=== packet_reassembler ===
==> src/rtl/packet_reassembler.sv <==
// Purpose : packs consecutive MTU-wide segments from an AXI-Stream slave into
//           AXI_FRAME_SIZE-wide, MSB-first frames on an AXI-Stream master.
// Ports   : clk/rst (sync, active-high); s_axis_* segment input (tdata/tvalid/tlast/tready);
//           m_axis_* frame output (tdata/tvalid/tkeep/tlast/tready).
// Latency : frame valid the cycle after its last segment is accepted (N==1: combinational).
// Backpressure: s_axis_tready drops only while a frame is held and m_axis_tready is low.
// Option  : define REASM_TLAST_EN to let s_axis_tlast flush a partial, zero-padded frame.
module packet_reassembler #(
   parameter int MTU            = 64,
   parameter int AXI_FRAME_SIZE = 128
) (
   input  logic                        clk,
   input  logic                        rst,
   input  logic [MTU-1:0]              s_axis_tdata,
   input  logic                        s_axis_tvalid,
   input  logic                        s_axis_tlast,
   output logic                        s_axis_tready,
   output logic [AXI_FRAME_SIZE-1:0]   m_axis_tdata,
   output logic                        m_axis_tvalid,
   output logic [AXI_FRAME_SIZE/8-1:0] m_axis_tkeep,
   output logic                        m_axis_tlast,
   input  logic                        m_axis_tready
);

   localparam int N  = AXI_FRAME_SIZE / MTU;
   localparam int CW = (N > 1) ? $clog2(N) : 1;
   localparam int MB = MTU / 8;
   localparam int KW = AXI_FRAME_SIZE / 8;

   // Packet-end indication as seen by the packer; constant 0 when the feature is off.
   logic last_in;
`ifdef REASM_TLAST_EN
   assign last_in = s_axis_tlast;
`else
   logic unused_tlast;
   assign last_in      = 1'b0;
   assign unused_tlast = s_axis_tlast;
`endif

   if (MTU < 8 || (MTU % 8) != 0 || AXI_FRAME_SIZE < MTU || (AXI_FRAME_SIZE % MTU) != 0) begin : g_bad_cfg
      $error("packet_reassembler: AXI_FRAME_SIZE must be N*MTU (N>=1) and MTU a multiple of 8");
   end else if (N == 1) begin : g_pass
      // One segment is a whole frame: nothing to store.
      logic unused_clk;
      assign unused_clk    = clk ^ rst;
      assign m_axis_tdata  = s_axis_tdata;
      assign m_axis_tvalid = s_axis_tvalid;
      assign m_axis_tkeep  = '1;
      assign m_axis_tlast  = last_in;
      assign s_axis_tready = m_axis_tready;
   end else begin : g_pack
      logic [CW-1:0]                  seg_cnt;
      logic [AXI_FRAME_SIZE-MTU-1:0]  acc;       // segments 0..N-2, segment 0 at the top
      logic [AXI_FRAME_SIZE-1:0]      acc_ext;
      logic [AXI_FRAME_SIZE-1:0]      frame_nxt;
      logic [KW-1:0]                  keep_nxt;
      logic                           accept;
      logic                           send;
      logic                           complete;

      assign s_axis_tready = !m_axis_tvalid || m_axis_tready;
      assign accept        = s_axis_tvalid && s_axis_tready;
      assign send          = m_axis_tvalid && m_axis_tready;
      assign complete      = accept && ((seg_cnt == CW'(N-1)) || last_in);

      // Padding the accumulator to frame width lets every slot use the same slice index.
      assign acc_ext = {acc, {MTU{1'b0}}};

      // Slots below seg_cnt come from the accumulator, slot seg_cnt is the incoming
      // segment, later slots are forced to zero so stale accumulator bits never leak.
      always_comb begin
         frame_nxt = '0;
         keep_nxt  = '0;
         for (int i = 0; i < N; i++) begin
            if (i < int'(seg_cnt)) begin
               frame_nxt[AXI_FRAME_SIZE-1-i*MTU -: MTU] = acc_ext[AXI_FRAME_SIZE-1-i*MTU -: MTU];
            end else if (i == int'(seg_cnt)) begin
               frame_nxt[AXI_FRAME_SIZE-1-i*MTU -: MTU] = s_axis_tdata;
            end
            if (i <= int'(seg_cnt)) begin
               keep_nxt[KW-1-i*MB -: MB] = '1;
            end
         end
      end

      always_ff @(posedge clk) begin
         if (rst) begin
            seg_cnt       <= '0;
            acc           <= '0;
            m_axis_tdata  <= '0;
            m_axis_tkeep  <= '0;
            m_axis_tlast  <= 1'b0;
            m_axis_tvalid <= 1'b0;
         end else begin
            if (accept) begin
               if (complete) begin
                  seg_cnt <= '0;
               end else begin
                  seg_cnt <= seg_cnt + 1'b1;
               end
               for (int i = 0; i < N-1; i++) begin
                  if (!complete && seg_cnt == CW'(i)) begin
                     acc[AXI_FRAME_SIZE-MTU-1-i*MTU -: MTU] <= s_axis_tdata;
                  end
               end
            end
            // A completing accept is only possible when the output slot is free or being
            // drained this cycle, so loading here never overwrites an unsent frame.
            if (complete) begin
               m_axis_tdata  <= frame_nxt;
               m_axis_tkeep  <= keep_nxt;
               m_axis_tlast  <= last_in;
               m_axis_tvalid <= 1'b1;
            end else if (send) begin
               m_axis_tvalid <= 1'b0;
            end
         end
      end
   end

endmodule

==> config.mk <==
export PLATFORM = sky130hd
export DESIGN_NAME = packet_reassembler
export DESIGN_NICKNAME = d
export VERILOG_FILES = /design/src/rtl/packet_reassembler.sv
export SDC_FILE = /design/constraint.sdc
export NUM_CORES = 1
export LEC_CHECK = 0
export CAP_MARGIN = 0
export CORE_UTILIZATION = 48
export DETAILED_ROUTE_END_ITERATION = 10
export PLACE_DENSITY = 0.87
export SLEW_MARGIN = 20
export SYNTH_ARGS = -nofsm -noshare
export SYNTH_HDL_FRONTEND = slang
export SYNTH_SLANG_ARGS = --single-unit
==> constraint.sdc <==
create_clock -name clk -period 1.8 [get_ports clk]
set_input_delay 0.45 -clock clk [delete_from_list [all_inputs] [get_ports clk]]
set_output_delay 0.45 -clock clk [all_outputs]
set_load 0.01 [all_outputs]
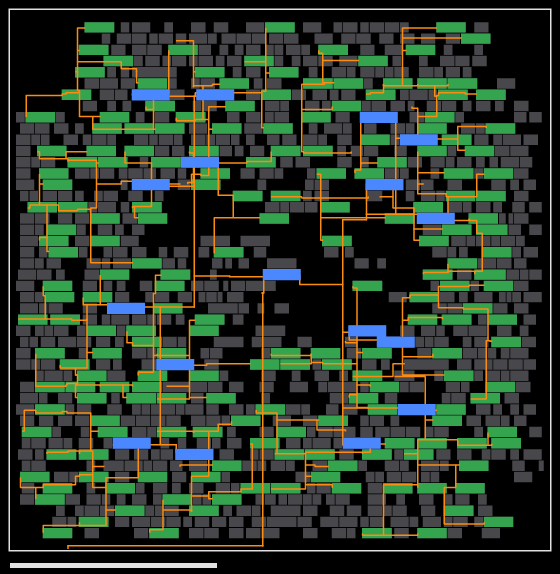
Fig. 1. Clock network drawn from the DEF (packet_reassembler).
The bar under the picture is 50 um long.
green -> flip-flops  # count 196
blue -> clock-net drivers  # count 17
orange -> clock wires  # length 2150 um
flops lie = widely spread
routed clock nets = 18
Late-Pin Clk Latency: 430 ps
Layout Skew: 7.95 ps
Clk power: 3.97 mW
clock share of power: 41.3%

## flip-flops by register name (all words and copies together) (netlist names)
register / flops
m_axis_tdata: 128
g_pack.seg_cnt: 1
m_axis_tkeep: 2
g_pack.acc: 64
m_axis_tvalid: 1
## layer usage
metal | GRT usage [%] | vias to the layer above | wire, um | share of wire [%]
met2 | 34.0 | 128 | 8200 | 49
li1 | - | 2727 | - | -
met5 | 0 | - | 0 | 0
met1 | 22.3 | 2505 | 7060 | 42
met3 | 6.03 | 30 | 1000 | 6.0
met4 | 8.11 | 0 | 391 | 2.3
## final timing paths
check	start	end	slack [ps]	depth (start not counted)
max	m_axis_tdata[23]	m_axis_tdata[23]	30	1
max reg2reg	m_axis_tvalid	g_pack.acc[50]	230	5
min reg2reg	m_axis_tdata[127]	m_axis_tdata[127]	470	2
min	m_axis_tdata[127]	m_axis_tdata[127]	470	2
## layout by cell type, fill, tap and decap left out, types with 3 or more instances in the layout
cell type	count
dlymetal6s2s_1	57
nand2b_1	256
buf_12	10
a21oi_1	4
clkinv_4	3
bufinv_16	3
buf_4	6
mux2i_1	192
inv_1	3
dlygate4sd2_1	40
clkbuf_16	17
clkdlybuf4s50_1	114
inv_6	3
dfxtp_1	194
==> CHANGELOG.md <==
### Physical design

- Multi-input gates: 459
- Ys flops: approximately 200
- Drt first pass iters: 5
- Number of enable flip-flop cells: 0
- Top-count cell post-synth: nand2b_1
- Pwr Total: slightly below 10 mW
- Dpl cells: 1103
- Clk pin slew, worst setup/hold paths: around 70 ps
- Kind of cell adding the most delay to the critical path: buffers and inverters
- Status: finished clean
- CTS resizes: ~44
- P&R area growth vs syn: 37.0%
- Init Core Util: 49.7%
- Rows: about 46
- Int Power: between 7 and 8 mW
- Seq pwr: 4.60 mW
- Post-synth area hogs: dfxtp_1, mux2i_1, nand2b_1, buf_6, buf_4
- Vias in the first global route: 5233
- Flop share of the area: a little over a third
- Horiz. Die Dim: between 100 and 150 um
- Crit-path max cell delay: approximately 570 ps
- CP endpoint kind: output pin
- Post-Place Setup Slack: -295 ps
- Comb power: about 1.1 mW
- Total of warnings raised by yosys: 0
- Comb pwr share: 10.9%
- Post-synth seq share: between 40% and 50%
- Non-clk buf share: ~23%
- WP data required: 1350 ps
- Leak Pwr: ~5.4 nW
- Async SR Flop Fraction: 0%
- Final clock-cell share: 5.73%
- H-Tree Depth: 4
- Logic area: 3600 um2

=== ram32k_arbiter ===
Fig. 2: ram32k_arbiter, routing congestion map
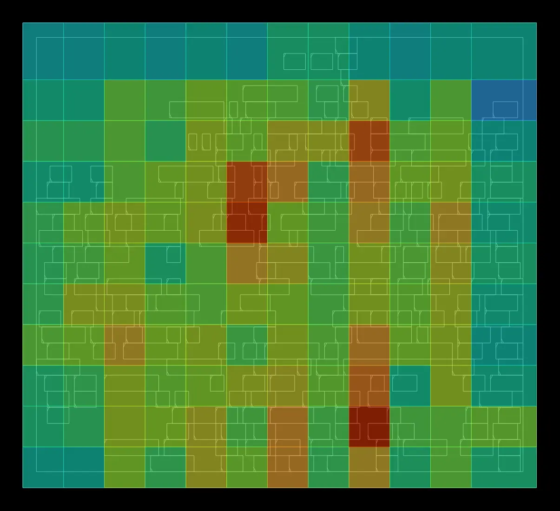
Fig. 3: ram32k_arbiter, placed cells, one colour a class
The bar under the picture is 20 um long.
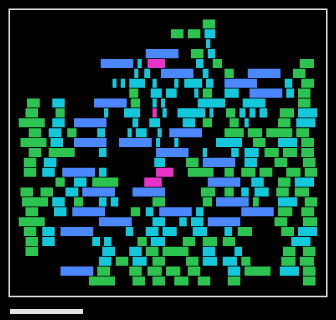
File: src/rtl/ram32k_pkg.sv
// Shared definitions for the RAM32K arbiter: RAM geometry, the arbiter's
// state encoding and the identifiers used to tag which port owns a read.
package ram32k_pkg;

  localparam int RAM_AW = 15;
  localparam int RAM_DW = 8;

  typedef enum logic [0:0] {
    IDLE   = 1'b0,
    LOCKED = 1'b1
  } state_t;

  typedef logic port_t;

  localparam port_t PORT_A = 1'b0;
  localparam port_t PORT_B = 1'b1;

endpackage

File: src/rtl/ram32k_arbiter.sv
// ram32k_arbiter: shares one byte-wide 32 KB SPRAM between the core (port A)
// and the boot loader / debug DMA (port B). Grants are same-cycle, read data
// returns one cycle later to whichever port issued the read. Port B may lock
// the RAM for bursts; a starvation counter forces a release to A after
// MAX_LOCK locked cycles in which A was waiting.
// Optional feature macro: ARB_ROUND_ROBIN_EN (round-robin on contention
// instead of fixed priority to port A).
module ram32k_arbiter
  import ram32k_pkg::*;
#(
  parameter int MAX_LOCK = 64
) (
  input  logic              clk,
  input  logic              rst,
  input  logic              a_req,
  input  logic              a_we,
  input  logic [RAM_AW-1:0] a_addr,
  input  logic [RAM_DW-1:0] a_wdata,
  input  logic              b_req,
  input  logic              b_we,
  input  logic [RAM_AW-1:0] b_addr,
  input  logic [RAM_DW-1:0] b_wdata,
  input  logic              b_lock,
  output logic              a_gnt,
  output logic              b_gnt,
  output logic              a_rvalid,
  output logic              b_rvalid,
  output logic [RAM_DW-1:0] a_rdata,
  output logic [RAM_DW-1:0] b_rdata,
  output logic [RAM_AW-1:0] ram_addr,
  output logic [RAM_DW-1:0] ram_din,
  output logic              ram_we,
  input  logic [RAM_DW-1:0] ram_dout
);

  localparam int            CW       = $clog2(MAX_LOCK + 1);
  localparam logic [CW-1:0] LOCK_MAX = CW'(MAX_LOCK);

  state_t            state;
  state_t            next_state;
  logic [CW-1:0]     lock_cnt;
  logic [CW-1:0]     next_cnt;
  logic              open_a;
  logic              open_b;
  logic              gnt_a;
  logic              gnt_b;
  logic              rd_grant;
  port_t             rd_winner;
  logic              rd_pend;
  port_t             rd_owner;
  logic [RAM_AW-1:0] addr_q;

`ifdef ARB_ROUND_ROBIN_EN
  port_t             last_winner;

  // Remember which port won most recently so contention alternates
  always_ff @(posedge clk or posedge rst) begin
    if (rst) begin
      last_winner <= PORT_B;
    end else if (gnt_a) begin
      last_winner <= PORT_A;
    end else if (gnt_b) begin
      last_winner <= PORT_B;
    end else begin
      last_winner <= last_winner;
    end
  end
`endif

  // Unlocked arbitration: single requester wins, contention resolved by policy
  always_comb begin
    open_a = 1'b0;
    open_b = 1'b0;
    if (a_req && b_req) begin
`ifdef ARB_ROUND_ROBIN_EN
      if (last_winner == PORT_A) begin
        open_b = 1'b1;
      end else begin
        open_a = 1'b1;
      end
`else
      open_a = 1'b1;
`endif
    end else begin
      open_a = a_req;
      open_b = b_req;
    end
  end

  // Grant selection, lock state transitions and starvation counter
  always_comb begin
    next_state = state;
    next_cnt   = lock_cnt;
    gnt_a      = 1'b0;
    gnt_b      = 1'b0;
    if (rst) begin
      next_state = IDLE;
      next_cnt   = '0;
    end else begin
      case (state)
        IDLE: begin
          gnt_a    = open_a;
          gnt_b    = open_b;
          next_cnt = '0;
          if (open_b && b_lock) begin
            next_state = LOCKED;
          end else begin
            next_state = IDLE;
          end
        end
        LOCKED: begin
          if (!b_lock) begin
            // B has let go: this cycle is arbitrated as if unlocked
            gnt_a      = open_a;
            gnt_b      = open_b;
            next_state = IDLE;
            next_cnt   = '0;
          end else if (a_req && (lock_cnt == LOCK_MAX)) begin
            // A has waited long enough: break the lock in its favour
            gnt_a      = 1'b1;
            next_state = IDLE;
            next_cnt   = '0;
          end else begin
            gnt_b      = b_req;
            next_state = LOCKED;
            if (!a_req) begin
              next_cnt = '0;
            end else if (lock_cnt != LOCK_MAX) begin
              next_cnt = lock_cnt + CW'(1);
            end else begin
              next_cnt = lock_cnt;
            end
          end
        end
        default: begin
          next_state = IDLE;
          next_cnt   = '0;
        end
      endcase
    end
  end

  // State register and starvation counter
  always_ff @(posedge clk or posedge rst) begin
    if (rst) begin
      state    <= IDLE;
      lock_cnt <= '0;
    end else begin
      state    <= next_state;
      lock_cnt <= next_cnt;
    end
  end

  // RAM-side mux: follow the winner, park on the last address when idle
  always_comb begin
    ram_addr  = addr_q;
    ram_din   = a_wdata;
    ram_we    = 1'b0;
    rd_grant  = 1'b0;
    rd_winner = PORT_A;
    if (gnt_b) begin
      ram_addr  = b_addr;
      ram_din   = b_wdata;
      ram_we    = b_we;
      rd_grant  = ~b_we;
      rd_winner = PORT_B;
    end else if (gnt_a) begin
      ram_addr  = a_addr;
      ram_din   = a_wdata;
      ram_we    = a_we;
      rd_grant  = ~a_we;
      rd_winner = PORT_A;
    end else begin
      ram_addr  = addr_q;
    end
  end

  // Held address and read-return tracking
  always_ff @(posedge clk or posedge rst) begin
    if (rst) begin
      addr_q   <= '0;
      rd_pend  <= 1'b0;
      rd_owner <= PORT_A;
    end else begin
      if (gnt_a || gnt_b) begin
        addr_q <= ram_addr;
      end else begin
        addr_q <= addr_q;
      end
      rd_pend <= rd_grant;
      if (rd_grant) begin
        rd_owner <= rd_winner;
      end else begin
        rd_owner <= rd_owner;
      end
    end
  end

  assign a_gnt    = gnt_a;
  assign b_gnt    = gnt_b;
  assign a_rvalid = rd_pend && (rd_owner == PORT_A);
  assign b_rvalid = rd_pend && (rd_owner == PORT_B);
  assign a_rdata  = ram_dout;
  assign b_rdata  = ram_dout;

endmodule
File: config.mk
export PLATFORM = sky130hd
export DESIGN_NAME = ram32k_arbiter
export DESIGN_NICKNAME = d
export VERILOG_FILES = /design/src/rtl/ram32k_pkg.sv /design/src/rtl/ram32k_arbiter.sv
export SDC_FILE = /design/constraint.sdc
export NUM_CORES = 1
export LEC_CHECK = 0
export CELL_PAD_IN_SITES_DETAIL_PLACEMENT = 1
export CELL_PAD_IN_SITES_GLOBAL_PLACEMENT = 1
export CORE_ASPECT_RATIO = 0.9
export CORE_MARGIN = 2
export CORE_UTILIZATION = 26
export CTS_CLUSTER_DIAMETER = 120
export DETAILED_ROUTE_END_ITERATION = 8
export PLACE_DENSITY = 0.78
export SYNTH_ARGS = -nofsm -noshare
export SYNTH_HDL_FRONTEND = slang
export SYNTH_SLANG_ARGS = --single-unit
export TNS_END_PERCENT = 1
File: constraint.sdc
create_clock -name clk -period 2.2 [get_ports clk]
set_input_delay 0.33 -clock clk [delete_from_list [all_inputs] [get_ports clk]]
set_output_delay 0.33 -clock clk [all_outputs]
set_load 0.05 [all_outputs]
==> CHANGELOG.md <==
### Physical design

- Maximum vdd drop: approximately 280 uV
- Final instance area: about 2700 um2
- Status: finished, violations left
- Clock Tree Buf Depth: 2
- Num CTS Buffers: 3
- Drt initial violations: 23
- Final worst setup slack: -219 ps
- Met3 Resource Use GR: between 3 and 4%
- Syn Inst Count: between 100 and 150
- Most common flop cell mapped by yosys: dfrtp_1
- Init Core Util: roughly a quarter
- Ports: ~110
- Leading cell kind: non-clock buffers
- Setup-failing EPs final: 24
- Comb area share: a little under a third
- Critical path class: reg -> out
- # port buffers: ~80
- Horiz. Die Dim: just under 90 um
- Initial antenna violation count: 0
- OpenROAD warnings: 30
- Area fraction in mux cells: 5.60%
- Top cells by count, synth: a221o_1, dfrtp_1, buf_4
- Die Size: 6830 um2
- Top Layer Used: met4
- Simple-Gate Area Share: between 10 and 15%
- Routed wire length on met2: 2.25 mm
- Drt first pass iters: 4
- Yosys aoi share: between 20% and 30%
- Pwr Total: between 1 and 1.5 mW
- Plain + repair buffers: 103
- Ys flops: 25
- Failing checks: negative setup slack
- Top Layout Cells: clkdlybuf4s50_1, dfrtp_1, a221o_1
- Max_cap viols: 0
- Top logic family: AND-OR/OR-AND gates
- Number of enable flip-flop cells: 0
- Post-synth seq share: 38.9%
Notes on Fig. 2 above:
drt wl/cell: 15.3 um
final core occ: 45.1%

Notes on Fig. 3 above:
green -> remaining buffers and delay cells  # cells 103
blue -> registers  # cells 25
cyan -> remaining logic cells  # cells 98
magenta -> clock drivers and dummy loads  # cells 4
flop share of the area: 22.9%
Rows: 27
Core Area: 6050 um2

registers in the layout, summed over array words and instances, names as in the netlist:
name and flops:
rd_owner 1, rd_pend 1, addr_q 15, state 1
lock_cnt 7
worst max-delay path, stage by stage (launching register included):
cell     delay, ps
dfrtp_1        360
inv_1           50
ha_1           190
and4b_4        230
a22oi_4        180
inv_2           80
buf_12         160
a221o_2        400
buf_6          160
metrics by stage:
step           std cells  setup WS (ps)  hold slack [ps]  setup TNS (ps)
2_1_floorplan        148          -14.5              387            -116
4_1_cts              302           -225              536           -4950
5_1_grt              302           -312              548           -7040
6_report             302           -219              542           -4790
3_3_place_gp         295           -216              492           -4390
3_5_place_dp         295           -267              522           -5320
power by group:
part	internal, mW	switching (mW)	leakage, nW
clock network	0.130	0.143	0.0228
logic	0.342	0.346	0.882
registers	0.500	0.0110	0.325
how the worst max path moves through the flow:
stage	start	end	slack, ps	depth (start not counted)
after floorplan	rst	ram_addr[0]	-10	5
after global placement	a_req	ram_addr[10]	-220	7
after detailed placement	a_req	ram_din[6]	-270	7
after CTS	lock_cnt[0]	ram_addr[10]	-220	8
after global routing	lock_cnt[0]	ram_addr[9]	-310	8
final	lock_cnt[0]	ram_addr[9]	-220	8

=== render_scheduler ===
Fig. 4: render_scheduler, routing congestion map
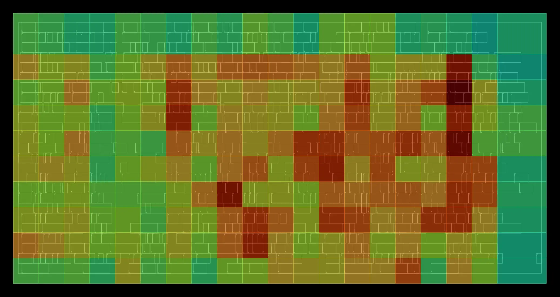
Fig. 5: render_scheduler, sequential cells coloured by netlist name
The bar under the picture is 50 um long. Other sequential cells in the stronger grey, the rest of the logic in the fainter grey.
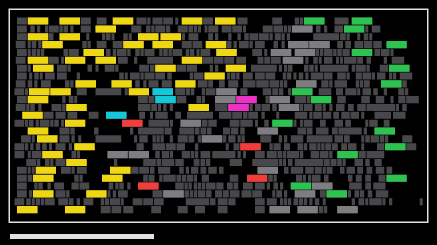
Fig. 6: render_scheduler, gate-type map
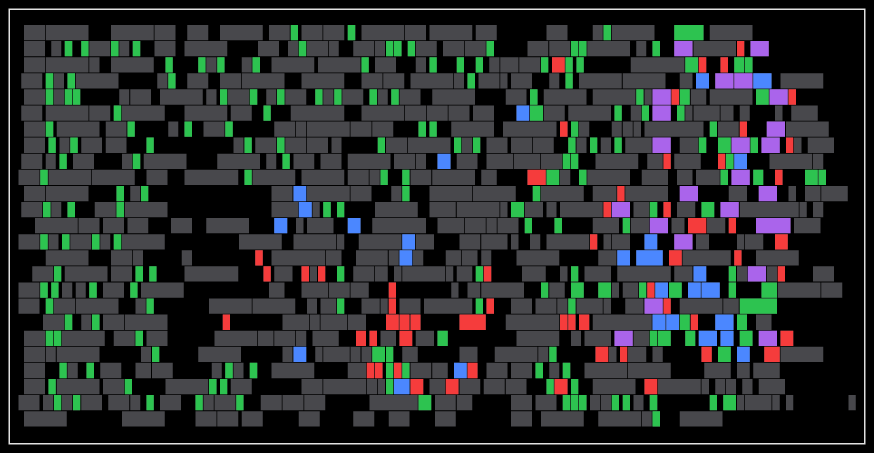
File: config.mk
export PLATFORM = sky130hd
export DESIGN_NAME = render_scheduler
export DESIGN_NICKNAME = d
export VERILOG_FILES = /design/src/rtl/render_pkg.sv /design/src/rtl/render_scheduler_rr_picker.sv /design/src/rtl/render_scheduler.sv
export SDC_FILE = /design/constraint.sdc
export NUM_CORES = 1
export LEC_CHECK = 0
export CAP_MARGIN = 5
export CORE_ASPECT_RATIO = 0.5
export CORE_UTILIZATION = 49
export CTS_CLUSTER_SIZE = 24
export DETAILED_ROUTE_END_ITERATION = 6
export PLACE_DENSITY = 0.8
export SETUP_SLACK_MARGIN = 0.2
export SLEW_MARGIN = 0
export SYNTH_ARGS = -nofsm -noshare
export SYNTH_HDL_FRONTEND = slang
export SYNTH_SLANG_ARGS = --single-unit
File: constraint.sdc
create_clock -name clk_in -period 4.1 [get_ports clk_in]
set_clock_uncertainty 0.05 [all_clocks]
set_input_delay 0.82 -clock clk_in [delete_from_list [all_inputs] [get_ports clk_in]]
set_output_delay 0.82 -clock clk_in [all_outputs]
set_load 0.02 [all_outputs]
File: src/rtl/render_pkg.sv
// Shared types for the render scheduler: FSM states, particle layout and a popcount helper.
package render_pkg;

    localparam int COORD_WIDTH = 16;

    typedef enum logic [1:0] {
        IDLE,
        DISPATCH,
        DRAIN,
        DONE
    } sched_state_t;

    typedef struct packed {
        logic [COORD_WIDTH-1:0] z;
        logic [COORD_WIDTH-1:0] y;
        logic [COORD_WIDTH-1:0] x;
    } particle_t;

    // Instance masks are at most 16 wide, so callers zero-extend into this helper.
    function automatic logic [4:0] popcount16(input logic [15:0] v);
        logic [4:0] cnt;
        cnt = '0;
        for (int i = 0; i < 16; i++) begin
            cnt = cnt + {4'b0000, v[i]};
        end
        return cnt;
    endfunction

endpackage

File: src/rtl/render_scheduler_rr_picker.sv
// Combinational round-robin select: first requester at or after ptr_i, wrapping modulo N.
module rr_picker #(
    parameter int N  = 4,
    parameter int PW = (N > 1) ? $clog2(N) : 1
) (
    input  logic [N-1:0]  req_i,
    input  logic [PW-1:0] ptr_i,
    output logic [N-1:0]  grant_o,
    output logic [PW-1:0] idx_o,
    output logic          any_o
);

    logic [PW-1:0] cand;

    always_comb begin
        grant_o = '0;
        idx_o   = '0;
        any_o   = 1'b0;
        cand    = '0;
        for (int k = 0; k < N; k++) begin
            cand = PW'((int'(ptr_i) + k) % N);
            if (!any_o && req_i[cand]) begin
                any_o         = 1'b1;
                grant_o[cand] = 1'b1;
                idx_o         = cand;
            end
        end
    end

endmodule

File: src/rtl/render_scheduler.sv
// Frame-level round-robin dispatcher feeding NUM_INST render instances from one particle stream.
// Optional drain watchdog is enabled by defining RENDER_SCHED_WATCHDOG_EN.
module render_scheduler #(
    parameter int NUM_INST    = 4,
    parameter int COORD_WIDTH = render_pkg::COORD_WIDTH,
    parameter int CNT_WIDTH   = 16,
    parameter int WDOG_CYCLES = 4096
) (
    input  logic                         clk_in,
    input  logic                         rst_in,
    input  logic                         frame_start_in,
    input  logic [CNT_WIDTH-1:0]         particle_count_in,
    input  logic                         p_valid_in,
    input  logic [3*COORD_WIDTH-1:0]     p_data_in,
    output logic                         p_ready_out,
    input  logic [NUM_INST-1:0]          inst_ready_in,
    input  logic [NUM_INST-1:0]          inst_retire_in,
    output logic [NUM_INST-1:0]          inst_valid_out,
    output logic [3*COORD_WIDTH-1:0]     inst_data_out,
    output logic                         busy_out,
    output logic                         frame_done_out,
    output logic [$clog2(NUM_INST+1)-1:0] in_flight_out,
    output logic                         timeout_out
);

    import render_pkg::*;

    localparam int PW  = $clog2(NUM_INST);
    localparam int IFW = $clog2(NUM_INST + 1);
    localparam int DW  = 3 * COORD_WIDTH;

    sched_state_t         state_q;
    logic [CNT_WIDTH-1:0] target_q, dispatched_q, dispatched_d;
    logic [NUM_INST-1:0]  claimed_q, claimed_d, eligible, grant, valid_q;
    logic [PW-1:0]        rr_q, rr_d, grant_idx;
    logic [DW-1:0]        data_q;
    logic [IFW-1:0]       in_flight_q;
    logic                 done_q, grant_any, p_ready, accept;

    assign eligible = inst_ready_in & ~claimed_q;

    rr_picker #(.N(NUM_INST), .PW(PW)) u_picker (
        .req_i   (eligible),
        .ptr_i   (rr_q),
        .grant_o (grant),
        .idx_o   (grant_idx),
        .any_o   (grant_any)
    );

    // A retire and a grant never target the same instance, so clear-then-set is safe.
    always_comb begin
        p_ready      = (state_q == DISPATCH) && (dispatched_q < target_q) && grant_any;
        accept       = p_valid_in && p_ready;
        claimed_d    = claimed_q & ~inst_retire_in;
        dispatched_d = dispatched_q;
        rr_d         = rr_q;
        if (accept) begin
            claimed_d    = claimed_d | grant;
            dispatched_d = dispatched_q + CNT_WIDTH'(1);
            rr_d         = (grant_idx == PW'(NUM_INST - 1)) ? '0 : grant_idx + PW'(1);
        end
    end

`ifdef RENDER_SCHED_WATCHDOG_EN
    localparam int WW = $clog2(WDOG_CYCLES + 1);
    logic [WW-1:0] wdog_q;
    logic          timeout_q;
`endif

    always_ff @(posedge clk_in) begin
        if (!rst_in) begin
            state_q      <= IDLE;
            target_q     <= '0;
            dispatched_q <= '0;
            claimed_q    <= '0;
            rr_q         <= '0;
            valid_q      <= '0;
            data_q       <= '0;
            in_flight_q  <= '0;
            done_q       <= 1'b0;
`ifdef RENDER_SCHED_WATCHDOG_EN
            wdog_q       <= '0;
            timeout_q    <= 1'b0;
`endif
        end else begin
            valid_q     <= '0;
            done_q      <= 1'b0;
            claimed_q   <= claimed_d;
            in_flight_q <= IFW'(popcount16(16'(claimed_d)));
            if (accept) begin
                valid_q      <= grant;
                data_q       <= p_data_in;
                rr_q         <= rr_d;
                dispatched_q <= dispatched_d;
            end
            case (state_q)
                IDLE: begin
                    if (frame_start_in) begin
                        target_q     <= particle_count_in;
                        dispatched_q <= '0;
                        state_q      <= (particle_count_in == '0) ? DONE : DISPATCH;
                    end
                end
                DISPATCH: begin
                    if (accept && (dispatched_d == target_q)) begin
                        state_q <= DRAIN;
                    end
                end
                DRAIN: begin
                    if (claimed_d == '0) begin
                        state_q <= DONE;
                    end
                end
                DONE: begin
                    done_q  <= 1'b1;
                    state_q <= IDLE;
                end
                default: state_q <= IDLE;
            endcase
`ifdef RENDER_SCHED_WATCHDOG_EN
            // Stalls with no accept or retire eventually force the frame closed.
            if ((state_q == DISPATCH) || (state_q == DRAIN)) begin
                if (accept || (inst_retire_in != '0)) begin
                    wdog_q <= '0;
                end else if (wdog_q == WW'(WDOG_CYCLES - 1)) begin
                    wdog_q      <= '0;
                    claimed_q   <= '0;
                    in_flight_q <= '0;
                    timeout_q   <= 1'b1;
                    state_q     <= DONE;
                end else begin
                    wdog_q <= wdog_q + WW'(1);
                end
            end else begin
                wdog_q <= '0;
            end
`endif
        end
    end

    assign p_ready_out    = p_ready;
    assign inst_valid_out = valid_q;
    assign inst_data_out  = data_q;
    assign busy_out       = (state_q != IDLE);
    assign frame_done_out = done_q;
    assign in_flight_out  = in_flight_q;
`ifdef RENDER_SCHED_WATCHDOG_EN
    assign timeout_out    = timeout_q;
`else
    assign timeout_out    = 1'b0;
`endif

endmodule

==> CHANGELOG.md <==
### Physical design

- Worst slew margin: between 50% and 60%
- # port buffers: roughly 130
- Fin crit share: between 90% and 100%
- Post-synth area hogs: dfxtp_1, nand2_1, a21oi_1, ha_1, nor2_1
- Most common flop cell mapped by yosys: dfxtp_1
- CTS tree: built
- Setup-failing EPs final: 0
- Status: finished clean
- Drt wl/cell: 14.9 um
- Yosys aoi share: between 10% and 20%
- OpenROAD warnings: 34
- Horiz. Die Dim: approximately 140 um
- Clock buf count: 9
- CP endpoint kind: flip-flop
- Core Area: 9630 um2
- Distinct lib cells used: about 64
- Non-clk buf share: a little over a fifth
- Die Size: roughly 11000 um2
- Post-Place Setup Slack: -3.85 ps
- Largest net degree at the start of global routing: around 54
- H-Tree Depth: 3
- Drt initial violations: roughly 220
- Area fraction in mux cells: around 1.3%
- # DRC: 0
- Final instance area: approximately 6700 um2
- WP depth: 11
- Kind of cell adding the most delay to the critical path: adder cells
- Total of warnings raised by yosys: 0
- Top-count cell post-synth: nand2_1
- Critical path's slowest cell: mux4_2
- CP endpoint: in_flight_out[1]
- # clock sinks: 96
- Vias in the first global route: about 4400
- CTS resizes: 0
- Top logic family: simple AND/OR/NAND/NOR gates
- RSZ-0062 raised after global routing: no
- Reg2reg start: rr_q[1]
About Fig. 4:
met2 global-route usage: 43.8%
total track usage: 25.7%
grt peak-use layer: met2

About Fig. 5:
cyan -> in_flight_out  # flops 3
red -> inst_valid_out  # flops 4
yellow -> inst_data_out  # flops 48
magenta -> state_q  # flops 2
green -> dispatched_q  # flops 16
not coloured = 23
sequential cell area: 1920 um2
flop share of the area: 28.7%
final core occ: 69.5%
seq pwr: 1.12 mW

About Fig. 6:
blue -> and/or cells  # cells 27, most used and2_1
purple -> xor and xnor cells  # cells 23, most used xor2_1
red -> nor cells  # cells 58, most used nor2_1
green -> nand cells  # cells 183, most used nand2_1, where widely spread
most frequent logic cell in the layout: nand2_1
Comb area share: 41.7%

-- cells by family after synthesis --
kind of cell / Yosys count
fa+ha+maj: 29
compound gates: 136
flops: 96
buf+inv: 64
xor+xnor: 23
simple gates: 268
other cells: 1
mux: 4
-- layer usage --
metal | vias to the layer above | wire length (um) | track usage (%) | share of wire [%]
met4 | 0 | 185 | 6.78 | 1.4
met5 | - | 0 | 0 | 0
met1 | 2160 | 5640 | 31.8 | 43
met3 | 21 | 984 | 7.68 | 7.5
li1 | 2356 | - | - | -
met2 | 168 | 6330 | 43.8 | 48
-- report_power, final --
group	switching [mW]	leakage, nW	internal (mW)
registers	0.0798	0.779	1.04
logic	0.609	1.54	0.472
clock network	0.386	0.142	0.419
total	1.07	2.46	1.93
-- per-stage QoR --
| step | hold slack (ps) | TNS (ps) |
|---|---|---|
| 2_1_floorplan | 395 | 0 |
| 3_3_place_gp | 390 | 0 |
| 3_5_place_dp | 396 | -3.85 |
| 4_1_cts | 406 | 0 |
| 5_1_grt | 423 | 0 |
| 6_report | 403 | 0 |

=== motoro3_step_sequencer_flat ===
<file path="src/rtl/motoro3_step_sequencer_pkg.sv">
// Shared types and constants for the motoro3 commutation step sequencer.
package motoro3_step_sequencer_pkg;

  localparam int unsigned CNT_W = 25;

  typedef enum logic [1:0] {
    IDLE  = 2'd0,
    ALIGN = 2'd1,
    RUN   = 2'd2,
    BRAKE = 2'd3
  } state_e;

  localparam logic [3:0] STEP_OFF   = 4'd0;
  localparam logic [3:0] STEP_FIRST = 4'd1;
  localparam logic [3:0] STEP_LAST  = 4'd6;
  localparam logic [3:0] STEP_BRAKE = 4'd8;

  localparam logic [CNT_W-1:0] MIN_PERIOD_DEF    = 25'd1000;
  localparam logic [7:0]       ALIGN_PERIODS_DEF = 8'd20;
  localparam logic [7:0]       BRAKE_PERIODS_DEF = 8'd10;

  // Next commutation step in the 1..6 ring; dir=1 walks up, dir=0 walks down.
  function automatic logic [3:0] step_advance(input logic [3:0] step, input logic dir);
    if (dir) return (step == STEP_LAST) ? STEP_FIRST : step + 4'd1;
    else     return (step == STEP_FIRST) ? STEP_LAST : step - 4'd1;
  endfunction

endpackage

</file>
<file path="src/rtl/motoro3_step_sequencer_if.sv">
// Control/status bundle between the motor register block and the step sequencer.
interface motoro3_step_sequencer_if;

  logic                                        m3r_start;
  logic                                        m3r_stop;
  logic                                        m3r_dir;
  logic [motoro3_step_sequencer_pkg::CNT_W-1:0] m3r_stepCNT_speedSET;
  logic [3:0]                                  m3step;
  logic [motoro3_step_sequencer_pkg::CNT_W-1:0] m3cnt;
  logic                                        m3cntLast1;
  logic                                        m3busy;

  modport master (
    output m3r_start, m3r_stop, m3r_dir, m3r_stepCNT_speedSET,
    input  m3step, m3cnt, m3cntLast1, m3busy
  );

  modport slave (
    input  m3r_start, m3r_stop, m3r_dir, m3r_stepCNT_speedSET,
    output m3step, m3cnt, m3cntLast1, m3busy
  );

endinterface

</file>
<file path="src/rtl/motoro3_step_sequencer_period_counter.sv">
// Per-step period counter: clamped period register, cycle index and registered
// last-cycle strobe aligned with cnt == period-1.
module motoro3_period_counter
  import motoro3_step_sequencer_pkg::*;
#(
  parameter logic [CNT_W-1:0] MIN_PERIOD = MIN_PERIOD_DEF
) (
  input  logic             clk,
  input  logic             nRst,
  input  logic             clear_i,
  input  logic             run_i,
  input  logic             newPeriod_i,
  input  logic [CNT_W-1:0] speed_i,
  output logic [CNT_W-1:0] cnt_o,
  output logic             last_o
);

  logic [CNT_W-1:0] period_q, period_d;
  logic [CNT_W-1:0] cnt_q, cnt_d;
  logic             last_q, last_d;
  logic [CNT_W-1:0] speed_clamped;

  // Next period/count; the strobe is precomputed against the period that the
  // next cycle will run with, so a reload at the wrap is honoured from cnt=0.
  always_comb begin
    speed_clamped = (speed_i < MIN_PERIOD) ? MIN_PERIOD : speed_i;
    period_d      = newPeriod_i ? speed_clamped : period_q;
    cnt_d         = '0;
    last_d        = 1'b0;
    if (!clear_i && run_i) begin
      cnt_d  = last_q ? '0 : cnt_q + 1'b1;
      last_d = (cnt_d == period_d - 1'b1);
    end
  end

  // Counter state registers.
  always_ff @(posedge clk or negedge nRst) begin
    if (!nRst) begin
      period_q <= MIN_PERIOD;
      cnt_q    <= '0;
      last_q   <= 1'b0;
    end else begin
      period_q <= period_d;
      cnt_q    <= cnt_d;
      last_q   <= last_d;
    end
  end

  assign cnt_o  = cnt_q;
  assign last_o = last_q;

endmodule

</file>
<file path="src/rtl/motoro3_step_sequencer.sv">
// Commutation step sequencer: IDLE -> ALIGN -> RUN -> BRAKE -> IDLE, stepping
// the 6-step sequence once per period; drives lgStep of the line generators.
module motoro3_step_sequencer
  import motoro3_step_sequencer_pkg::*;
#(
  parameter logic [CNT_W-1:0] MIN_PERIOD    = MIN_PERIOD_DEF,
  parameter logic [7:0]       ALIGN_PERIODS = ALIGN_PERIODS_DEF,
  parameter logic [7:0]       BRAKE_PERIODS = BRAKE_PERIODS_DEF
) (
  input  logic                     clk,
  input  logic                     nRst,
  motoro3_step_sequencer_if.slave  m3
);

  state_e           state_q, state_d;
  logic [3:0]       step_q, step_d;
  logic [7:0]       phase_q, phase_d;
  logic             busy_q;
  logic             clear, run, newPeriod;
  logic [CNT_W-1:0] cnt;
  logic             last;

  motoro3_period_counter #(
    .MIN_PERIOD (MIN_PERIOD)
  ) u_period_counter (
    .clk         (clk),
    .nRst        (nRst),
    .clear_i     (clear),
    .run_i       (run),
    .newPeriod_i (newPeriod),
    .speed_i     (m3.m3r_stepCNT_speedSET),
    .cnt_o       (cnt),
    .last_o      (last)
  );

  // Next-state, step and counter control; stop takes effect immediately,
  // every other transition waits for the period boundary.
  always_comb begin
    state_d   = state_q;
    step_d    = step_q;
    phase_d   = phase_q;
    clear     = 1'b0;
    newPeriod = 1'b0;
    run       = (state_q != IDLE);
    case (state_q)
      IDLE: begin
        if (m3.m3r_start && !m3.m3r_stop) begin
          state_d   = ALIGN;
          step_d    = STEP_FIRST;
          phase_d   = '0;
          clear     = 1'b1;
          newPeriod = 1'b1;
        end
      end
      ALIGN, RUN: begin
        if (m3.m3r_stop) begin
          state_d = BRAKE;
          step_d  = STEP_BRAKE;
          phase_d = '0;
          clear   = 1'b1;
        end else if (last) begin
          newPeriod = 1'b1;
          if (state_q == ALIGN) begin
            if (phase_q == ALIGN_PERIODS - 8'd1) begin
              state_d = RUN;
              step_d  = m3.m3r_dir ? 4'd2 : 4'd6;
              phase_d = '0;
            end else begin
              phase_d = phase_q + 8'd1;
            end
          end else begin
            step_d = step_advance(step_q, m3.m3r_dir);
          end
        end
      end
      BRAKE: begin
        if (last) begin
          newPeriod = 1'b1;
          if (phase_q == BRAKE_PERIODS - 8'd1) begin
            state_d = IDLE;
            step_d  = STEP_OFF;
            phase_d = '0;
            clear   = 1'b1;
          end else begin
            phase_d = phase_q + 8'd1;
          end
        end
      end
      default: begin
        state_d = IDLE;
        step_d  = STEP_OFF;
        phase_d = '0;
        clear   = 1'b1;
      end
    endcase
  end

  // FSM, step and busy registers.
  always_ff @(posedge clk or negedge nRst) begin
    if (!nRst) begin
      state_q <= IDLE;
      step_q  <= STEP_OFF;
      phase_q <= '0;
      busy_q  <= 1'b0;
    end else begin
      state_q <= state_d;
      step_q  <= step_d;
      phase_q <= phase_d;
      busy_q  <= (state_d != IDLE);
    end
  end

  assign m3.m3step     = step_q;
  assign m3.m3cnt      = cnt;
  assign m3.m3cntLast1 = last;
  assign m3.m3busy     = busy_q;

endmodule

</file>
<file path="src/flat_wrapper.sv">
// flat-port wrapper written by rule: the top's interface ports become plain ports
module motoro3_step_sequencer_flat import motoro3_step_sequencer_pkg::*;
#(
  parameter logic [CNT_W-1:0] MIN_PERIOD    = MIN_PERIOD_DEF,
  parameter logic [7:0]       ALIGN_PERIODS = ALIGN_PERIODS_DEF,
  parameter logic [7:0]       BRAKE_PERIODS = BRAKE_PERIODS_DEF
)
  (clk, nRst, m3_m3r_start, m3_m3r_stop, m3_m3r_dir, m3_m3r_stepCNT_speedSET, m3_m3step, m3_m3cnt, m3_m3cntLast1, m3_m3busy);
  motoro3_step_sequencer_if m3_i ();
  input  logic clk;
  input  logic nRst;
  input wire logic [$bits(m3_i.m3r_start)-1:0] m3_m3r_start;
  input wire logic [$bits(m3_i.m3r_stop)-1:0] m3_m3r_stop;
  input wire logic [$bits(m3_i.m3r_dir)-1:0] m3_m3r_dir;
  input wire logic [$bits(m3_i.m3r_stepCNT_speedSET)-1:0] m3_m3r_stepCNT_speedSET;
  output wire logic [$bits(m3_i.m3step)-1:0] m3_m3step;
  output wire logic [$bits(m3_i.m3cnt)-1:0] m3_m3cnt;
  output wire logic [$bits(m3_i.m3cntLast1)-1:0] m3_m3cntLast1;
  output wire logic [$bits(m3_i.m3busy)-1:0] m3_m3busy;
  assign m3_i.m3r_start = m3_m3r_start;
  assign m3_i.m3r_stop = m3_m3r_stop;
  assign m3_i.m3r_dir = m3_m3r_dir;
  assign m3_i.m3r_stepCNT_speedSET = m3_m3r_stepCNT_speedSET;
  assign m3_m3step = m3_i.m3step;
  assign m3_m3cnt = m3_i.m3cnt;
  assign m3_m3cntLast1 = m3_i.m3cntLast1;
  assign m3_m3busy = m3_i.m3busy;
  motoro3_step_sequencer #(.MIN_PERIOD(MIN_PERIOD), .ALIGN_PERIODS(ALIGN_PERIODS), .BRAKE_PERIODS(BRAKE_PERIODS)) u_core (.clk(clk), .nRst(nRst), .m3(m3_i));
endmodule
</file>
<file path="config.mk">
export PLATFORM = sky130hd
export DESIGN_NAME = motoro3_step_sequencer_flat
export DESIGN_NICKNAME = d
export VERILOG_FILES = /design/src/rtl/motoro3_step_sequencer_pkg.sv /design/src/rtl/motoro3_step_sequencer_if.sv /design/src/rtl/motoro3_step_sequencer_period_counter.sv /design/src/rtl/motoro3_step_sequencer.sv /design/src/flat_wrapper.sv
export SDC_FILE = /design/constraint.sdc
export NUM_CORES = 1
export LEC_CHECK = 0
export CORE_UTILIZATION = 40
export DETAILED_ROUTE_END_ITERATION = 8
export PLACE_DENSITY = 0.66
export SYNTH_ARGS = -nofsm -noshare
export SYNTH_HDL_FRONTEND = slang
export SYNTH_SLANG_ARGS = --single-unit
</file>
<file path="constraint.sdc">
create_clock -name clk -period 5.9 [get_ports clk]
set_input_delay 1.18 -clock clk [delete_from_list [all_inputs] [get_ports clk]]
set_output_delay 1.18 -clock clk [all_outputs]
set_load 0.1 [all_outputs]
</file>
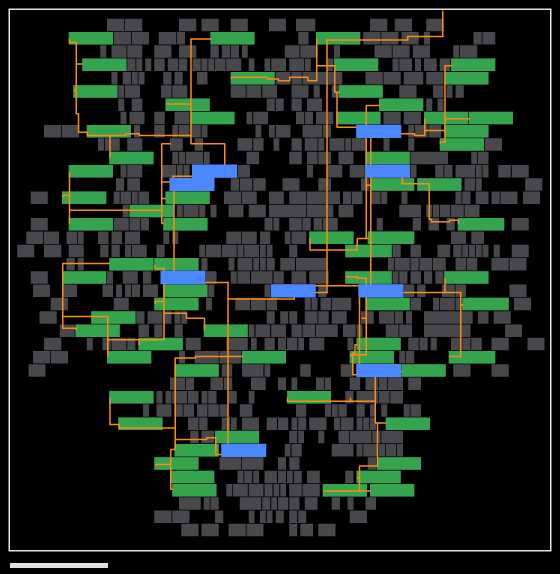
Fig. 7. Clock network drawn from the DEF (motoro3_step_sequencer_flat).
The bar under the picture is 20 um long.
green -> flip-flops  # count 66
blue -> clock-net drivers  # count 9
orange -> clock wires  # length 891 um
routed clock nets = 10
flops lie = widely spread
clock share of power: 31.1%
Late-Pin Clk Latency: 330 ps
Layout Skew: 5.85 ps
Clk power: 0.485 mW

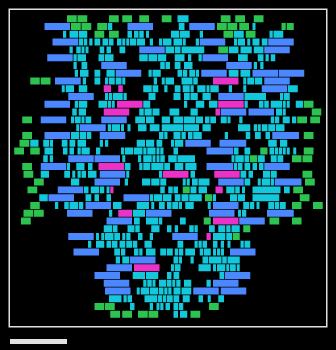
Fig. 8. Placed cells, one colour a class (motoro3_step_sequencer_flat).
The bar under the picture is 20 um long.
blue -> registers  # cells 66
magenta -> clock drivers and dummy loads  # cells 16
cyan -> remaining logic cells  # cells 464
green -> remaining buffers and delay cells  # cells 68
Core Area: 11500 um2
flop share of the area: 29.0%
Rows: 39
final core occ: 49.9%
final instance area: 5720 um2

==> CHANGELOG.md <==
### Physical design

- Status: finished clean
- Syn Inst Count: between 500 and 600
- Critical path class: in -> reg
- Reg2reg end: u_core.u_period_counter.last_o
- Fin. Hold Viols: 0
- Fin Hold WS: between 500 and 600 ps
- Worst slew margin: roughly a third
- Slew Viols, Final: 0
- Max_cap viols: 0
- CTS tree: built
- WP depth: 14
- Total of warnings raised by yosys: 0
- Post-CTS setup buffer count: 0
- Floorplan Nets: 593
- Worst-path cell chain: clkdlybuf4s50_1 > or4_4 > nor4_4 > and3_1 > nor2_1 > a22oi_1 > buf_4 > ha_1 > nand3_4 > nor4_4 > xnor2_1 > mux2i_1 > or4_1 > nor4b_2
- # DRC: 0
- Placed inst area: roughly 5400 um2
- Total track usage: between 20% and 30%
- Number of enable flip-flop cells: 0
- Initial antenna violation count: 0
- Met1 WL: 6.39 mm
- Gr ovfl total: 0
- Post-synth area hogs: dfrtp_1, xnor2_1, nor2_1, nand2_1, dfstp_2
- Fmax: between 200 and 250 MHz
- Leading cell kind: logic gates
- Sequential cell area: about 1700 um2
- Vias in the first global route: between 4000 and 5000
- Final clock-cell share: between 4 and 5%
- Int Power: 0.947 mW
- Async SR Flop Fraction: 100%
- Comb pwr share: approximately 35%
- Met2 global-route usage: 29.3%
- Top logic family: simple AND/OR/NAND/NOR gates
[cells in the final DEF (no fill, tap or decap), types with 3 or more instances in the layout]
cell type,instances
nor3_1,25
a21oi_1,19
nor2_1,70
nand3_1,24
clkdlybuf4s50_1,59
nand2b_1,7
inv_1,26
mux2i_1,11
clkinv_2,3
or4_1,7
dfstp_2,6
xnor2_1,36
nand4_1,13
nor4_1,6
o211ai_1,3
clkbuf_16,9
or2_2,8
nand2_1,49
nor2b_1,9
xor2_1,18
a31oi_1,5
a211oi_1,7
o21ai_0,21
dfrtp_1,60
ha_1,12
buf_4,8
or3_1,14
o31ai_1,11
and4_1,5
and3_1,5
[how the worst min path moves through the flow]
stage                                            to  slack, ps  depth (start not counted)
2_1_floorplan  u_core.u_period_counter.period_q[24]        450                          2
3_3_place_gp   u_core.u_period_counter.period_q[24]        470                          2
3_5_place_dp   u_core.u_period_counter.period_q[24]        480                          2
4_1_cts        u_core.u_period_counter.period_q[24]        500                          2
5_1_grt        u_core.u_period_counter.period_q[24]        550                          2
6_report       u_core.u_period_counter.period_q[24]        500                          2

=== fifo_rd_ctrl ===
Fig. 9: fifo_rd_ctrl, gate-type map
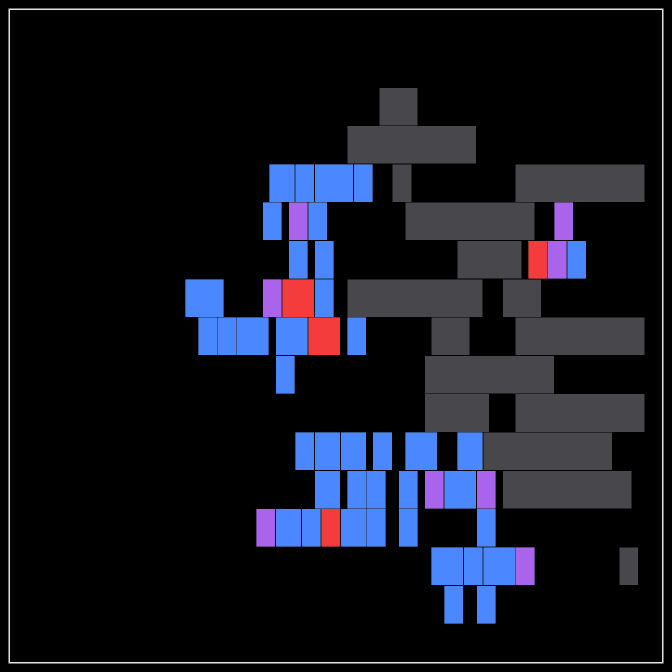
Fig. 10: fifo_rd_ctrl, sequential cells coloured by netlist name
The bar under the picture is 10 um long. Other sequential cells in the stronger grey, the rest of the logic in the fainter grey.
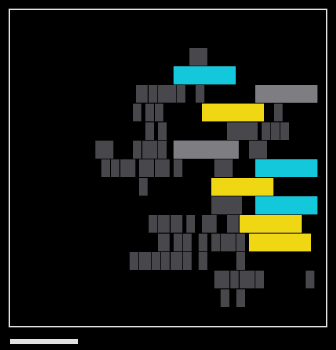
$ cat src/rtl/fifo_pkg.sv
// ---------------------------------------------------------------------------
// fifo_pkg: pointer widths and Gray/binary helpers shared by both FIFO sides.
// Revision: 1.0
// ---------------------------------------------------------------------------
`default_nettype none

package fifo_pkg;

  localparam int FIFO_ADDR_WIDTH = 3;
  localparam int FIFO_PTR_W      = FIFO_ADDR_WIDTH + 1;

  function automatic logic [31:0] bin2gray(input logic [31:0] b);
    return b ^ (b >> 1);
  endfunction

  // Prefix XOR from the MSB down, done in log2(32) shift steps.
  function automatic logic [31:0] gray2bin(input logic [31:0] g);
    logic [31:0] b;
    b = g;
    b = b ^ (b >> 1);
    b = b ^ (b >> 2);
    b = b ^ (b >> 4);
    b = b ^ (b >> 8);
    b = b ^ (b >> 16);
    return b;
  endfunction

endpackage

`default_nettype wire

$ cat src/rtl/gray_to_bin.sv
// ---------------------------------------------------------------------------
// gray_to_bin: combinational Gray-to-binary converter of parameterised width.
// Revision: 1.0
// ---------------------------------------------------------------------------
`default_nettype none

module gray_to_bin #(
  parameter int WIDTH = 4
) (
  input  logic [WIDTH-1:0] gray_i,
  output logic [WIDTH-1:0] bin_o
);

  // Each binary bit is the XOR of all Gray bits at or above it.
  for (genvar i = 0; i < WIDTH; i++) begin : g_bit
    assign bin_o[i] = ^gray_i[WIDTH-1:i];
  end

endmodule

`default_nettype wire

$ cat src/rtl/fifo_rd_ctrl.sv
// ---------------------------------------------------------------------------
// fifo_rd_ctrl: async FIFO read-side pointers, RAM read address and empty flag.
// Optional almost-empty flag built only when FIFO_ALMOST_EMPTY_EN is defined.
// Revision: 1.0
// ---------------------------------------------------------------------------
`default_nettype none

module fifo_rd_ctrl
  import fifo_pkg::*;
#(
  parameter int ADDR_WIDTH = FIFO_ADDR_WIDTH,
  parameter int AE_THRESH  = 1
) (
  input  logic                  rclk,
  input  logic                  rrstn,
  input  logic                  rinc,
  input  logic [ADDR_WIDTH:0]   rq2_wptr,
  output logic [ADDR_WIDTH-1:0] raddr,
  output logic [ADDR_WIDTH:0]   rptr,
  output logic                  rempty,
  output logic                  r_underflow,
  output logic                  rd_almost_empty
);

  localparam int PTR_W = ADDR_WIDTH + 1;

  logic [PTR_W-1:0] rbin_q, rbin_d;
  logic [PTR_W-1:0] rptr_q, rptr_d;
  logic             rempty_q, rempty_d;
  logic             r_underflow_q, r_underflow_d;
  logic             pop;

  // Empty compares the next Gray pointer against the freshly synchronised
  // write pointer, so a write landing in the same cycle as a pop is never lost.
  always_comb begin
    pop           = rinc && !rempty_q;
    rbin_d        = rbin_q + PTR_W'(pop);
    rptr_d        = PTR_W'(bin2gray(32'(rbin_d)));
    rempty_d      = (rptr_d == rq2_wptr);
    r_underflow_d = rinc && rempty_q;
  end

  always_ff @(posedge rclk or negedge rrstn) begin
    if (!rrstn) begin
      rbin_q        <= '0;
      rptr_q        <= '0;
      rempty_q      <= 1'b1;
      r_underflow_q <= 1'b0;
    end else begin
      rbin_q        <= rbin_d;
      rptr_q        <= rptr_d;
      rempty_q      <= rempty_d;
      r_underflow_q <= r_underflow_d;
    end
  end

  assign raddr       = rbin_q[ADDR_WIDTH-1:0];
  assign rptr        = rptr_q;
  assign rempty      = rempty_q;
  assign r_underflow = r_underflow_q;

`ifdef FIFO_ALMOST_EMPTY_EN
  logic [PTR_W-1:0] wbin_s;
  logic [PTR_W-1:0] fill;
  logic             rd_ae_q;

  gray_to_bin #(
    .WIDTH (PTR_W)
  ) u_gray_to_bin (
    .gray_i (rq2_wptr),
    .bin_o  (wbin_s)
  );

  assign fill = wbin_s - rbin_d;

  always_ff @(posedge rclk or negedge rrstn) begin
    if (!rrstn) begin
      rd_ae_q <= 1'b1;
    end else begin
      rd_ae_q <= (fill <= PTR_W'(AE_THRESH));
    end
  end

  assign rd_almost_empty = rd_ae_q;
`else
  logic ae_thresh_unused;
  assign ae_thresh_unused = (AE_THRESH != 0);
  assign rd_almost_empty  = 1'b0;
`endif

endmodule

`default_nettype wire

$ cat config.mk
export PLATFORM = sky130hd
export DESIGN_NAME = fifo_rd_ctrl
export DESIGN_NICKNAME = d
export VERILOG_FILES = /design/src/rtl/fifo_pkg.sv /design/src/rtl/gray_to_bin.sv /design/src/rtl/fifo_rd_ctrl.sv
export SDC_FILE = /design/constraint.sdc
export NUM_CORES = 1
export LEC_CHECK = 0
export ABC_AREA = 1
export CORE_UTILIZATION = 25
export CTS_CLUSTER_DIAMETER = 50
export CTS_CLUSTER_SIZE = 16
export DETAILED_ROUTE_END_ITERATION = 16
export DONT_BUFFER_PORTS = 1
export HOLD_SLACK_MARGIN = 0.08
export RECOVER_POWER = 25
export SYNTH_ARGS = -nofsm -noshare
export SYNTH_HDL_FRONTEND = slang
export SYNTH_SLANG_ARGS = --single-unit
$ cat constraint.sdc
create_clock -name rclk -period 2.3 [get_ports rclk]
set_input_delay 0.69 -clock rclk [delete_from_list [all_inputs] [get_ports rclk]]
set_output_delay 0.69 -clock rclk [all_outputs]
set_load 0.02 [all_outputs]
==> CHANGELOG.md <==
### Physical design

- Status: finished clean
- Post-route ant nets: 0
- Hold-fix buffers, CTS: 0
- Synthesized area per cell: between 7 and 8 um2
- CP Max Fanout: 5
- Psw: about 0.46 mW
- Pwr Total: just over 0.9 mW
- Crit path from: rempty
- Die height: ~46 um
- CP startpoint kind: flip-flop
- Crit-path max cell delay: roughly 600 ps
- Init Core Util: between 20% and 30%
- Distinct lib cells used: 14
- Post-CTS setup buffer count: 0
- CTS tree: built
- Critical path class: reg -> reg
- Clk pin slew, worst setup/hold paths: roughly 60 ps
- Fin. Hold Viols: 0
- Rows: 15
- Antenna Cells: 0
- WP depth: 11
- P&R area growth vs syn: 10.2%
- Maximum vdd drop: approximately 400 uV
- H-Tree Depth: 1
- Int Power: approximately 0.45 mW
- Clk power: ~0.11 mW
About Fig. 9:
purple -> inv cells  # cells 8, most used inv_1
red -> nor cells  # cells 4, where centre
blue -> nand cells  # cells 39, most used nand2_1
fin cells: 92
Comb area share: 41.9%

About Fig. 10:
yellow -> rbin_q  # flops 4
cyan -> rptr  # flops 3
not coloured = 2
sequential cell area: 226 um2
final core occ: 30.3%
seq pwr: 0.389 mW
flop share of the area: 41.9%

cells in the mapped netlist (all sizes together):
cell type | instances | area (um2)
nor2 | 4 | 20.0
nand2 | 28 | 115
ha | 2 | 25.0
nand3b | 2 | 15.0
inv | 8 | 30.0
conb | 1 | 3.75
nand3 | 7 | 35.0
dfstp | 1 | 26.3
buf | 1 | 7.51
dfrtp | 8 | 200
nand4 | 2 | 12.5
logic make-up after synthesis:
family	count (synthesis)	share of synthesized area, %
adder cells (fa/ha/maj)	2	5.10
buffers and inverters	9	7.65
flip-flops	9	46.2
other	1	0.765
AND/OR/NAND/NOR	43	40.3
per-layer routing:
layer  vias to the layer above  wire, um  GRT usage, %
met5                         -         0             0
met4                         0         0          5.29
met3                         0        50          3.92
met2                        16       389          14.1
met1                       169       417          12.7
li1                        202         -             -
layout make-up:
type	count	share of cell area, %
flip-flops and latches	9	41.9
inverters	8	5.56
multi-input cells	46	41.9
well taps	25	5.79
clock buffers	4	4.86
flip-flops by register name (all words and copies together), names as in the netlist:
| name | count |
|---|---|
| r_underflow | 1 |
| rbin_q | 4 |
| rempty | 1 |
| rptr | 3 |

=== memwb ===
Fig. 11: memwb, routing congestion map
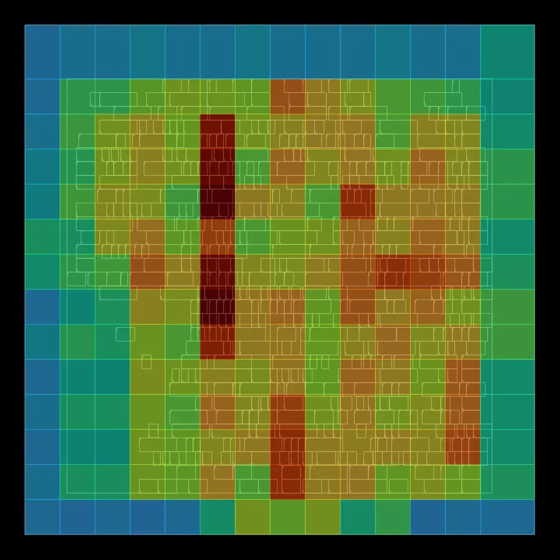
## src/rtl/memwb_pkg.sv

```systemverilog
// Shared definitions for the memory/writeback stage: FSM state encoding.
package memwb_pkg;

  // Two-state control: IDLE accepts work, BUSY owns the data-memory bus.
  typedef enum logic {
    ST_IDLE = 1'b0,
    ST_BUSY = 1'b1
  } memwb_state_e;

endpackage

```

## src/rtl/memwb.sv

```systemverilog
// Memory/writeback stage: accepts execute's submit bundle, runs load/store
// transactions on the data bus and returns one register writeback pulse per
// instruction. ALU results pass through in one cycle; memory ops hold o_ready
// low from acceptance until the cycle their writeback (or fault) is issued.
module memwb
  import memwb_pkg::*;
#(
  parameter int RW      = 16,
  parameter int REGNO   = 8,
  parameter int TIMEOUT = 255,
  parameter int TO_W    = 8
) (
  input  logic             i_clk,
  input  logic             i_rst,
  input  logic             i_submit,
  output logic             o_ready,
  input  logic [RW-1:0]    i_data,
  input  logic [RW-1:0]    i_addr,
  input  logic [REGNO-1:0] i_reg_ie,
  input  logic             i_mem_access,
  input  logic             i_mem_we,
  output logic             o_mem_req,
  output logic [RW-1:0]    o_mem_addr,
  output logic [RW-1:0]    o_mem_data,
  output logic             o_mem_we,
  input  logic             i_mem_ack,
  input  logic [RW-1:0]    i_mem_data,
  output logic [REGNO-1:0] o_reg_ie,
  output logic [RW-1:0]    o_reg_data,
  output logic             o_mem_fault
);

  // A zero TIMEOUT means wait for the ack forever.
  localparam bit            TO_EN  = (TIMEOUT > 0);
  localparam logic [TO_W-1:0] TO_MAX = TO_W'(TIMEOUT);
  localparam logic [TO_W-1:0] TO_ONE = TO_W'(1);

  memwb_state_e     state_q,    state_d;
  logic             ready_q,    ready_d;
  logic             mem_req_q,  mem_req_d;
  logic [RW-1:0]    mem_addr_q, mem_addr_d;
  logic [RW-1:0]    mem_data_q, mem_data_d;
  logic             mem_we_q,   mem_we_d;
  logic [REGNO-1:0] reg_ie_q,   reg_ie_d;
  logic [RW-1:0]    reg_data_q, reg_data_d;
  logic             fault_q,    fault_d;
  logic [REGNO-1:0] pend_ie_q,  pend_ie_d;
  logic [TO_W-1:0]  cnt_q,      cnt_d;

  logic accept_s;
  logic expired_s;

  assign accept_s  = i_submit & ready_q;
  assign expired_s = TO_EN && (cnt_q == TO_MAX);

  // Next-state logic for the IDLE/BUSY controller, its counter and outputs.
  always_comb begin
    state_d    = state_q;
    ready_d    = ready_q;
    mem_req_d  = mem_req_q;
    mem_addr_d = mem_addr_q;
    mem_data_d = mem_data_q;
    mem_we_d   = mem_we_q;
    reg_ie_d   = '0;            // writeback enable is only ever a pulse
    reg_data_d = reg_data_q;
    fault_d    = 1'b0;          // fault is only ever a pulse
    pend_ie_d  = pend_ie_q;
    cnt_d      = cnt_q;

    case (state_q)
      ST_IDLE: begin
        if (accept_s) begin
          if (i_mem_access) begin
            // Launch the bus request; hold off execute until it resolves.
            state_d    = ST_BUSY;
            ready_d    = 1'b0;
            mem_req_d  = 1'b1;
            mem_addr_d = i_addr;
            mem_data_d = i_data;
            mem_we_d   = i_mem_we;
            pend_ie_d  = i_reg_ie;
            cnt_d      = '0;
          end else begin
            // ALU result: write back next cycle, stay ready.
            reg_ie_d   = i_reg_ie;
            reg_data_d = i_data;
          end
        end else begin
          // Nothing offered; stray acks are ignored here.
          state_d = ST_IDLE;
        end
      end

      ST_BUSY: begin
        if (i_mem_ack) begin
          // Ack wins over a same-cycle timeout expiry.
          state_d   = ST_IDLE;
          ready_d   = 1'b1;
          mem_req_d = 1'b0;
          mem_we_d  = 1'b0;
          if (!mem_we_q) begin
            reg_ie_d   = pend_ie_q;
            reg_data_d = i_mem_data;
          end else begin
            // Stores produce no writeback and leave reg_data untouched.
            reg_ie_d = '0;
          end
        end else if (expired_s) begin
          // Bus never answered: abandon the access without a writeback.
          state_d   = ST_IDLE;
          ready_d   = 1'b1;
          mem_req_d = 1'b0;
          mem_we_d  = 1'b0;
          fault_d   = 1'b1;
        end else if (cnt_q != TO_MAX) begin
          cnt_d = cnt_q + TO_ONE;
        end else begin
          // Counter saturates at TIMEOUT (only reachable with TIMEOUT=0).
          cnt_d = cnt_q;
        end
      end

      default: begin
        state_d   = ST_IDLE;
        ready_d   = 1'b1;
        mem_req_d = 1'b0;
        mem_we_d  = 1'b0;
      end
    endcase
  end

  // State and output registers with synchronous reset to the idle, ready state.
  always_ff @(posedge i_clk) begin
    if (i_rst) begin
      state_q    <= ST_IDLE;
      ready_q    <= 1'b1;
      mem_req_q  <= 1'b0;
      mem_addr_q <= '0;
      mem_data_q <= '0;
      mem_we_q   <= 1'b0;
      reg_ie_q   <= '0;
      reg_data_q <= '0;
      fault_q    <= 1'b0;
      pend_ie_q  <= '0;
      cnt_q      <= '0;
    end else begin
      state_q    <= state_d;
      ready_q    <= ready_d;
      mem_req_q  <= mem_req_d;
      mem_addr_q <= mem_addr_d;
      mem_data_q <= mem_data_d;
      mem_we_q   <= mem_we_d;
      reg_ie_q   <= reg_ie_d;
      reg_data_q <= reg_data_d;
      fault_q    <= fault_d;
      pend_ie_q  <= pend_ie_d;
      cnt_q      <= cnt_d;
    end
  end

  assign o_ready     = ready_q;
  assign o_mem_req   = mem_req_q;
  assign o_mem_addr  = mem_addr_q;
  assign o_mem_data  = mem_data_q;
  assign o_mem_we    = mem_we_q;
  assign o_reg_ie    = reg_ie_q;
  assign o_reg_data  = reg_data_q;
  assign o_mem_fault = fault_q;

endmodule

```

## config.mk

```make
export PLATFORM = sky130hd
export DESIGN_NAME = memwb
export DESIGN_NICKNAME = d
export VERILOG_FILES = /design/src/rtl/memwb_pkg.sv /design/src/rtl/memwb.sv
export SDC_FILE = /design/constraint.sdc
export NUM_CORES = 1
export LEC_CHECK = 0
export ABC_AREA = 1
export CAP_MARGIN = 20
export CORE_MARGIN = 8
export CORE_UTILIZATION = 43
export DETAILED_ROUTE_END_ITERATION = 12
export PLACE_DENSITY = 0.83
export SYNTH_ARGS = -nofsm -noshare
export SYNTH_HDL_FRONTEND = slang
export SYNTH_SLANG_ARGS = --single-unit
```

## constraint.sdc

```tcl
create_clock -name i_clk -period 1.85 [get_ports i_clk]
set_input_delay 0.2775 -clock i_clk [delete_from_list [all_inputs] [get_ports i_clk]]
set_output_delay 0.2775 -clock i_clk [all_outputs]
set_load 0.03 [all_outputs]
```

==> CHANGELOG.md <==
### Physical design

- Yosys aoi share: between 10% and 20%
- Clock share of power: a little under a third
- Status: finished clean
- Slew Viols, Final: 0
- Floorplan Nets: 467
- # DRC: 0
- Yosys stat cell total: between 400 and 500
- XOR Share, Synth: 0%
- Max_cap viols: 0
- Crit-path max cell delay: around 700 ps
- Placed inst area: 4360 um2
- Multi-input gates: 276
- Most common flop cell mapped by yosys: dfxtp_1
- Leading cell kind: sequential cells
- Init Core Util: between 40 and 50%
- Comb pwr share: approximately 23%
- Reg2reg start: cnt_q[0]
- Top-count cell post-synth: dfxtp_1
- Comb area share: 27.9%
- Top logic family: simple AND/OR/NAND/NOR gates
- Int Power: 2.84 mW
- Post-CTS setup buffer count: 0
- Sequential cell area: 1540 um2
- Clk power: between 1 and 1.5 mW
- Hold-fix buffers, CTS: 0
- Fillers: roughly 570
- OpenROAD warnings: 26
- Hold path startpoint: pend_ie_q[3]
Notes on Fig. 11 above:
met2 global-route usage: 29.7%
final core occ: 66.8%
met3 Resource Use GR: 5.19%

==> how the worst max path moves through the flow <==
stage / start / end / slack [ps] / depth (start not counted)
floorplan: o_ready / o_mem_addr[0] / 400 / 7
finish: o_mem_we / o_mem_we / 90 / 1
global route: o_mem_we / o_mem_we / 7 / 1
detailed placement: i_submit / cnt_q[1] / 70 / 9
global placement: i_submit / cnt_q[5] / 120 / 9
CTS: o_mem_we / o_mem_we / 80 / 1
==> logic make-up (layout without fill, tap and decap cells) <==
| kind of cell | Yosys count | after routing |
|---|---|---|
| simple gates | 164 | 164 |
| compound gates | 111 | 111 |
| flops | 77 | 77 |
| buf+inv | 51 | 175 |
| fa+ha+maj | 1 | 1 |
==> metrics by stage <==
stage | power [mW] | std cells | utilization, % | hold WS [ps]
CTS | 4.05 | 624 | 66.8 | 466
global placement | 2.77 | 608 | 63.9 | 448
global route | 4.22 | 624 | 66.8 | 478
floorplan | 2.37 | 404 | - | 356
detailed placement | 2.79 | 608 | 63.9 | 454
finish | 4.03 | 624 | 66.8 | 466

=== fetch_prefetch_unit ===
**src/rtl/fetch_prefetch_unit.sv**
```systemverilog
// Instruction-fetch front end: fetch PC, single-outstanding imem read
// handshake, DEPTH-entry prefetch FIFO of {instr, pc+4}, redirect/flush.
//
// state | meaning
// IDLE  | no request in flight; start a fetch when a FIFO slot is free
// REQ   | imem_req high at fetch_pc, waiting for grant
// WAIT  | request granted, waiting for the read data to return
// DROP  | request granted but redirected; discard its returning data
module fetch_prefetch_unit #(
    parameter int          DEPTH    = 4,
    parameter logic [31:0] RESET_PC = 32'h0000_0000
) (
    input  logic        clk,
    input  logic        rst_n,
    output logic        imem_req,
    output logic [31:0] imem_addr,
    input  logic        imem_gnt,
    input  logic        imem_rvalid,
    input  logic [31:0] imem_rdata,
    input  logic        redirect,
    input  logic [31:0] redirect_pc,
    output logic        id_valid,
    input  logic        id_ready,
    output logic [31:0] id_instr,
    output logic [31:0] id_pc4
);

    localparam int PW = (DEPTH > 1) ? $clog2(DEPTH) : 1;
    localparam int CW = PW + 1;

    typedef enum logic [1:0] {
        IDLE = 2'd0,
        REQ  = 2'd1,
        WAIT = 2'd2,
        DROP = 2'd3
    } state_t;

    state_t        state;
    logic [31:0]   fetch_pc;
    logic [31:0]   instr_q [DEPTH];
    logic [31:0]   pc4_q   [DEPTH];
    logic [PW-1:0] rd_ptr;
    logic [PW-1:0] wr_ptr;
    logic [CW-1:0] count;

    logic [31:0]   target;
    logic          room;
    logic          push;
    logic          pop;

    assign target    = redirect_pc & 32'hFFFF_FFFC;
    assign room      = (count < CW'(DEPTH));
    // In WAIT fetch_pc already holds issued_pc + 4; a redirect would have discarded the word.
    assign push      = (state == WAIT) && imem_rvalid && !redirect;
    assign pop       = (count != '0) && id_ready;

    assign imem_req  = (state == REQ);
    assign imem_addr = fetch_pc;
    assign id_valid  = (count != '0);
    assign id_instr  = instr_q[rd_ptr];
    assign id_pc4    = pc4_q[rd_ptr];

    // Fetch sequencer: one request outstanding, slot reserved before issuing.
    always_ff @(posedge clk or negedge rst_n) begin
        if (!rst_n) begin
            state    <= IDLE;
            fetch_pc <= RESET_PC;
        end else begin
            case (state)
                IDLE: begin
                    if (redirect) begin
                        fetch_pc <= target;
                    end else if (room) begin
                        state <= REQ;
                    end
                end
                REQ: begin
                    if (redirect) begin
                        fetch_pc <= target;
                        if (imem_gnt) begin
                            state <= DROP;
                        end
                    end else if (imem_gnt) begin
                        fetch_pc <= fetch_pc + 32'd4;
                        state    <= WAIT;
                    end
                end
                WAIT: begin
                    if (redirect) begin
                        fetch_pc <= target;
                    end
                    if (imem_rvalid) begin
                        state <= IDLE;
                    end else if (redirect) begin
                        state <= DROP;
                    end
                end
                DROP: begin
                    if (redirect) begin
                        fetch_pc <= target;
                    end
                    if (imem_rvalid) begin
                        state <= IDLE;
                    end
                end
                default: state <= IDLE;
            endcase
        end
    end

    // Prefetch FIFO; a redirect empties it and wins over push and pop.
    always_ff @(posedge clk or negedge rst_n) begin
        if (!rst_n) begin
            rd_ptr <= '0;
            wr_ptr <= '0;
            count  <= '0;
            for (int i = 0; i < DEPTH; i++) begin
                instr_q[i] <= '0;
                pc4_q[i]   <= '0;
            end
        end else if (redirect) begin
            rd_ptr <= '0;
            wr_ptr <= '0;
            count  <= '0;
        end else begin
            if (push) begin
                instr_q[wr_ptr] <= imem_rdata;
                pc4_q[wr_ptr]   <= fetch_pc;
                wr_ptr          <= wr_ptr + 1'b1;
            end
            if (pop) begin
                rd_ptr <= rd_ptr + 1'b1;
            end
            if (push && !pop) begin
                count <= count + 1'b1;
            end else if (pop && !push) begin
                count <= count - 1'b1;
            end
        end
    end

endmodule
```
**config.mk**
```make
export PLATFORM = sky130hd
export DESIGN_NAME = fetch_prefetch_unit
export DESIGN_NICKNAME = d
export VERILOG_FILES = /design/src/rtl/fetch_prefetch_unit.sv
export SDC_FILE = /design/constraint.sdc
export NUM_CORES = 1
export LEC_CHECK = 0
export CAP_MARGIN = 10
export CORE_MARGIN = 5
export CORE_UTILIZATION = 47
export CTS_CLUSTER_SIZE = 12
export DETAILED_ROUTE_END_ITERATION = 8
export MAX_ROUTING_LAYER = met4
export PLACE_DENSITY_LB_ADDON = 0.12
export SLEW_MARGIN = 20
export SYNTH_ARGS = -nofsm -noshare
export SYNTH_HDL_FRONTEND = slang
export SYNTH_SLANG_ARGS = --single-unit
```
**constraint.sdc**
```tcl
create_clock -name clk -period 6.1 [get_ports clk]
set_input_delay 0.915 -clock clk [delete_from_list [all_inputs] [get_ports clk]]
set_output_delay 0.915 -clock clk [all_outputs]
set_load 0.02 [all_outputs]
```
==> CHANGELOG.md <==
### Physical design

- Post-synth area hogs: dfrtp_1, mux2_2, mux4_2, clkbuf_1, or4_1
- Plain + repair buffers: ~170
- Critical Path AT: slightly below 3000 ps
- Status: finished clean
- CTS resizes: 0
- Vias: between 7000 and 8000
- Fillers: between 2000 and 2500
- XOR Share, Synth: 0.940%
- Hold-fix buffers, CTS: 0
- Top-count cell post-synth: dfrtp_1
- Die Size: approximately 31000 um2
- Drt wl/cell: just over 20 um
- Syn Inst Count: 893
- CTS tree: built
- Number of sequential cells: 287
- WP data required: 5180 ps
- Dpl cells: about 1400
- Wire length on met3: 1.29 mm
- Kind of cell adding the most delay to the critical path: buffers and inverters
[cell usage in the layout, fill, tap and decap left out, types with 3 or more instances in the layout]
| master | n |
|---|---|
| nand4_1 | 7 |
| nor3_1 | 3 |
| nor4_1 | 3 |
| xor2_1 | 5 |
| clkdlybuf4s50_1 | 160 |
| clkbuf_1 | 13 |
| diode_2 | 3 |
| mux2_2 | 248 |
| mux4_2 | 62 |
| clkbuf_16 | 35 |
| nor2_1 | 30 |
| a21boi_0 | 3 |
| ha_1 | 5 |
| conb_1 | 4 |
| or3_1 | 9 |
| xnor2_1 | 9 |
| o31ai_1 | 14 |
| and3_1 | 4 |
| dfrtp_1 | 285 |
| a31oi_1 | 17 |
| nand2_1 | 25 |
| nor2b_1 | 3 |
| or4_1 | 18 |
| inv_1 | 10 |
| clkbuf_8 | 4 |
| buf_4 | 4 |
| nand3_1 | 5 |
| nand2_4 | 4 |
| o21ai_0 | 20 |
[state kept, by name, summed over array words and instances (netlist names)]
name,count
instr_q,128
pc4_q,120
imem_addr,30
count,3
rd_ptr,2
state,2
wr_ptr,2
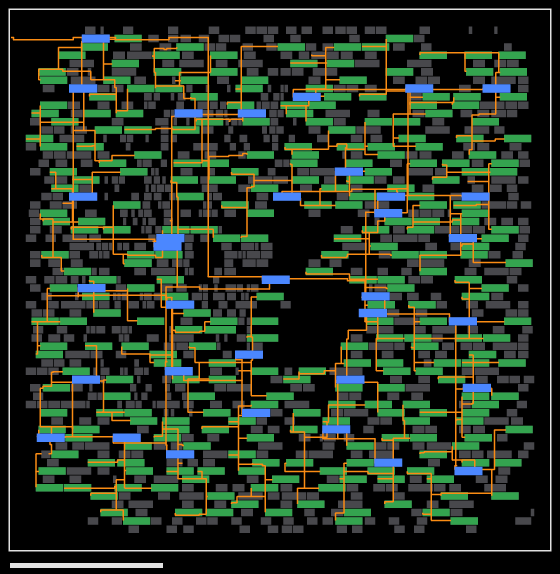
Fig. 12. Clock network drawn from the DEF (fetch_prefetch_unit).
The bar under the picture is 50 um long.
orange -> clock wires  # length 3620 um
blue -> clock-net drivers  # count 34
green -> flip-flops  # count 287
flops lie = widely spread
clock share of power: 28.0%
Clk power: 1.89 mW

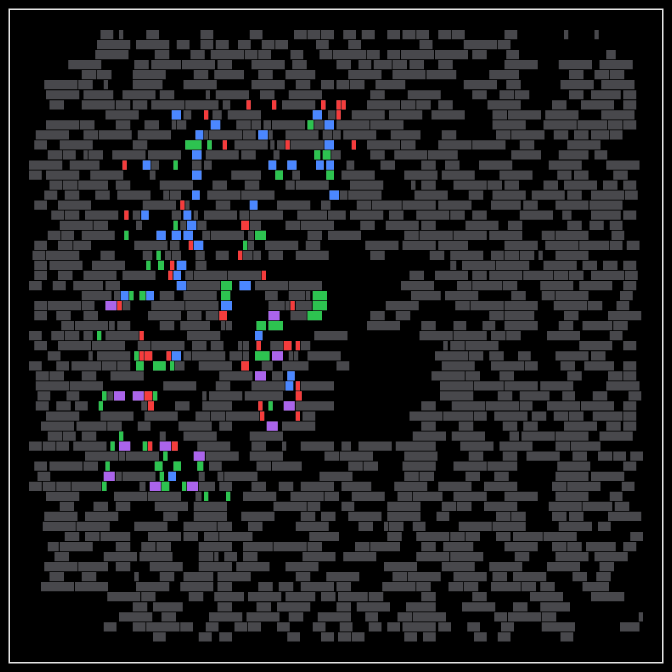
Fig. 13. Gate-type map (fetch_prefetch_unit).
green -> nand cells  # cells 48, most used nand2_1
red -> nor cells  # cells 39, most used nor2_1
blue -> and/or cells  # cells 36, most used or4_1
purple -> xor and xnor cells  # cells 14, most used xnor2_1
Comb area share: 34.7%
fin cells: 1426


=== inj_port_rx ===
Fig. 14: inj_port_rx, clock network drawn from the DEF
The bar under the picture is 100 um long.
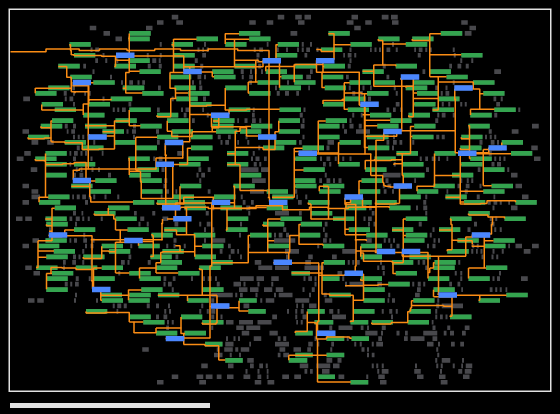
Fig. 15: inj_port_rx, gate-type map
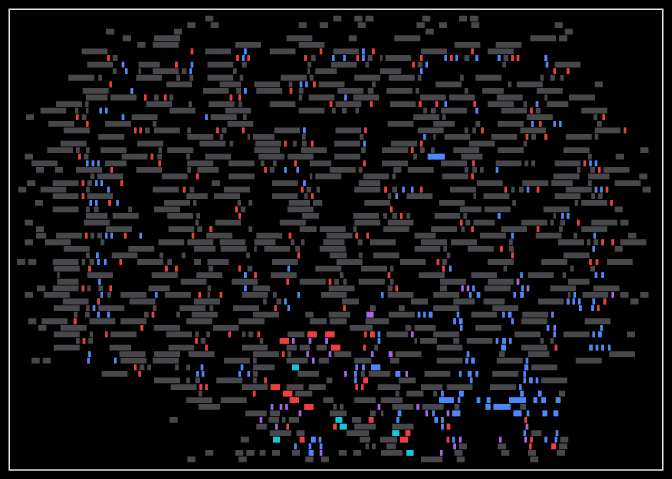
Fig. 16: inj_port_rx, routing congestion map
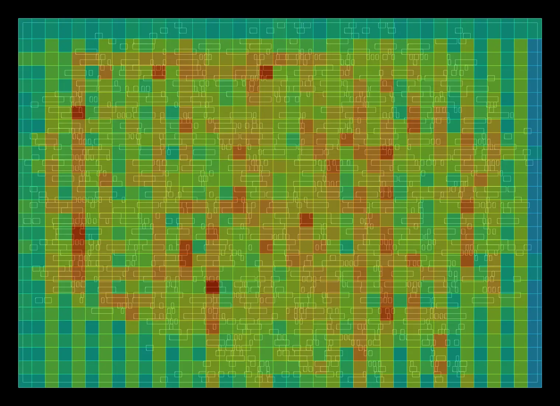
## config.mk

```make
export PLATFORM = sky130hd
export DESIGN_NAME = inj_port_rx
export DESIGN_NICKNAME = d
export VERILOG_FILES = /design/src/rtl/noc_pkg.sv /design/src/rtl/vc_fifo.sv /design/src/rtl/inj_port_rx.sv
export SDC_FILE = /design/constraint.sdc
export NUM_CORES = 1
export LEC_CHECK = 0
export ABC_AREA = 1
export CAP_MARGIN = 20
export CELL_PAD_IN_SITES_DETAIL_PLACEMENT = 1
export CELL_PAD_IN_SITES_GLOBAL_PLACEMENT = 1
export CORE_ASPECT_RATIO = 0.7
export CORE_MARGIN = 2
export CORE_UTILIZATION = 25
export DETAILED_ROUTE_END_ITERATION = 8
export PLACE_DENSITY_LB_ADDON = 0.1
export SLEW_MARGIN = 20
export SYNTH_ARGS = -nofsm -noshare
export SYNTH_HDL_FRONTEND = slang
export SYNTH_SLANG_ARGS = --single-unit
```

## constraint.sdc

```tcl
create_clock -name clk -period 3.4 [get_ports clk]
set_input_delay 0.68 -clock clk [delete_from_list [all_inputs] [get_ports clk]]
set_output_delay 0.68 -clock clk [all_outputs]
set_load 0.01 [all_outputs]
```

## src/rtl/noc_pkg.sv

```systemverilog
// Shared NoC types: route directions, flit layout,
// and the torus dimension-order routing function.
package noc_pkg;

    typedef enum logic [2:0] {
        DIR_E     = 3'd0,
        DIR_W     = 3'd1,
        DIR_N     = 3'd2,
        DIR_S     = 3'd3,
        DIR_LOCAL = 3'd4
    } dir_e;

    typedef enum logic {
        ARB_OPEN,
        ARB_HELD
    } arb_e;

    localparam int FLIT_X_W = 2;
    localparam int FLIT_Y_W = 2;
    localparam int FLIT_D_W = 32;

    typedef struct packed {
        logic [FLIT_X_W-1:0] x;
        logic [FLIT_Y_W-1:0] y;
        logic [FLIT_D_W-1:0] data;
    } flit_t;

    // X first, then Y; shortest way round each ring, ties go E / N.
    function automatic dir_e torus_route(
        input int unsigned x,
        input int unsigned y,
        input int unsigned xc,
        input int unsigned yc,
        input int unsigned xw,
        input int unsigned yw
    );
        int unsigned xm;
        int unsigned ym;
        int unsigned dx;
        int unsigned dy;
        dir_e        d;
        xm = 32'd1 << xw;
        ym = 32'd1 << yw;
        dx = (x - xc) & (xm - 32'd1);
        dy = (y - yc) & (ym - 32'd1);
        if (dx != 0) begin
            d = (dx <= xm / 2) ? DIR_E : DIR_W;
        end else if (dy != 0) begin
            d = (dy <= ym / 2) ? DIR_N : DIR_S;
        end else begin
            d = DIR_LOCAL;
        end
        return d;
    endfunction

endpackage

```

## src/rtl/vc_fifo.sv

```systemverilog
// Per-VC flit FIFO; full and empty come from the
// registered count, so a push never bypasses a pop.
module vc_fifo #(
    parameter int W     = 36,
    parameter int DEPTH = 4
) (
    input  logic         clk,
    input  logic         rst,
    input  logic         push,
    input  logic         pop,
    input  logic [W-1:0] din,
    output logic [W-1:0] dout,
    output logic         empty,
    output logic         full
);

    localparam int AW = $clog2(DEPTH);
    localparam logic [AW:0] CNT_FULL = (AW+1)'(DEPTH);

    logic [W-1:0]  mem [DEPTH];
    logic [AW-1:0] wr_ptr;
    logic [AW-1:0] rd_ptr;
    logic [AW:0]   cnt;

    // storage array, no reset needed
    always_ff @(posedge clk) begin
        if (push) mem[wr_ptr] <= din;
    end

    // pointers wrap naturally; count tracks occupancy
    always_ff @(posedge clk or negedge rst) begin
        if (!rst) begin
            wr_ptr <= '0;
            rd_ptr <= '0;
            cnt    <= '0;
        end else begin
            if (push) wr_ptr <= wr_ptr + AW'(1);
            if (pop)  rd_ptr <= rd_ptr + AW'(1);
            case ({push, pop})
                2'b10:   cnt <= cnt + (AW+1)'(1);
                2'b01:   cnt <= cnt - (AW+1)'(1);
                default: cnt <= cnt;
            endcase
        end
    end

    assign dout  = mem[rd_ptr];
    assign empty = (cnt == '0);
    assign full  = (cnt == CNT_FULL);

endmodule

```

## src/rtl/inj_port_rx.sv

```systemverilog
// Injection port receiver: per-VC buffering, round-robin
// VC arbitration with grant lock, torus route tagging.
module inj_port_rx
    import noc_pkg::*;
#(
    parameter int VC_W  = 1,
    parameter int X_W   = 2,
    parameter int Y_W   = 2,
    parameter int X     = 0,
    parameter int Y     = 0,
    parameter int D_W   = 32,
    parameter int DEPTH = 4
) (
    input  logic                  clk,
    input  logic                  rst,
    input  logic                  i_v,
    input  logic [VC_W-1:0]       i_vc,
    input  logic [X_W-1:0]        i_x,
    input  logic [Y_W-1:0]        i_y,
    input  logic [D_W-1:0]        i_data,
    output logic                  i_ack,
    output logic                  r_v,
    output logic [VC_W-1:0]       r_vc,
    output logic [X_W-1:0]        r_x,
    output logic [Y_W-1:0]        r_y,
    output logic [D_W-1:0]        r_data,
    output logic [2:0]            r_dir,
    input  logic                  r_rdy,
    output logic [(1<<VC_W)-1:0]  vc_full
);

    localparam int N_VC = 1 << VC_W;
    localparam int FW   = X_W + Y_W + D_W;

    logic [FW-1:0]   head [N_VC];
    logic [N_VC-1:0] empty_v;
    logic [N_VC-1:0] full_v;
    logic [N_VC-1:0] push_v;
    logic [N_VC-1:0] pop_v;

    arb_e            st_q, st_d;
    logic [VC_W-1:0] grant_q, grant_d;
    logic [VC_W-1:0] last_q, last_d;
    logic [VC_W-1:0] pick;
    logic [VC_W-1:0] idx;
    logic [VC_W-1:0] sel;
    logic            any;

    assign i_ack   = rst & i_v & ~full_v[i_vc];
    assign vc_full = full_v;

    for (genvar g = 0; g < N_VC; g++) begin : g_vc
        assign push_v[g] = i_ack & (i_vc == VC_W'(g));
        assign pop_v[g]  = r_v & r_rdy & (sel == VC_W'(g));

        vc_fifo #(
            .W     (FW),
            .DEPTH (DEPTH)
        ) u_fifo (
            .clk   (clk),
            .rst   (rst),
            .push  (push_v[g]),
            .pop   (pop_v[g]),
            .din   ({i_x, i_y, i_data}),
            .dout  (head[g]),
            .empty (empty_v[g]),
            .full  (full_v[g])
        );
    end

    // round-robin search starting one past the last popped VC
    always_comb begin
        pick = last_q;
        idx  = '0;
        any  = 1'b0;
        for (int i = 1; i <= N_VC; i++) begin
            idx = last_q + VC_W'(i);
            if (!any && !empty_v[idx]) begin
                pick = idx;
                any  = 1'b1;
            end
        end
    end

    assign sel  = (st_q == ARB_HELD) ? grant_q : pick;
    assign r_v  = (st_q == ARB_HELD) | any;
    assign r_vc = sel;
    assign {r_x, r_y, r_data} = head[sel];
    assign r_dir = torus_route(32'(r_x), 32'(r_y), X, Y, X_W, Y_W);

    // grant lock: hold a presented flit until the switch takes it
    always_comb begin
        st_d    = st_q;
        grant_d = grant_q;
        last_d  = last_q;
        if (r_v && r_rdy) begin
            st_d   = ARB_OPEN;
            last_d = sel;
        end else if (r_v) begin
            st_d    = ARB_HELD;
            grant_d = sel;
        end
    end

    // arbiter state register
    always_ff @(posedge clk or negedge rst) begin
        if (!rst) begin
            st_q    <= ARB_OPEN;
            grant_q <= '0;
            last_q  <= '0;
        end else begin
            st_q    <= st_d;
            grant_q <= grant_d;
            last_q  <= last_d;
        end
    end

endmodule

```

==> CHANGELOG.md <==
### Physical design

- Status: finished clean
- # Taps: about 670
- GP Congestion: around 0.67
- First-pass GRT wire length: ~53 mm
- Logic area: approximately 2900 um2
- Post-synth seq share: roughly three quarters
- Fillers: between 5000 and 6000
- # DRC: 0
- Routed wire length on met2: around 16 mm
- CP endpoint kind: output pin
- Largest reg by FF count: g_vc.u_fifo.mem
- Flop share of the area: between 50% and 60%
- Syn Inst Count: a little under 1000
- Critical Path AT: about 2600 ps
- Init Core Util: about a quarter
- Number of sequential cells: between 300 and 400
- Crit-path max cell delay: approximately 530 ps
- Placed inst area: 14100 um2
- P&R area growth vs syn: 24.6%
- Num CTS Buffers: 36
- WP depth: 11
- GR Layer Usage met1: about a fifth
- Fmax: around 300 MHz
- Final clock-cell share: around 7%
- Clock Tree Buf Depth: 3
Notes on Fig. 14 above:
green -> flip-flops  # count 305
orange -> clock wires  # length 4630 um
blue -> clock-net drivers  # count 36
routed clock nets = 37
flops lie = widely spread
clock share of power: 28.5%
Layout Skew: 21.3 ps
Clk power: 3.73 mW
Late-Pin Clk Latency: 530 ps

Notes on Fig. 15 above:
cyan -> xor and xnor cells  # cells 6, most used xor2_1, where south
blue -> nand cells  # cells 192, most used nand2_1, where widely spread
purple -> inv cells  # cells 34, most used inv_1
red -> nor cells  # cells 158, most used nor2_1, where widely spread
fin cells: 1755
Comb area share: 18.7%
most frequent logic cell in the layout: edfxtp_1

Notes on Fig. 16 above:
met3 Resource Use GR: 2.31%
total track usage: 13.8%
grt peak-use layer: met2

## placed cells by master (no fill, tap or decap), drive strengths merged, types with 2 or more instances in the layout
cell	n
ha	10
xnor2	2
nand2	168
nand3	22
inv	35
clkdlybuf4s50	82
o21ai	136
a21oi	4
nor3	3
edfxtp	288
dfrtp	17
bufinv	3
fa	2
dlymetal6s2s	2
buf	31
clkbuf	45
xor2	4
mux2	2
clkinv	12
o22ai	64
nor2	155
## per-stage QoR
stage	util (%)	power (mW)	instances
floorplan	-	7.28	968
global placement	28.8	9.40	1687
detailed placement	28.8	9.39	1687
CTS	31.2	13.3	1751
global route	31.4	13.9	1755
finish	31.4	13.1	1755
## power by group
part | total [mW] | internal (mW) | switching, mW
Clock | 3.73 | 2.21 | 1.53
Combinational | 4.85 | 1.86 | 2.99
Sequential | 4.53 | 4.40 | 0.128
Total | 13.1 | 8.47 | 4.64
## cells by family after synthesis
kind of cell | count (synthesis) | synth area share (%)
simple gates | 350 | 11.8
flops | 305 | 73.6
compound gates | 204 | 8.93
buf+inv | 89 | 3.78
fa+ha+maj | 12 | 1.34
xor+xnor | 6 | 0.426
mux | 2 | 0.183

=== encode_4_2_seq ===
$ cat src/rtl/encode_4_2_seq.sv
// -----------------------------------------------------------------------------
// encode_4_2_seq
//   Registered request encoder (inverse of a 2x4 decoder). Request strobes on I
//   are collected into a pending mask; one binary index per grant is offered on
//   Y with a Vld/Rdy handshake, so N_IN request lines share one IDX_W-bit
//   select bus.
//
// Ports
//   clk  in   1      clock, all state on rising edge
//   rst  in   1      asynchronous, active-high reset
//   En   in   1      request enable; I ignored when En=0
//   I    in   N_IN   request strobes, sampled every cycle
//   Rdy  in   1      consumer ready
//   Vld  out  1      Y holds a valid encoded index
//   Y    out  IDX_W  encoded index of the granted request
//   Ovf  out  1      1-cycle pulse: a request hit an already-pending bit
//
// Configuration macro
//   RR_PRIO_EN  defined   : round-robin selection starting after the last
//                           granted index (rr_last), ascending with wrap.
//               undefined : fixed priority, highest index wins.
// -----------------------------------------------------------------------------
module encode_4_2_seq #(
  parameter int N_IN  = 4,
  parameter int IDX_W = 2
) (
  input  logic             clk,
  input  logic             rst,
  input  logic             En,
  input  logic [N_IN-1:0]  I,
  input  logic             Rdy,
  output logic             Vld,
  output logic [IDX_W-1:0] Y,
  output logic             Ovf
);

  typedef enum logic {IDLE = 1'b0, SEL = 1'b1} state_t;

  state_t           state;
  state_t           state_nxt;
  logic [IDX_W-1:0] y_nxt;

  logic [N_IN-1:0]  pend;
  logic [N_IN-1:0]  req;
  logic [N_IN-1:0]  clr;
  logic [N_IN-1:0]  rem;
  logic [N_IN-1:0]  pend_nxt;
  logic             hs;

  logic [IDX_W-1:0] pick_pend;
  logic [IDX_W-1:0] pick_rem;

`ifdef RR_PRIO_EN
  logic [IDX_W-1:0] rr_last;

  // Ascending search starting one past 'last'; k=N_IN wraps back onto 'last'
  // itself so every line is examined exactly once.
  function automatic logic [IDX_W-1:0] sel_rr(input logic [N_IN-1:0]  v,
                                              input logic [IDX_W-1:0] last);
    logic [IDX_W-1:0] r;
    logic [IDX_W-1:0] idx;
    logic             found;
    r     = '0;
    found = 1'b0;
    for (int k = 1; k <= N_IN; k++) begin
      idx = last + IDX_W'(k);
      if (!found && v[idx]) begin
        r     = idx;
        found = 1'b1;
      end
    end
    return r;
  endfunction

  // After a handshake the index just granted becomes the new search origin,
  // matching the rr_last update on the same edge.
  assign pick_pend = sel_rr(pend, rr_last);
  assign pick_rem  = sel_rr(rem, Y);
`else
  // Fixed priority: later (higher) indices overwrite earlier hits.
  function automatic logic [IDX_W-1:0] sel_fixed(input logic [N_IN-1:0] v);
    logic [IDX_W-1:0] r;
    r = '0;
    for (int i = 0; i < N_IN; i++) begin
      if (v[i]) r = IDX_W'(i);
    end
    return r;
  endfunction

  assign pick_pend = sel_fixed(pend);
  assign pick_rem  = sel_fixed(rem);
`endif

  // Capture / clear datapath. A new request on the bit being granted this
  // cycle survives the clear (set wins) and does not count as an overflow.
  assign hs       = Vld & Rdy;
  assign req      = I & {N_IN{En}};
  assign clr      = hs ? (N_IN'(1) << Y) : '0;
  assign rem      = pend & ~clr;
  assign pend_nxt = rem | req;

  // State register plus the registered datapath outputs
  always_ff @(posedge clk or posedge rst) begin
    if (rst) begin
      state <= IDLE;
      pend  <= '0;
      Y     <= '0;
      Ovf   <= 1'b0;
    end else begin
      state <= state_nxt;
      pend  <= pend_nxt;
      Y     <= y_nxt;
      Ovf   <= |(req & rem);
    end
  end

`ifdef RR_PRIO_EN
  always_ff @(posedge clk or posedge rst) begin
    if (rst) begin
      rr_last <= IDX_W'(N_IN - 1);
    end else if (hs) begin
      rr_last <= Y;
    end
  end
`endif

  // Next-state: selection only ever looks at the registered pend, so a new
  // strobe is granted no earlier than one cycle after it is captured.
  always_comb begin
    state_nxt = state;
    y_nxt     = Y;
    case (state)
      IDLE: begin
        if (|pend) begin
          state_nxt = SEL;
          y_nxt     = pick_pend;
        end
      end
      SEL: begin
        // Y is frozen while the consumer stalls.
        if (hs) begin
          if (|rem) begin
            y_nxt = pick_rem;
          end else begin
            state_nxt = IDLE;
          end
        end
      end
      default: begin
        state_nxt = IDLE;
      end
    endcase
  end

  // Outputs
  always_comb begin
    Vld = (state == SEL);
  end

endmodule

$ cat config.mk
export PLATFORM = sky130hd
export DESIGN_NAME = encode_4_2_seq
export DESIGN_NICKNAME = d
export VERILOG_FILES = /design/src/rtl/encode_4_2_seq.sv
export SDC_FILE = /design/constraint.sdc
export NUM_CORES = 1
export LEC_CHECK = 0
export CORE_AREA = 3 3 40 42
export CTS_CLUSTER_DIAMETER = 30
export DETAILED_ROUTE_END_ITERATION = 7
export DIE_AREA = 0 0 43 45
export MAX_ROUTING_LAYER = met4
export PLACE_DENSITY = 0.69
export SYNTH_ARGS = -nofsm -noshare
export SYNTH_HDL_FRONTEND = slang
export SYNTH_SLANG_ARGS = --single-unit
$ cat constraint.sdc
create_clock -name clk -period 1.7 [get_ports clk]
set_input_delay 0.255 -clock clk [delete_from_list [all_inputs] [get_ports clk]]
set_output_delay 0.255 -clock clk [all_outputs]
set_load 0.02 [all_outputs]
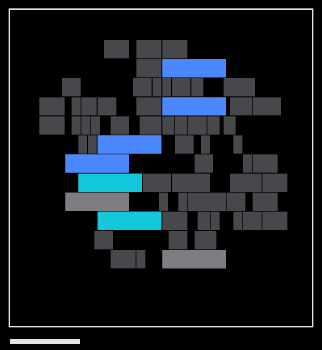
Fig. 17. Sequential cells coloured by netlist name (encode_4_2_seq).
The bar under the picture is 10 um long. Other sequential cells in the stronger grey, the rest of the logic in the fainter grey.
cyan -> Y  # flops 2
blue -> pend  # flops 4
final core occ: 49.8%
sequential cell area: 200 um2
seq pwr: 0.355 mW

==> CHANGELOG.md <==
### Physical design

- Actual slew at the worst max-slew pin: roughly 340 ps
- Top cells by count, synth: dfrtp_1, nand2_1, inv_1
- RSZ-0062 raised after global routing: no
- Crit path from: Y[1]
- GP Congestion: slightly above 0.8
- Post-Place Setup Slack: -38.1 ps
- CP endpoint kind: output pin
- CTS resizes: 0
- # clock sinks: 8
- Cell Area, Synth: ~450 um2
- Critical path class: reg -> out
- Drt wl/cell: around 12 um
- Int Power: roughly 0.56 mW
- Clock Tree Buf Depth: 2
- Drt initial violations: 8
- WP depth: 1
- Placed inst area: about 620 um2
- Ys flops: 8
- Layout cells sized above 1: roughly a fifth
- Num CTS Buffers: 3
- Status: finished clean
-- power groups by stage --
stage               registers [mW]  clock network (mW)  logic [mW]
floorplan                    0.367                   0       0.221
CTS                          0.354               0.147       0.417
global placement             0.355                   0       0.410
global route                 0.369               0.160       0.446
finish                       0.355               0.139       0.412
detailed placement           0.356                   0       0.415
-- placed cells by master, fill, tap and decap left out, types with 2 or more instances in the layout --
master,synthesis,layout
clkdlybuf4s50_1,0,11
dfrtp_1,8,8
nand2_1,8,8
inv_1,5,5
buf_4,0,5
nor2_1,3,3
o21ai_1,3,3
clkbuf_4,0,3
nand3_1,2,2
mux2_1,2,2
a21o_1,2,2
-- sequential cells by signal, indices dropped and copies added (netlist names) --
register and flops:
pend 4, Y 2, Ovf 1, Vld 1
-- final cells by class --
cell class                      count  area (um2)  share of cell area (%)
Clock buffer                        3        22.5                    3.52
Multi-Input combinational cell     33         231                    36.2
Timing Repair Buffer               16         148                    23.1
Tap cell                           15        18.8                    2.94
Sequential cell                     8         200                    31.3
Inverter                            5        18.8                    2.94
-- cell families after synthesis --
family / share of synthesized area [%]
and+or+nand+nor: 11.4
DFF: 44.4
buffers and inverters: 4.17
AOI/OAI and AO/OA: 29.4
muxes: 10.6

=== phase_decoder ===
Fig. 18: phase_decoder, gate-type map
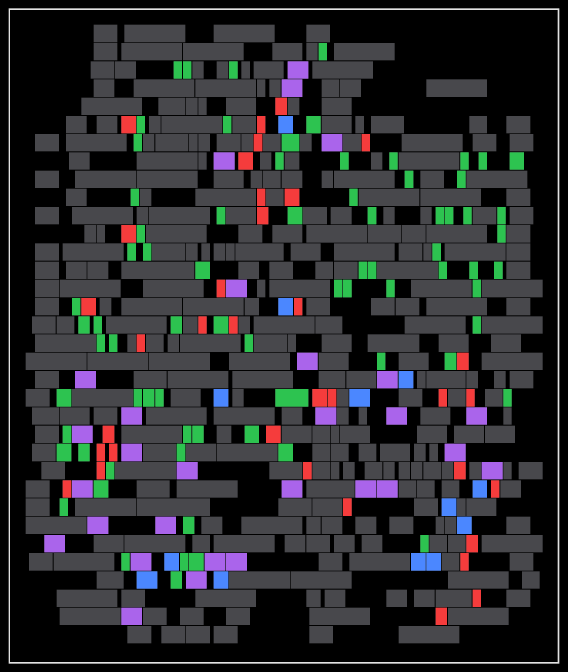
Fig. 19: phase_decoder, placed cells, one colour a class
The bar under the picture is 20 um long.
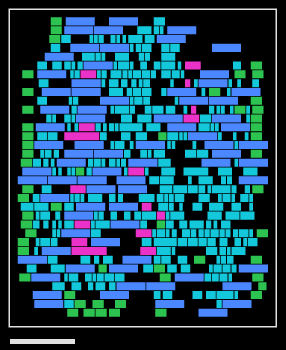
Fig. 20: phase_decoder, routing congestion map
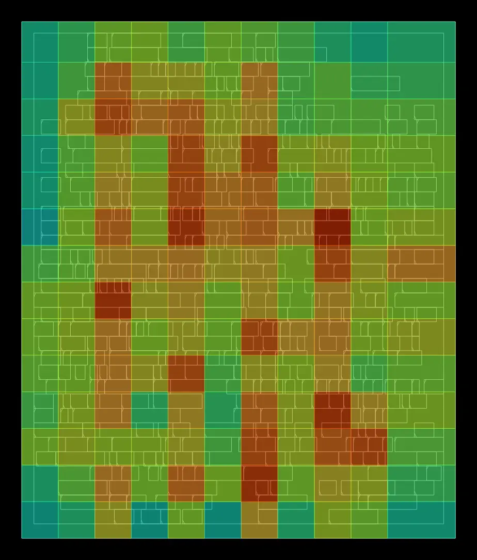
`src/rtl/phase_decoder.sv`:
```
// phase_decoder: turns the phase of a neuron spike inside each global_phase
// window back into an input-current estimate, THRESHOLD / phase. The estimate
// comes from an 8-step restoring divider. An exponential moving average of the
// estimates is also kept, and each result is presented on a valid/ready output.
module phase_decoder #(
    parameter logic [7:0] THRESHOLD   = 8'd200,
    parameter int         ALPHA_SHIFT = 2,
    parameter logic [7:0] ZERO_EST    = 8'd255
) (
    input  logic       clk,
    input  logic       rst_n,
    input  logic       cycle_start,
    input  logic [7:0] global_phase,
    input  logic       spike_in,
    input  logic       enable,
    input  logic       out_ready,
    output logic       out_valid,
    output logic [7:0] current_est,
    output logic [7:0] current_avg,
    output logic       spike_seen,
    output logic [7:0] miss_cnt,
    output logic [7:0] drop_cnt,
    output logic       overrun,
    output logic       busy
);

    typedef enum logic [1:0] {IDLE, DIV, DONE} state_t;

    state_t      state_reg, state_next;
    logic        win_open_reg;
    logic        cap_flag_reg;
    logic [7:0]  cap_phase_reg;
    logic        div_flag_reg;
    logic        skip_reg;
    logic [7:0]  divisor_reg;
    logic [7:0]  quot_reg;
    logic [8:0]  rem_reg;
    logic [2:0]  iter_reg;

    logic        cs_en;
    logic        win_close;
    logic        accept;
    logic        drop;
    logic [8:0]  rem_shift;
    logic [8:0]  rem_next;
    logic [7:0]  quot_next;
    logic signed [8:0] ema_diff;
    logic signed [8:0] ema_step;
    logic signed [9:0] ema_sum;
    logic [7:0]  avg_next;

    // A cycle_start only closes a window once one has been opened; the first
    // pulse after reset or after enable rises just opens a window.
    assign cs_en     = cycle_start & enable;
    assign win_close = cs_en & win_open_reg;
    // The DONE cycle may already take the next window, so only DIV rejects one.
    assign accept    = win_close & (state_reg != DIV);
    assign drop      = win_close & (state_reg == DIV);
    assign busy      = (state_reg == DIV);

    // Track whether a window is currently open.
    always_ff @(posedge clk or negedge rst_n) begin
        if (!rst_n) begin
            win_open_reg <= 1'b0;
        end else if (!enable) begin
            win_open_reg <= 1'b0;
        end else if (cycle_start) begin
            win_open_reg <= 1'b1;
        end
    end

    // Capture the first spike of each window. A spike on the cycle_start clock
    // belongs to the window that this cycle_start opens.
    always_ff @(posedge clk or negedge rst_n) begin
        if (!rst_n) begin
            cap_flag_reg  <= 1'b0;
            cap_phase_reg <= 8'd0;
        end else if (cs_en) begin
            cap_flag_reg  <= spike_in;
            cap_phase_reg <= spike_in ? global_phase : 8'd0;
        end else if (enable && spike_in && !cap_flag_reg) begin
            cap_flag_reg  <= 1'b1;
            cap_phase_reg <= global_phase;
        end
    end

    // FSM state register.
    always_ff @(posedge clk or negedge rst_n) begin
        if (!rst_n) begin
            state_reg <= IDLE;
        end else begin
            state_reg <= state_next;
        end
    end

    // FSM next state. DIV always lasts 8 clocks, so the latency does not depend
    // on the data.
    always_comb begin
        state_next = state_reg;
        case (state_reg)
            IDLE:    if (accept) state_next = DIV;
            DIV:     if (iter_reg == 3'd7) state_next = DONE;
            DONE:    state_next = accept ? DIV : IDLE;
            default: state_next = IDLE;
        endcase
    end

    // One restoring-division step. The remainder shifts in the next numerator
    // bit, which is taken from the top of the quotient register.
    always_comb begin
        rem_shift = {rem_reg[7:0], quot_reg[7]};
        rem_next  = rem_shift;
        quot_next = {quot_reg[6:0], 1'b0};
        if (rem_shift >= {1'b0, divisor_reg}) begin
            rem_next  = rem_shift - {1'b0, divisor_reg};
            quot_next = {quot_reg[6:0], 1'b1};
        end
    end

    // Divider datapath. The special cases preload the final result and skip
    // the iterations.
    always_ff @(posedge clk or negedge rst_n) begin
        if (!rst_n) begin
            div_flag_reg <= 1'b0;
            skip_reg     <= 1'b0;
            divisor_reg  <= 8'd0;
            quot_reg     <= 8'd0;
            rem_reg      <= 9'd0;
            iter_reg     <= 3'd0;
        end else if (accept) begin
            div_flag_reg <= cap_flag_reg;
            divisor_reg  <= cap_phase_reg;
            rem_reg      <= 9'd0;
            iter_reg     <= 3'd0;
            if (!cap_flag_reg) begin
                quot_reg <= 8'd0;
                skip_reg <= 1'b1;
            end else if (cap_phase_reg == 8'd0) begin
                quot_reg <= ZERO_EST;
                skip_reg <= 1'b1;
            end else begin
                quot_reg <= THRESHOLD;
                skip_reg <= 1'b0;
            end
        end else if (state_reg == DIV) begin
            iter_reg <= iter_reg + 3'd1;
            if (!skip_reg) begin
                rem_reg  <= rem_next;
                quot_reg <= quot_next;
            end
        end
    end

    // EMA update: avg + ((est - avg) >>> ALPHA_SHIFT), clamped to 0..255.
    always_comb begin
        ema_diff = $signed({1'b0, quot_reg}) - $signed({1'b0, current_avg});
        ema_step = ema_diff >>> ALPHA_SHIFT;
        ema_sum  = $signed({2'b00, current_avg}) + $signed({ema_step[8], ema_step});
        avg_next = ema_sum[7:0];
        if (ema_sum < 0) begin
            avg_next = 8'd0;
        end else if (ema_sum > 10'sd255) begin
            avg_next = 8'd255;
        end
    end

    // Result register and valid/ready handshake. If a new result lands on an
    // unaccepted one, the old result is overwritten and the overrun is flagged.
    always_ff @(posedge clk or negedge rst_n) begin
        if (!rst_n) begin
            out_valid   <= 1'b0;
            current_est <= 8'd0;
            current_avg <= 8'd0;
            spike_seen  <= 1'b0;
            overrun     <= 1'b0;
        end else if (state_reg == DONE) begin
            current_est <= quot_reg;
            current_avg <= avg_next;
            spike_seen  <= div_flag_reg;
            out_valid   <= 1'b1;
            if (out_valid && !out_ready) begin
                overrun <= 1'b1;
            end
        end else if (out_valid && out_ready) begin
            out_valid <= 1'b0;
        end
    end

    // Saturating counters for empty windows and for windows lost to a busy divider.
    always_ff @(posedge clk or negedge rst_n) begin
        if (!rst_n) begin
            miss_cnt <= 8'd0;
            drop_cnt <= 8'd0;
        end else begin
            if (win_close && !cap_flag_reg && miss_cnt != 8'd255) begin
                miss_cnt <= miss_cnt + 8'd1;
            end
            if (drop && drop_cnt != 8'd255) begin
                drop_cnt <= drop_cnt + 8'd1;
            end
        end
    end

endmodule

```
`config.mk`:
```
export PLATFORM = sky130hd
export DESIGN_NAME = phase_decoder
export DESIGN_NICKNAME = d
export VERILOG_FILES = /design/src/rtl/phase_decoder.sv
export SDC_FILE = /design/constraint.sdc
export NUM_CORES = 1
export LEC_CHECK = 0
export CAP_MARGIN = 15
export CORE_ASPECT_RATIO = 1.2
export CORE_MARGIN = 2
export CORE_UTILIZATION = 56
export CTS_CLUSTER_DIAMETER = 150
export DETAILED_ROUTE_END_ITERATION = 8
export GPL_TIMING_DRIVEN = 1
export PLACE_DENSITY = 0.8
export SLEW_MARGIN = 10
export SYNTH_ARGS = -nofsm -noshare
export SYNTH_HDL_FRONTEND = slang
export SYNTH_SLANG_ARGS = --single-unit
```
`constraint.sdc`:
```
create_clock -name clk -period 4 [get_ports clk]
set_input_delay 0.6 -clock clk [delete_from_list [all_inputs] [get_ports clk]]
set_output_delay 0.6 -clock clk [all_outputs]
set_load 0.02 [all_outputs]
```
==> CHANGELOG.md <==
### Physical design

- Status: finished clean
- Met2 global-route usage: around a third
- Total of warnings raised by yosys: 0
- Gr ovfl total: 0
- Hold-fix buffers, CTS: 0
- Top logic family: AND-OR/OR-AND gates
- Total track usage: between 20% and 30%
- Switching Share: between 40% and 50%
- P per Cell Area: roughly 920 nW/um2
- Critical path's slowest cell: dfrtp_1
- Post-route ant nets: 0
- Area leader, netlist: dfrtp_1
- Fin Hold WS: between 300 and 400 ps
- Worst slew margin: approximately 39%
- Yosys stat cell total: 399
- Layout cells sized above 1: 7.25%
- Async SR Flop Fraction: 100%
- CP endpoint kind: flip-flop
- First-pass GRT wire length: 13.8 mm
- Fin. Hold Viols: 0
- GP Congestion: 0.822
- Clock share of power: between 10% and 20%
- # port buffers: approximately 49
- Actual slew at the worst max-slew pin: approximately 920 ps
- XOR Share, Synth: 6.25%
- Largest net degree at the start of global routing: between 70 and 80
- Worst-path cell chain: inv_1 > ha_1 > a2111o_1 > a32o_1 > o21a_1 > nor2_1 > xnor2_1 > ha_1 > or3_1 > o211ai_1 > nand2_1 > or3_1 > a311oi_2
- Int Power: around 2.6 mW
- Post-synth area hogs: dfrtp_1, ha_1, nand2_1, xnor2_1, o21ai_0
- Syn Inst Count: around 400
- # DRC: 0
- Initial antenna violation count: 0
- Final clock-cell share: under 10%
- Logic area: roughly 2000 um2
- Fillers: between 500 and 600
- Maximum vdd drop: approximately 550 uV
- Vias in the first global route: ~3000
- CTS resizes: 0
- Top Layout Cells: dfrtp_1, nand2_1, clkdlybuf4s50_1
- Slew Viols, Final: 0
Notes on Fig. 18 above:
blue -> and/or cells  # cells 13, most used or3_1
red -> nor cells  # cells 35, most used nor2_1
purple -> xor and xnor cells  # cells 29, most used xnor2_1
green -> nand cells  # cells 75, most used nand2_1
Comb area share: 41.7%
most frequent logic cell in the layout: dfrtp_1
fin cells: 545

Notes on Fig. 19 above:
magenta -> clock drivers and dummy loads  # cells 16
blue -> registers  # cells 76
cyan -> remaining logic cells  # cells 310
green -> remaining buffers and delay cells  # cells 53
flop share of the area: 39.1%
final instance area: 4870 um2
final core occ: 68.1%
Core Area: 7150 um2
Rows: 34

Notes on Fig. 20 above:
drt wl/cell: 14.8 um
GR Layer Usage met1: 30.3%

==> metrics by stage <==
| step | std cells | setup WS (ps) | power [mW] |
|---|---|---|---|
| global route | 545 | 73.4 | 4.84 |
| finish | 545 | 290 | 4.47 |
| detailed placement | 528 | 338 | 3.81 |
| floorplan | 399 | 433 | 3.16 |
| global placement | 528 | 415 | 3.72 |
| CTS | 544 | 308 | 4.48 |
==> power by group through the flow <==
stage,clock (mW),sequential (mW),combinational [mW]
2_1_floorplan,0,1.30,1.86
3_3_place_gp,0,1.21,2.51
3_5_place_dp,0,1.22,2.58
4_1_cts,0.664,1.21,2.60
5_1_grt,0.703,1.25,2.89
6_report,0.653,1.21,2.60
==> worst max-delay path, delay by kind of cell, from the launching register on <==
family                     cells  cell delay, ps
AOI/OAI and AO/OA              5            1310
xor gates and xnor gates       1             130
adders and majority gates      2             610
buffers and inverters          1              80
DFF                            1             450
and+or+nand+nor                4            1040
==> metal layers <==
layer | wire (um) | share of wire (%)
met2 | 4000 | 50
met4 | 119 | 1.5
met5 | 0 | 0
met1 | 3590 | 44
met3 | 367 | 4.5

=== decoder_scan ===
$ cat src/rtl/decoder_pkg.sv
// Shared types, mode constants and one-hot decode helper for decoder_scan.
package decoder_pkg;

    typedef enum logic [1:0] {
        IDLE   = 2'd0,
        DIRECT = 2'd1,
        SCAN   = 2'd2
    } state_t;

    localparam logic MODE_DIRECT = 1'b0;
    localparam logic MODE_SCAN   = 1'b1;

    // Widest select the helper can decode; callers size-cast the result to 2^N.
    localparam int unsigned MAX_N = 8;
    localparam int unsigned MAX_W = 1 << MAX_N;

    // One-hot decode of pos for an n-bit select; positions outside 2^n decode to zero.
    function automatic logic [MAX_W-1:0] onehot(input logic [MAX_N-1:0] pos,
                                                input int unsigned     n);
        logic [MAX_W-1:0] v;
        v = '0;
        if (32'(pos) < (32'd1 << n))
            v[pos] = 1'b1;
        return v;
    endfunction

endpackage

$ cat src/rtl/decoder_scan_dwell_timer.sv
// Dwell counter for scan mode: counts 0..DWELL-1 while running, flags the last cycle.
module dwell_timer #(
    parameter int unsigned DWELL = 4
) (
    input  logic clk,
    input  logic rst,
    input  logic run,
    input  logic clear,
    output logic step
);

    // DWELL=1 still needs a one-bit counter; it never leaves zero.
    localparam int unsigned CW   = (DWELL > 1) ? $clog2(DWELL) : 1;
    localparam logic [CW-1:0] LAST = CW'(DWELL - 1);

    logic [CW-1:0] dcnt;

    assign step = run && (dcnt == LAST);

    // Count while running, restart on clear or after the last dwell cycle; hold otherwise.
    always_ff @(posedge clk) begin
        if (rst)
            dcnt <= '0;
        else if (clear)
            dcnt <= '0;
        else if (run)
            dcnt <= step ? '0 : dcnt + 1'b1;
    end

endmodule

$ cat src/rtl/decoder_scan.sv
// N-to-2^N one-hot decoder with registered outputs; direct (loaded) or scanning position.
module decoder_scan
    import decoder_pkg::*;
#(
    parameter int unsigned N     = 3,
    parameter int unsigned DWELL = 4
) (
    input  logic              clk,
    input  logic              rst,
    input  logic              en,
    input  logic              mode,
    input  logic              load,
    input  logic [N-1:0]      sel,
    input  logic [N-1:0]      limit,
    output logic [(1<<N)-1:0] y,
    output logic [N-1:0]      idx,
    output logic              wrap
);

    localparam int unsigned W = 1 << N;

    state_t       state_q;
    state_t       st_d;
    logic [N-1:0] idx_d;
    logic         wrap_d;
    logic [W-1:0] y_d;
    logic         scan_on;
    logic         step;

    assign scan_on = en && (mode == MODE_SCAN);

    dwell_timer #(.DWELL(DWELL)) u_dwell (
        .clk   (clk),
        .rst   (rst),
        .run   (scan_on),
        .clear (scan_on && load),
        .step  (step)
    );

    // Next state from sampled en/mode, then next position/wrap; y is decoded from the next position
    // so that the registered y always matches the registered idx.
    always_comb begin
        st_d   = IDLE;
        idx_d  = idx;
        wrap_d = 1'b0;
        if (en)
            st_d = (mode == MODE_SCAN) ? SCAN : DIRECT;
        case (st_d)
            DIRECT: begin
                if (load)
                    idx_d = sel;
            end
            SCAN: begin
                if (load) begin
                    idx_d = sel;
                end else if (step) begin
                    if (idx >= limit) begin
                        idx_d  = '0;
                        wrap_d = 1'b1;
                    end else begin
                        idx_d = idx + 1'b1;
                    end
                end
            end
            default: ;
        endcase
        y_d = (st_d != IDLE) ? W'(onehot(MAX_N'(idx_d), N)) : '0;
    end

    // State, position and output registers.
    always_ff @(posedge clk) begin
        if (rst) begin
            state_q <= IDLE;
            idx     <= '0;
            y       <= '0;
            wrap    <= 1'b0;
        end else begin
            state_q <= st_d;
            idx     <= idx_d;
            y       <= y_d;
            wrap    <= wrap_d;
        end
    end

    // y is the decode of idx whenever the block is active, and zero when idle.
    assert property (@(posedge clk)
        y == ((state_q != IDLE) ? W'(onehot(MAX_N'(idx), N)) : {W{1'b0}}));

endmodule
$ cat config.mk
export PLATFORM = sky130hd
export DESIGN_NAME = decoder_scan
export DESIGN_NICKNAME = d
export VERILOG_FILES = /design/src/rtl/decoder_pkg.sv /design/src/rtl/decoder_scan_dwell_timer.sv /design/src/rtl/decoder_scan.sv
export SDC_FILE = /design/constraint.sdc
export NUM_CORES = 1
export LEC_CHECK = 0
export CORE_MARGIN = 4
export CORE_UTILIZATION = 39
export CTS_CLUSTER_DIAMETER = 150
export DETAILED_ROUTE_END_ITERATION = 8
export HOLD_SLACK_MARGIN = 0.15
export PLACE_DENSITY = 0.71
export RECOVER_POWER = 100
export SKIP_LAST_GASP = 1
export SYNTH_ARGS = -nofsm -noshare
export SYNTH_HDL_FRONTEND = slang
export SYNTH_SLANG_ARGS = --single-unit
$ cat constraint.sdc
create_clock -name clk -period 2 [get_ports clk]
set_input_delay 0.5 -clock clk [delete_from_list [all_inputs] [get_ports clk]]
set_output_delay 0.5 -clock clk [all_outputs]
set_load 0.005 [all_outputs]
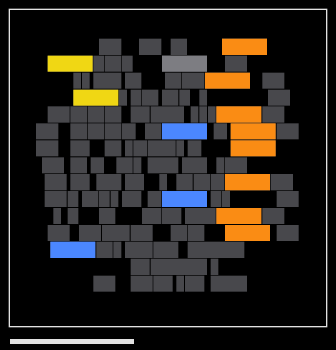
Fig. 21. Sequential cells coloured by netlist name (decoder_scan).
The bar under the picture is 20 um long. Other sequential cells in the stronger grey, the rest of the logic in the fainter grey.
blue -> idx  # flops 3
orange -> y  # flops 8
yellow -> u_dwell.dcnt  # flops 2
final core occ: 67.0%
seq pwr: 0.291 mW
flop share of the area: 24.2%
sequential cell area: 280 um2

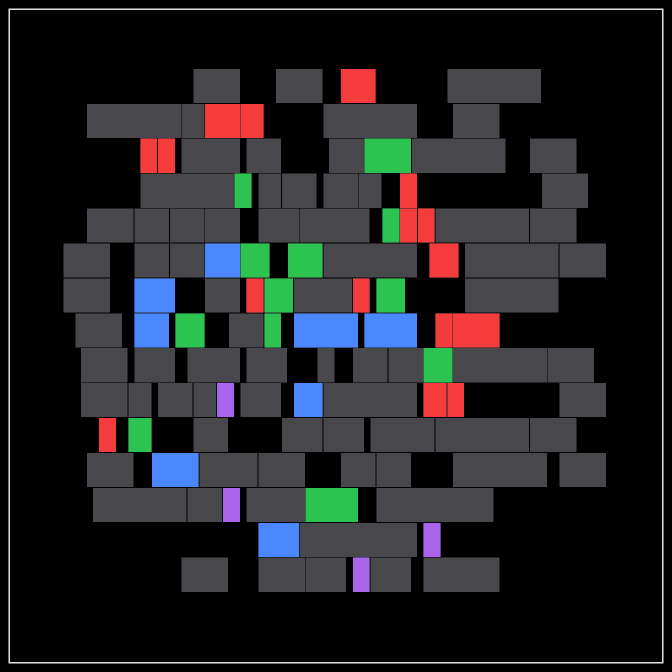
Fig. 22. Gate-type map (decoder_scan).
purple -> inv cells  # cells 4, where south
blue -> and/or cells  # cells 8
red -> nor cells  # cells 16, most used nor2_1
green -> nand cells  # cells 12
Comb area share: 40.7%
fin cells: 142
most frequent logic cell in the layout: dfxtp_1

==> CHANGELOG.md <==
### Physical design

- Status: finished, violations left
- Failing checks: design-rule violations
- Top logic family: simple AND/OR/NAND/NOR gates
- CTS resizes: 16
- Nets: between 100 and 150
- Initial antenna violation count: 0
- WP depth: 7
- Ys flops: 14
- CP endpoint: y[5]
- Largest net degree at the start of global routing: 13
- Total track usage: between 10% and 20%
- Num CTS Buffers: 3
- Clock buf count: 4
- CP startpoint kind: input pin
- Leak Pwr: 0.519 nW
- Non-clk buf share: approximately 28%
- Late-Pin Clk Latency: between 200 and 300 ps
- CP endpoint kind: flip-flop
- Crit path from: limit[0]
- Critical path class: in -> reg
- # DRC: 2
- Kind of cell adding the most delay to the critical path: AND-OR/OR-AND gates
- First-pass GRT wire length: 2.87 mm
- Worst reg-to-reg setup slack: between 100 and 150 ps
- Placed inst area: roughly 1100 um2
- Syn Inst Count: around 80
- Leading cell kind: logic gates
- Init Core Util: ~41%
- Yosys adder share: roughly 8.8%
- Fin crit share: roughly 97%
- CP bufs+invs: 1
- Top flop regs: y (8), idx (3), u_dwell.dcnt (2)
- Vias: around 710
- Number of enable flip-flop cells: 0
- Max-area cell share: between 30 and 40%
- WP data required: roughly 2200 ps
- # clock sinks: 14
- # port buffers: 22
[per-layer routing]
layer	vias to the layer above	part of all wire (%)	track usage (%)
met2	26	52	26.1
met3	2	5.1	2.67
li1	363	-	-
met4	0	0.74	4.93
met5	-	0	0
met1	318	42	16.8
[cells in the final DEF, fill, tap and decap left out, types with 3 or more instances in the layout]
cell type,instances
nor2_1,10
buf_4,13
clkbuf_4,3
nand2b_1,3
clkdlybuf4s50_1,8
nand2_1,3
dlygate4sd3_1,11
dlygate4sd2_1,3
ha_1,3
dfxtp_1,14
[report_power, final]
| group | total (mW) | leakage (nW) | internal (mW) | switching (mW) |
|---|---|---|---|---|
| logic | 0.134 | 0.385 | 0.0746 | 0.0591 |
| clock network | 0.205 | 0.0210 | 0.111 | 0.0940 |
| registers | 0.291 | 0.114 | 0.286 | 0.00471 |
| total | 0.629 | 0.519 | 0.472 | 0.158 |
[metrics by stage]
stage                     worst slack (ps)  TNS [ps]  util (%)  hold WS, ps
after floorplan                       6.87         0         -          461
after detailed placement              -472     -4170      60.9          495
after global routing                  8.99         0      67.0          569
final                                 67.8         0      67.0          506
after CTS                             76.4         0      67.4          516
after global placement                -452     -3900      60.9          475

=== cordic_linear_engine ===
Fig. 23: cordic_linear_engine, routing congestion map
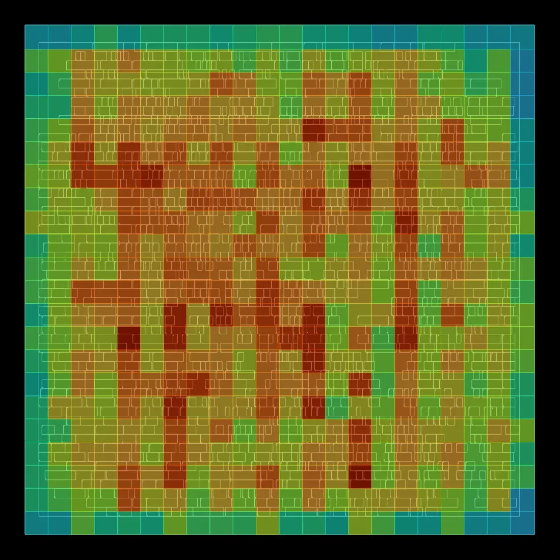
**src/rtl/cordic_linear_engine.sv**
```systemverilog
// Linear-mode CORDIC vectoring divider: z = y_in / x_in by shift-add iterations.
// Accepts a one-cycle start in IDLE, runs ITER iterations, returns a one-cycle done.
module cordic_linear_engine #(
  parameter int WIDTH = 32,
  parameter int FRAC  = 30,
  parameter int ITER  = 31
) (
  input  logic             clk,
  input  logic             rst,
  input  logic             start,
  input  logic [WIDTH-1:0] x_in,
  input  logic [WIDTH-1:0] y_in,
  output logic             busy,
  output logic             done,
  output logic [WIDTH-1:0] z_out
);

  localparam int CW = (ITER > 1) ? $clog2(ITER) : 1;
  // Two guard bits let the residual swing to +/-4 without wrapping.
  localparam int YW = WIDTH + 2;
  localparam logic [CW-1:0]    LAST = CW'(ITER - 1);
  localparam logic [WIDTH-1:0] ONE  = {{(WIDTH-1){1'b0}}, 1'b1};

  typedef enum logic [1:0] {
    IDLE = 2'd0,
    RUN  = 2'd1,
    DONE = 2'd2
  } state_t;

  state_t               state_r, state_s;
  logic [CW-1:0]        cnt_r, cnt_s;
  logic [WIDTH-1:0]     x_r, x_s;
  logic signed [YW-1:0] y_r, y_s;
  logic [WIDTH-1:0]     z_r, z_s;
  logic [WIDTH-1:0]     z_out_r, z_out_s;
  logic                 busy_r, done_r;
  logic signed [YW-1:0] x_sh_s;
  logic [WIDTH-1:0]     step_s, z_nxt_s;
  logic [31:0]          shamt_s;

  // Shifted divisor and exact z step (2^(FRAC-i)) for the current iteration
  always_comb begin
    shamt_s = 32'(FRAC) - 32'(cnt_r);
    x_sh_s  = $signed({{2{x_r[WIDTH-1]}}, x_r}) >>> cnt_r;
    step_s  = ONE << shamt_s;
  end

  // Next-state and datapath update
  always_comb begin
    state_s = state_r;
    cnt_s   = cnt_r;
    x_s     = x_r;
    y_s     = y_r;
    z_s     = z_r;
    z_out_s = z_out_r;
    z_nxt_s = z_r;
    case (state_r)
      IDLE: begin
        if (start) begin
          state_s = RUN;
          cnt_s   = {CW{1'b0}};
          x_s     = x_in;
          y_s     = $signed({{2{y_in[WIDTH-1]}}, y_in});
          z_s     = {WIDTH{1'b0}};
        end else begin
          state_s = IDLE;
        end
      end
      RUN: begin
        // Non-negative residual: remove divisor, credit quotient
        if (y_r[YW-1] == 1'b0) begin
          y_s     = y_r - x_sh_s;
          z_nxt_s = z_r + step_s;
        end else begin
          y_s     = y_r + x_sh_s;
          z_nxt_s = z_r - step_s;
        end
        z_s = z_nxt_s;
        if (cnt_r == LAST) begin
          state_s = DONE;
          z_out_s = z_nxt_s;
        end else begin
          cnt_s = cnt_r + CW'(1);
        end
      end
      DONE: begin
        state_s = IDLE;
      end
      default: begin
        state_s = IDLE;
      end
    endcase
  end

  // State, datapath and registered outputs
  always_ff @(posedge clk or negedge rst) begin
    if (!rst) begin
      state_r <= IDLE;
      cnt_r   <= {CW{1'b0}};
      x_r     <= {WIDTH{1'b0}};
      y_r     <= {YW{1'b0}};
      z_r     <= {WIDTH{1'b0}};
      z_out_r <= {WIDTH{1'b0}};
      busy_r  <= 1'b0;
      done_r  <= 1'b0;
    end else begin
      state_r <= state_s;
      cnt_r   <= cnt_s;
      x_r     <= x_s;
      y_r     <= y_s;
      z_r     <= z_s;
      z_out_r <= z_out_s;
      busy_r  <= (state_s != IDLE);
      done_r  <= (state_s == DONE);
    end
  end

  assign busy  = busy_r;
  assign done  = done_r;
  assign z_out = z_out_r;

endmodule

```
**config.mk**
```make
export PLATFORM = sky130hd
export DESIGN_NAME = cordic_linear_engine
export DESIGN_NICKNAME = d
export VERILOG_FILES = /design/src/rtl/cordic_linear_engine.sv
export SDC_FILE = /design/constraint.sdc
export NUM_CORES = 1
export LEC_CHECK = 0
export CAP_MARGIN = 0
export CORE_MARGIN = 4
export CORE_UTILIZATION = 60
export DETAILED_ROUTE_END_ITERATION = 8
export PLACE_DENSITY = 0.82
export SYNTH_ARGS = -nofsm -noshare
export SYNTH_HDL_FRONTEND = slang
export SYNTH_SLANG_ARGS = --single-unit
```
**constraint.sdc**
```tcl
create_clock -name clk -period 13.3 [get_ports clk]
set_input_delay 1.33 -clock clk [delete_from_list [all_inputs] [get_ports clk]]
set_output_delay 1.33 -clock clk [all_outputs]
set_load 0.05 [all_outputs]
```
==> CHANGELOG.md <==
### Physical design

- Status: finished clean
- Rows: 52
- Placed inst area: between 10000 and 15000 um2
- Top Layer Used: met4
- Fin crit share: between 50% and 60%
- Layout Skew: ~14 ps
- Clock Tree Buf Depth: 2
- Worst-path cell chain: buf_4 > inv_1 > ha_1 > nor3_1 > nand3_1 > ha_1 > inv_1 > a31oi_1 > nand2_1 > nand2_1 > a21oi_1 > o21ai_0 > a21oi_1 > ha_1 > o21a_1 > o21ai_0 > nand2b_1 > a21oi_1 > a311oi_1 > o21ai_0 > a21oi_1 > or4_1 > nand3_1
- Initial antenna violation count: 0
- # clock sinks: 139
- Reg2reg end: z_out[31]
- Grt peak-use layer: met2
- Fillers: about 1700
- Die Size: 23100 um2
- First-pass GRT wire length: about 57 mm
- Cell Area, Synth: ~12000 um2
- H-Tree Depth: 4
- Worst slew margin: roughly 30%
- CP most frequent cell: a21oi_1
- Clk pin slew, worst setup/hold paths: roughly 60 ps
- Worst reg-to-reg setup slack: approximately 6200 ps
- Gr ovfl total: 0
- Hold-fix buffers, CTS: 0
- Yosys adder share: about 7.1%
- Synthesized area per cell: 8.66 um2
- GP Congestion: ~0.98
- Top Layout Cells: nand2_1, a21oi_1, dfrtp_1
- # port buffers: approximately 100
- Hold depth: 2
About Fig. 23:
met2 global-route usage: 45.3%
met3 Resource Use GR: 5.06%
GR Layer Usage met1: 43.4%
drt wl/cell: 19.1 um

## registers in the layout, summed over array words and instances, names as in the netlist
register / flops
cnt_r: 5
busy: 1
y_r: 34
x_r: 32
done: 1
state_r: 2
z_r: 32
z_out: 32
## cell type report
class                      count  area share [%]
clock inverter                13            1.10
inverter                      36           0.953
timing repair buffer         113            7.76
clock buffer                  19            3.13
tap                          270            2.38
multi-input combinational   1180            60.1
sequential                   139            24.6
## synthesized netlist by cell type (11+ instances only)
library cell | count | area (um2)
nand2_1 | 183 | 687
a21oi_1 | 140 | 701
dfrtp_1 | 139 | 3480
o21ai_0 | 110 | 551
nor2_1 | 80 | 300
ha_1 | 68 | 851
mux2_2 | 66 | 743
clkbuf_1 | 61 | 229
xnor2_1 | 57 | 499
mux2i_1 | 50 | 500
a21o_1 | 35 | 263
inv_1 | 35 | 131
xor2_1 | 32 | 280
mux4_2 | 31 | 698
nand3_1 | 27 | 135
a22o_1 | 22 | 193
nor3_1 | 19 | 95.1
and2_1 | 17 | 106
o21a_1 | 17 | 128
a31oi_1 | 16 | 100
nand2b_1 | 16 | 100
nor2b_1 | 15 | 93.8
o22ai_1 | 14 | 87.6
and3_1 | 12 | 75.1
buf_2 | 11 | 55.1


==> screenshots <==
Placed cells, one colour a class.
image #1
The bar under the picture is 20 um long.
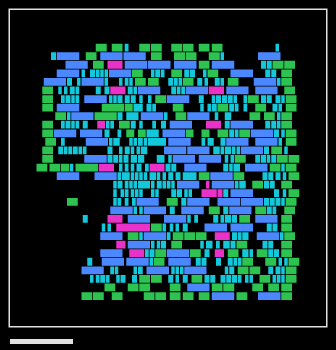
image #2
The bar under the picture is 50 um long.
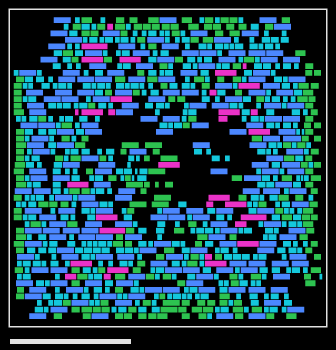
image #3
The bar under the picture is 10 um long.
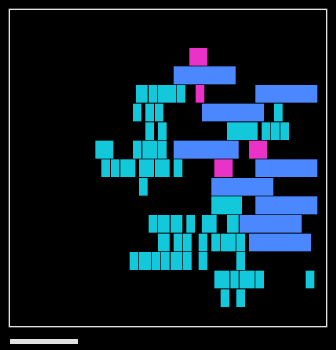
image #4
The bar under the picture is 20 um long.
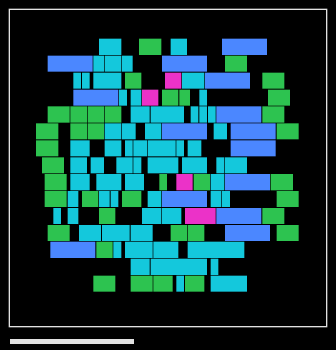
image #5
The bar under the picture is 100 um long.
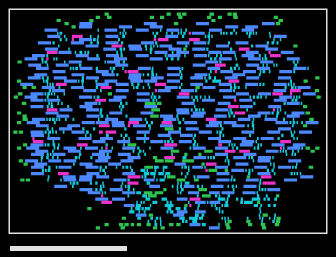
image #6
The bar under the picture is 50 um long.
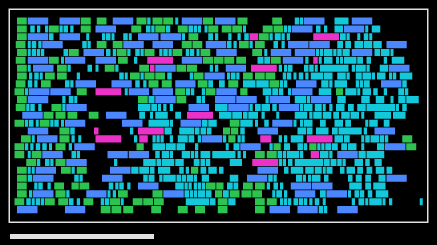
- most cells: image #5
image #1: memwb
image #3: fifo_rd_ctrl
image #2: packet_reassembler
image #6: render_scheduler
image #4: decoder_scan
image #5: inj_port_rx

Key to image #1:
green -> remaining buffers and delay cells  # cells 130
blue -> registers  # cells 77
magenta -> clock drivers and dummy loads  # cells 16
cyan -> remaining logic cells  # cells 305


==> gallery <==
Clock network drawn from the DEF.
shot_01.png
The bar under the picture is 10 um long.
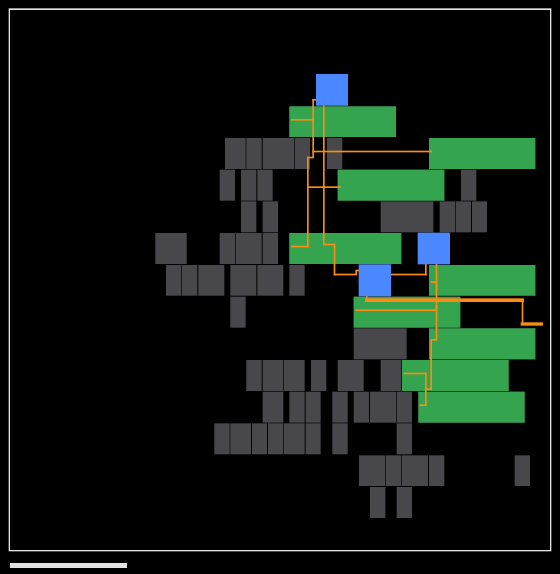
shot_02.png
The bar under the picture is 20 um long.
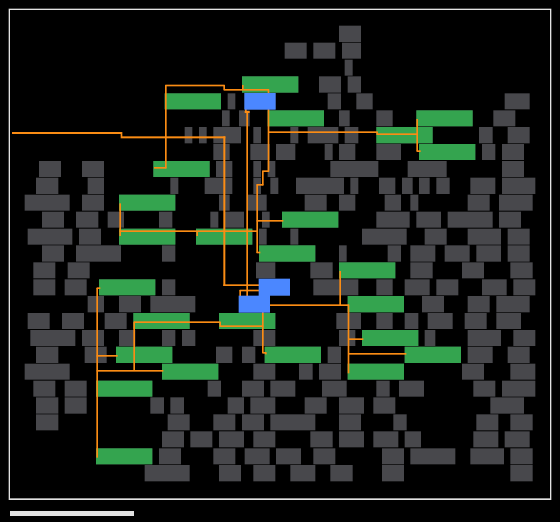
shot_03.png
The bar under the picture is 20 um long.
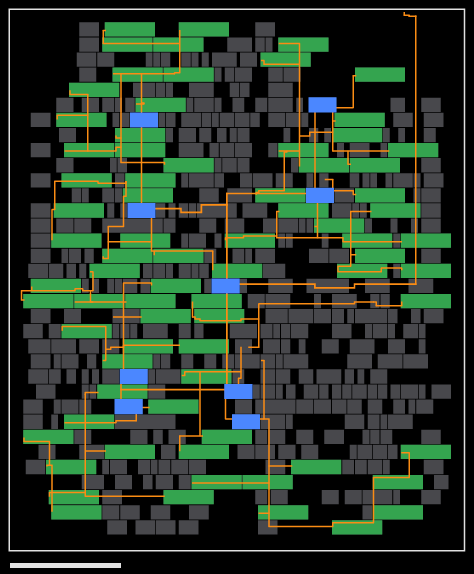
shot_04.png
The bar under the picture is 50 um long.
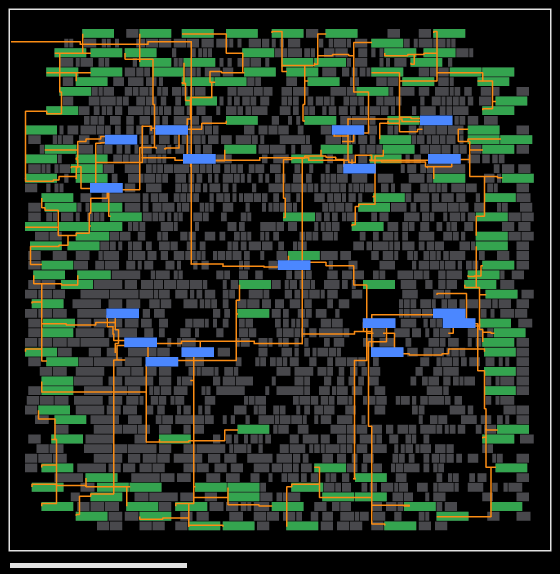
shot_05.png
The bar under the picture is 20 um long.
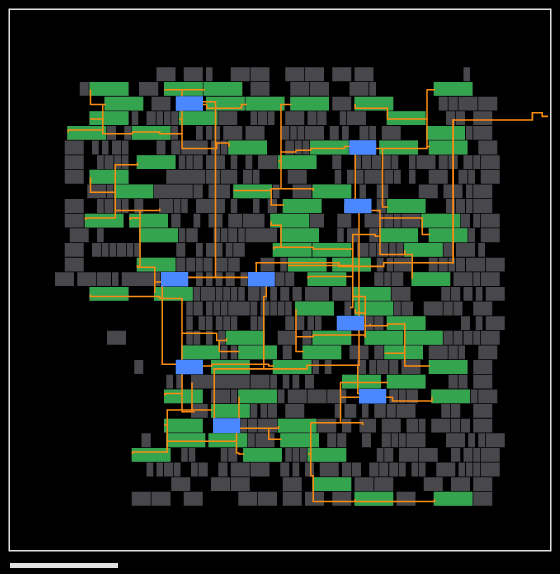
shot_06.png
The bar under the picture is 10 um long.
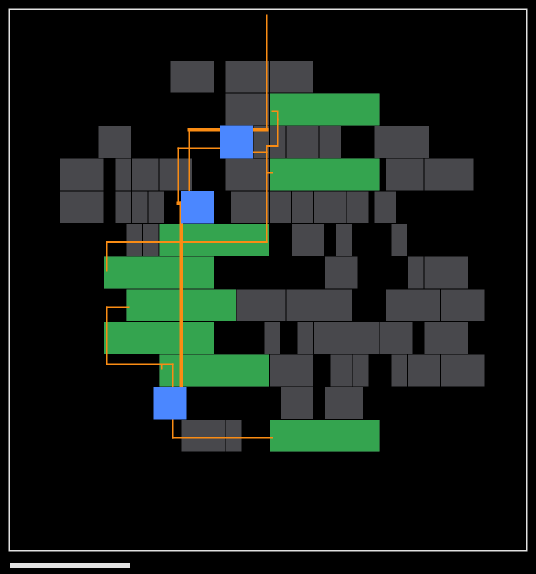
- cordic_linear_engine = shot_04.png
- phase_decoder = shot_03.png
- ram32k_arbiter = shot_02.png
- fifo_rd_ctrl = shot_01.png
- memwb = shot_05.png
- encode_4_2_seq = shot_06.png
Of these, largest die: shot_04.png
Of these, most sequential cells: shot_04.png

Key to shot_03.png:
green -> flip-flops  # count 76
orange -> clock wires  # length 943 um
blue -> clock-net drivers  # count 9
flops lie = widely spread
routed clock nets = 10

Power is estimated from default activity; no workload was simulated.
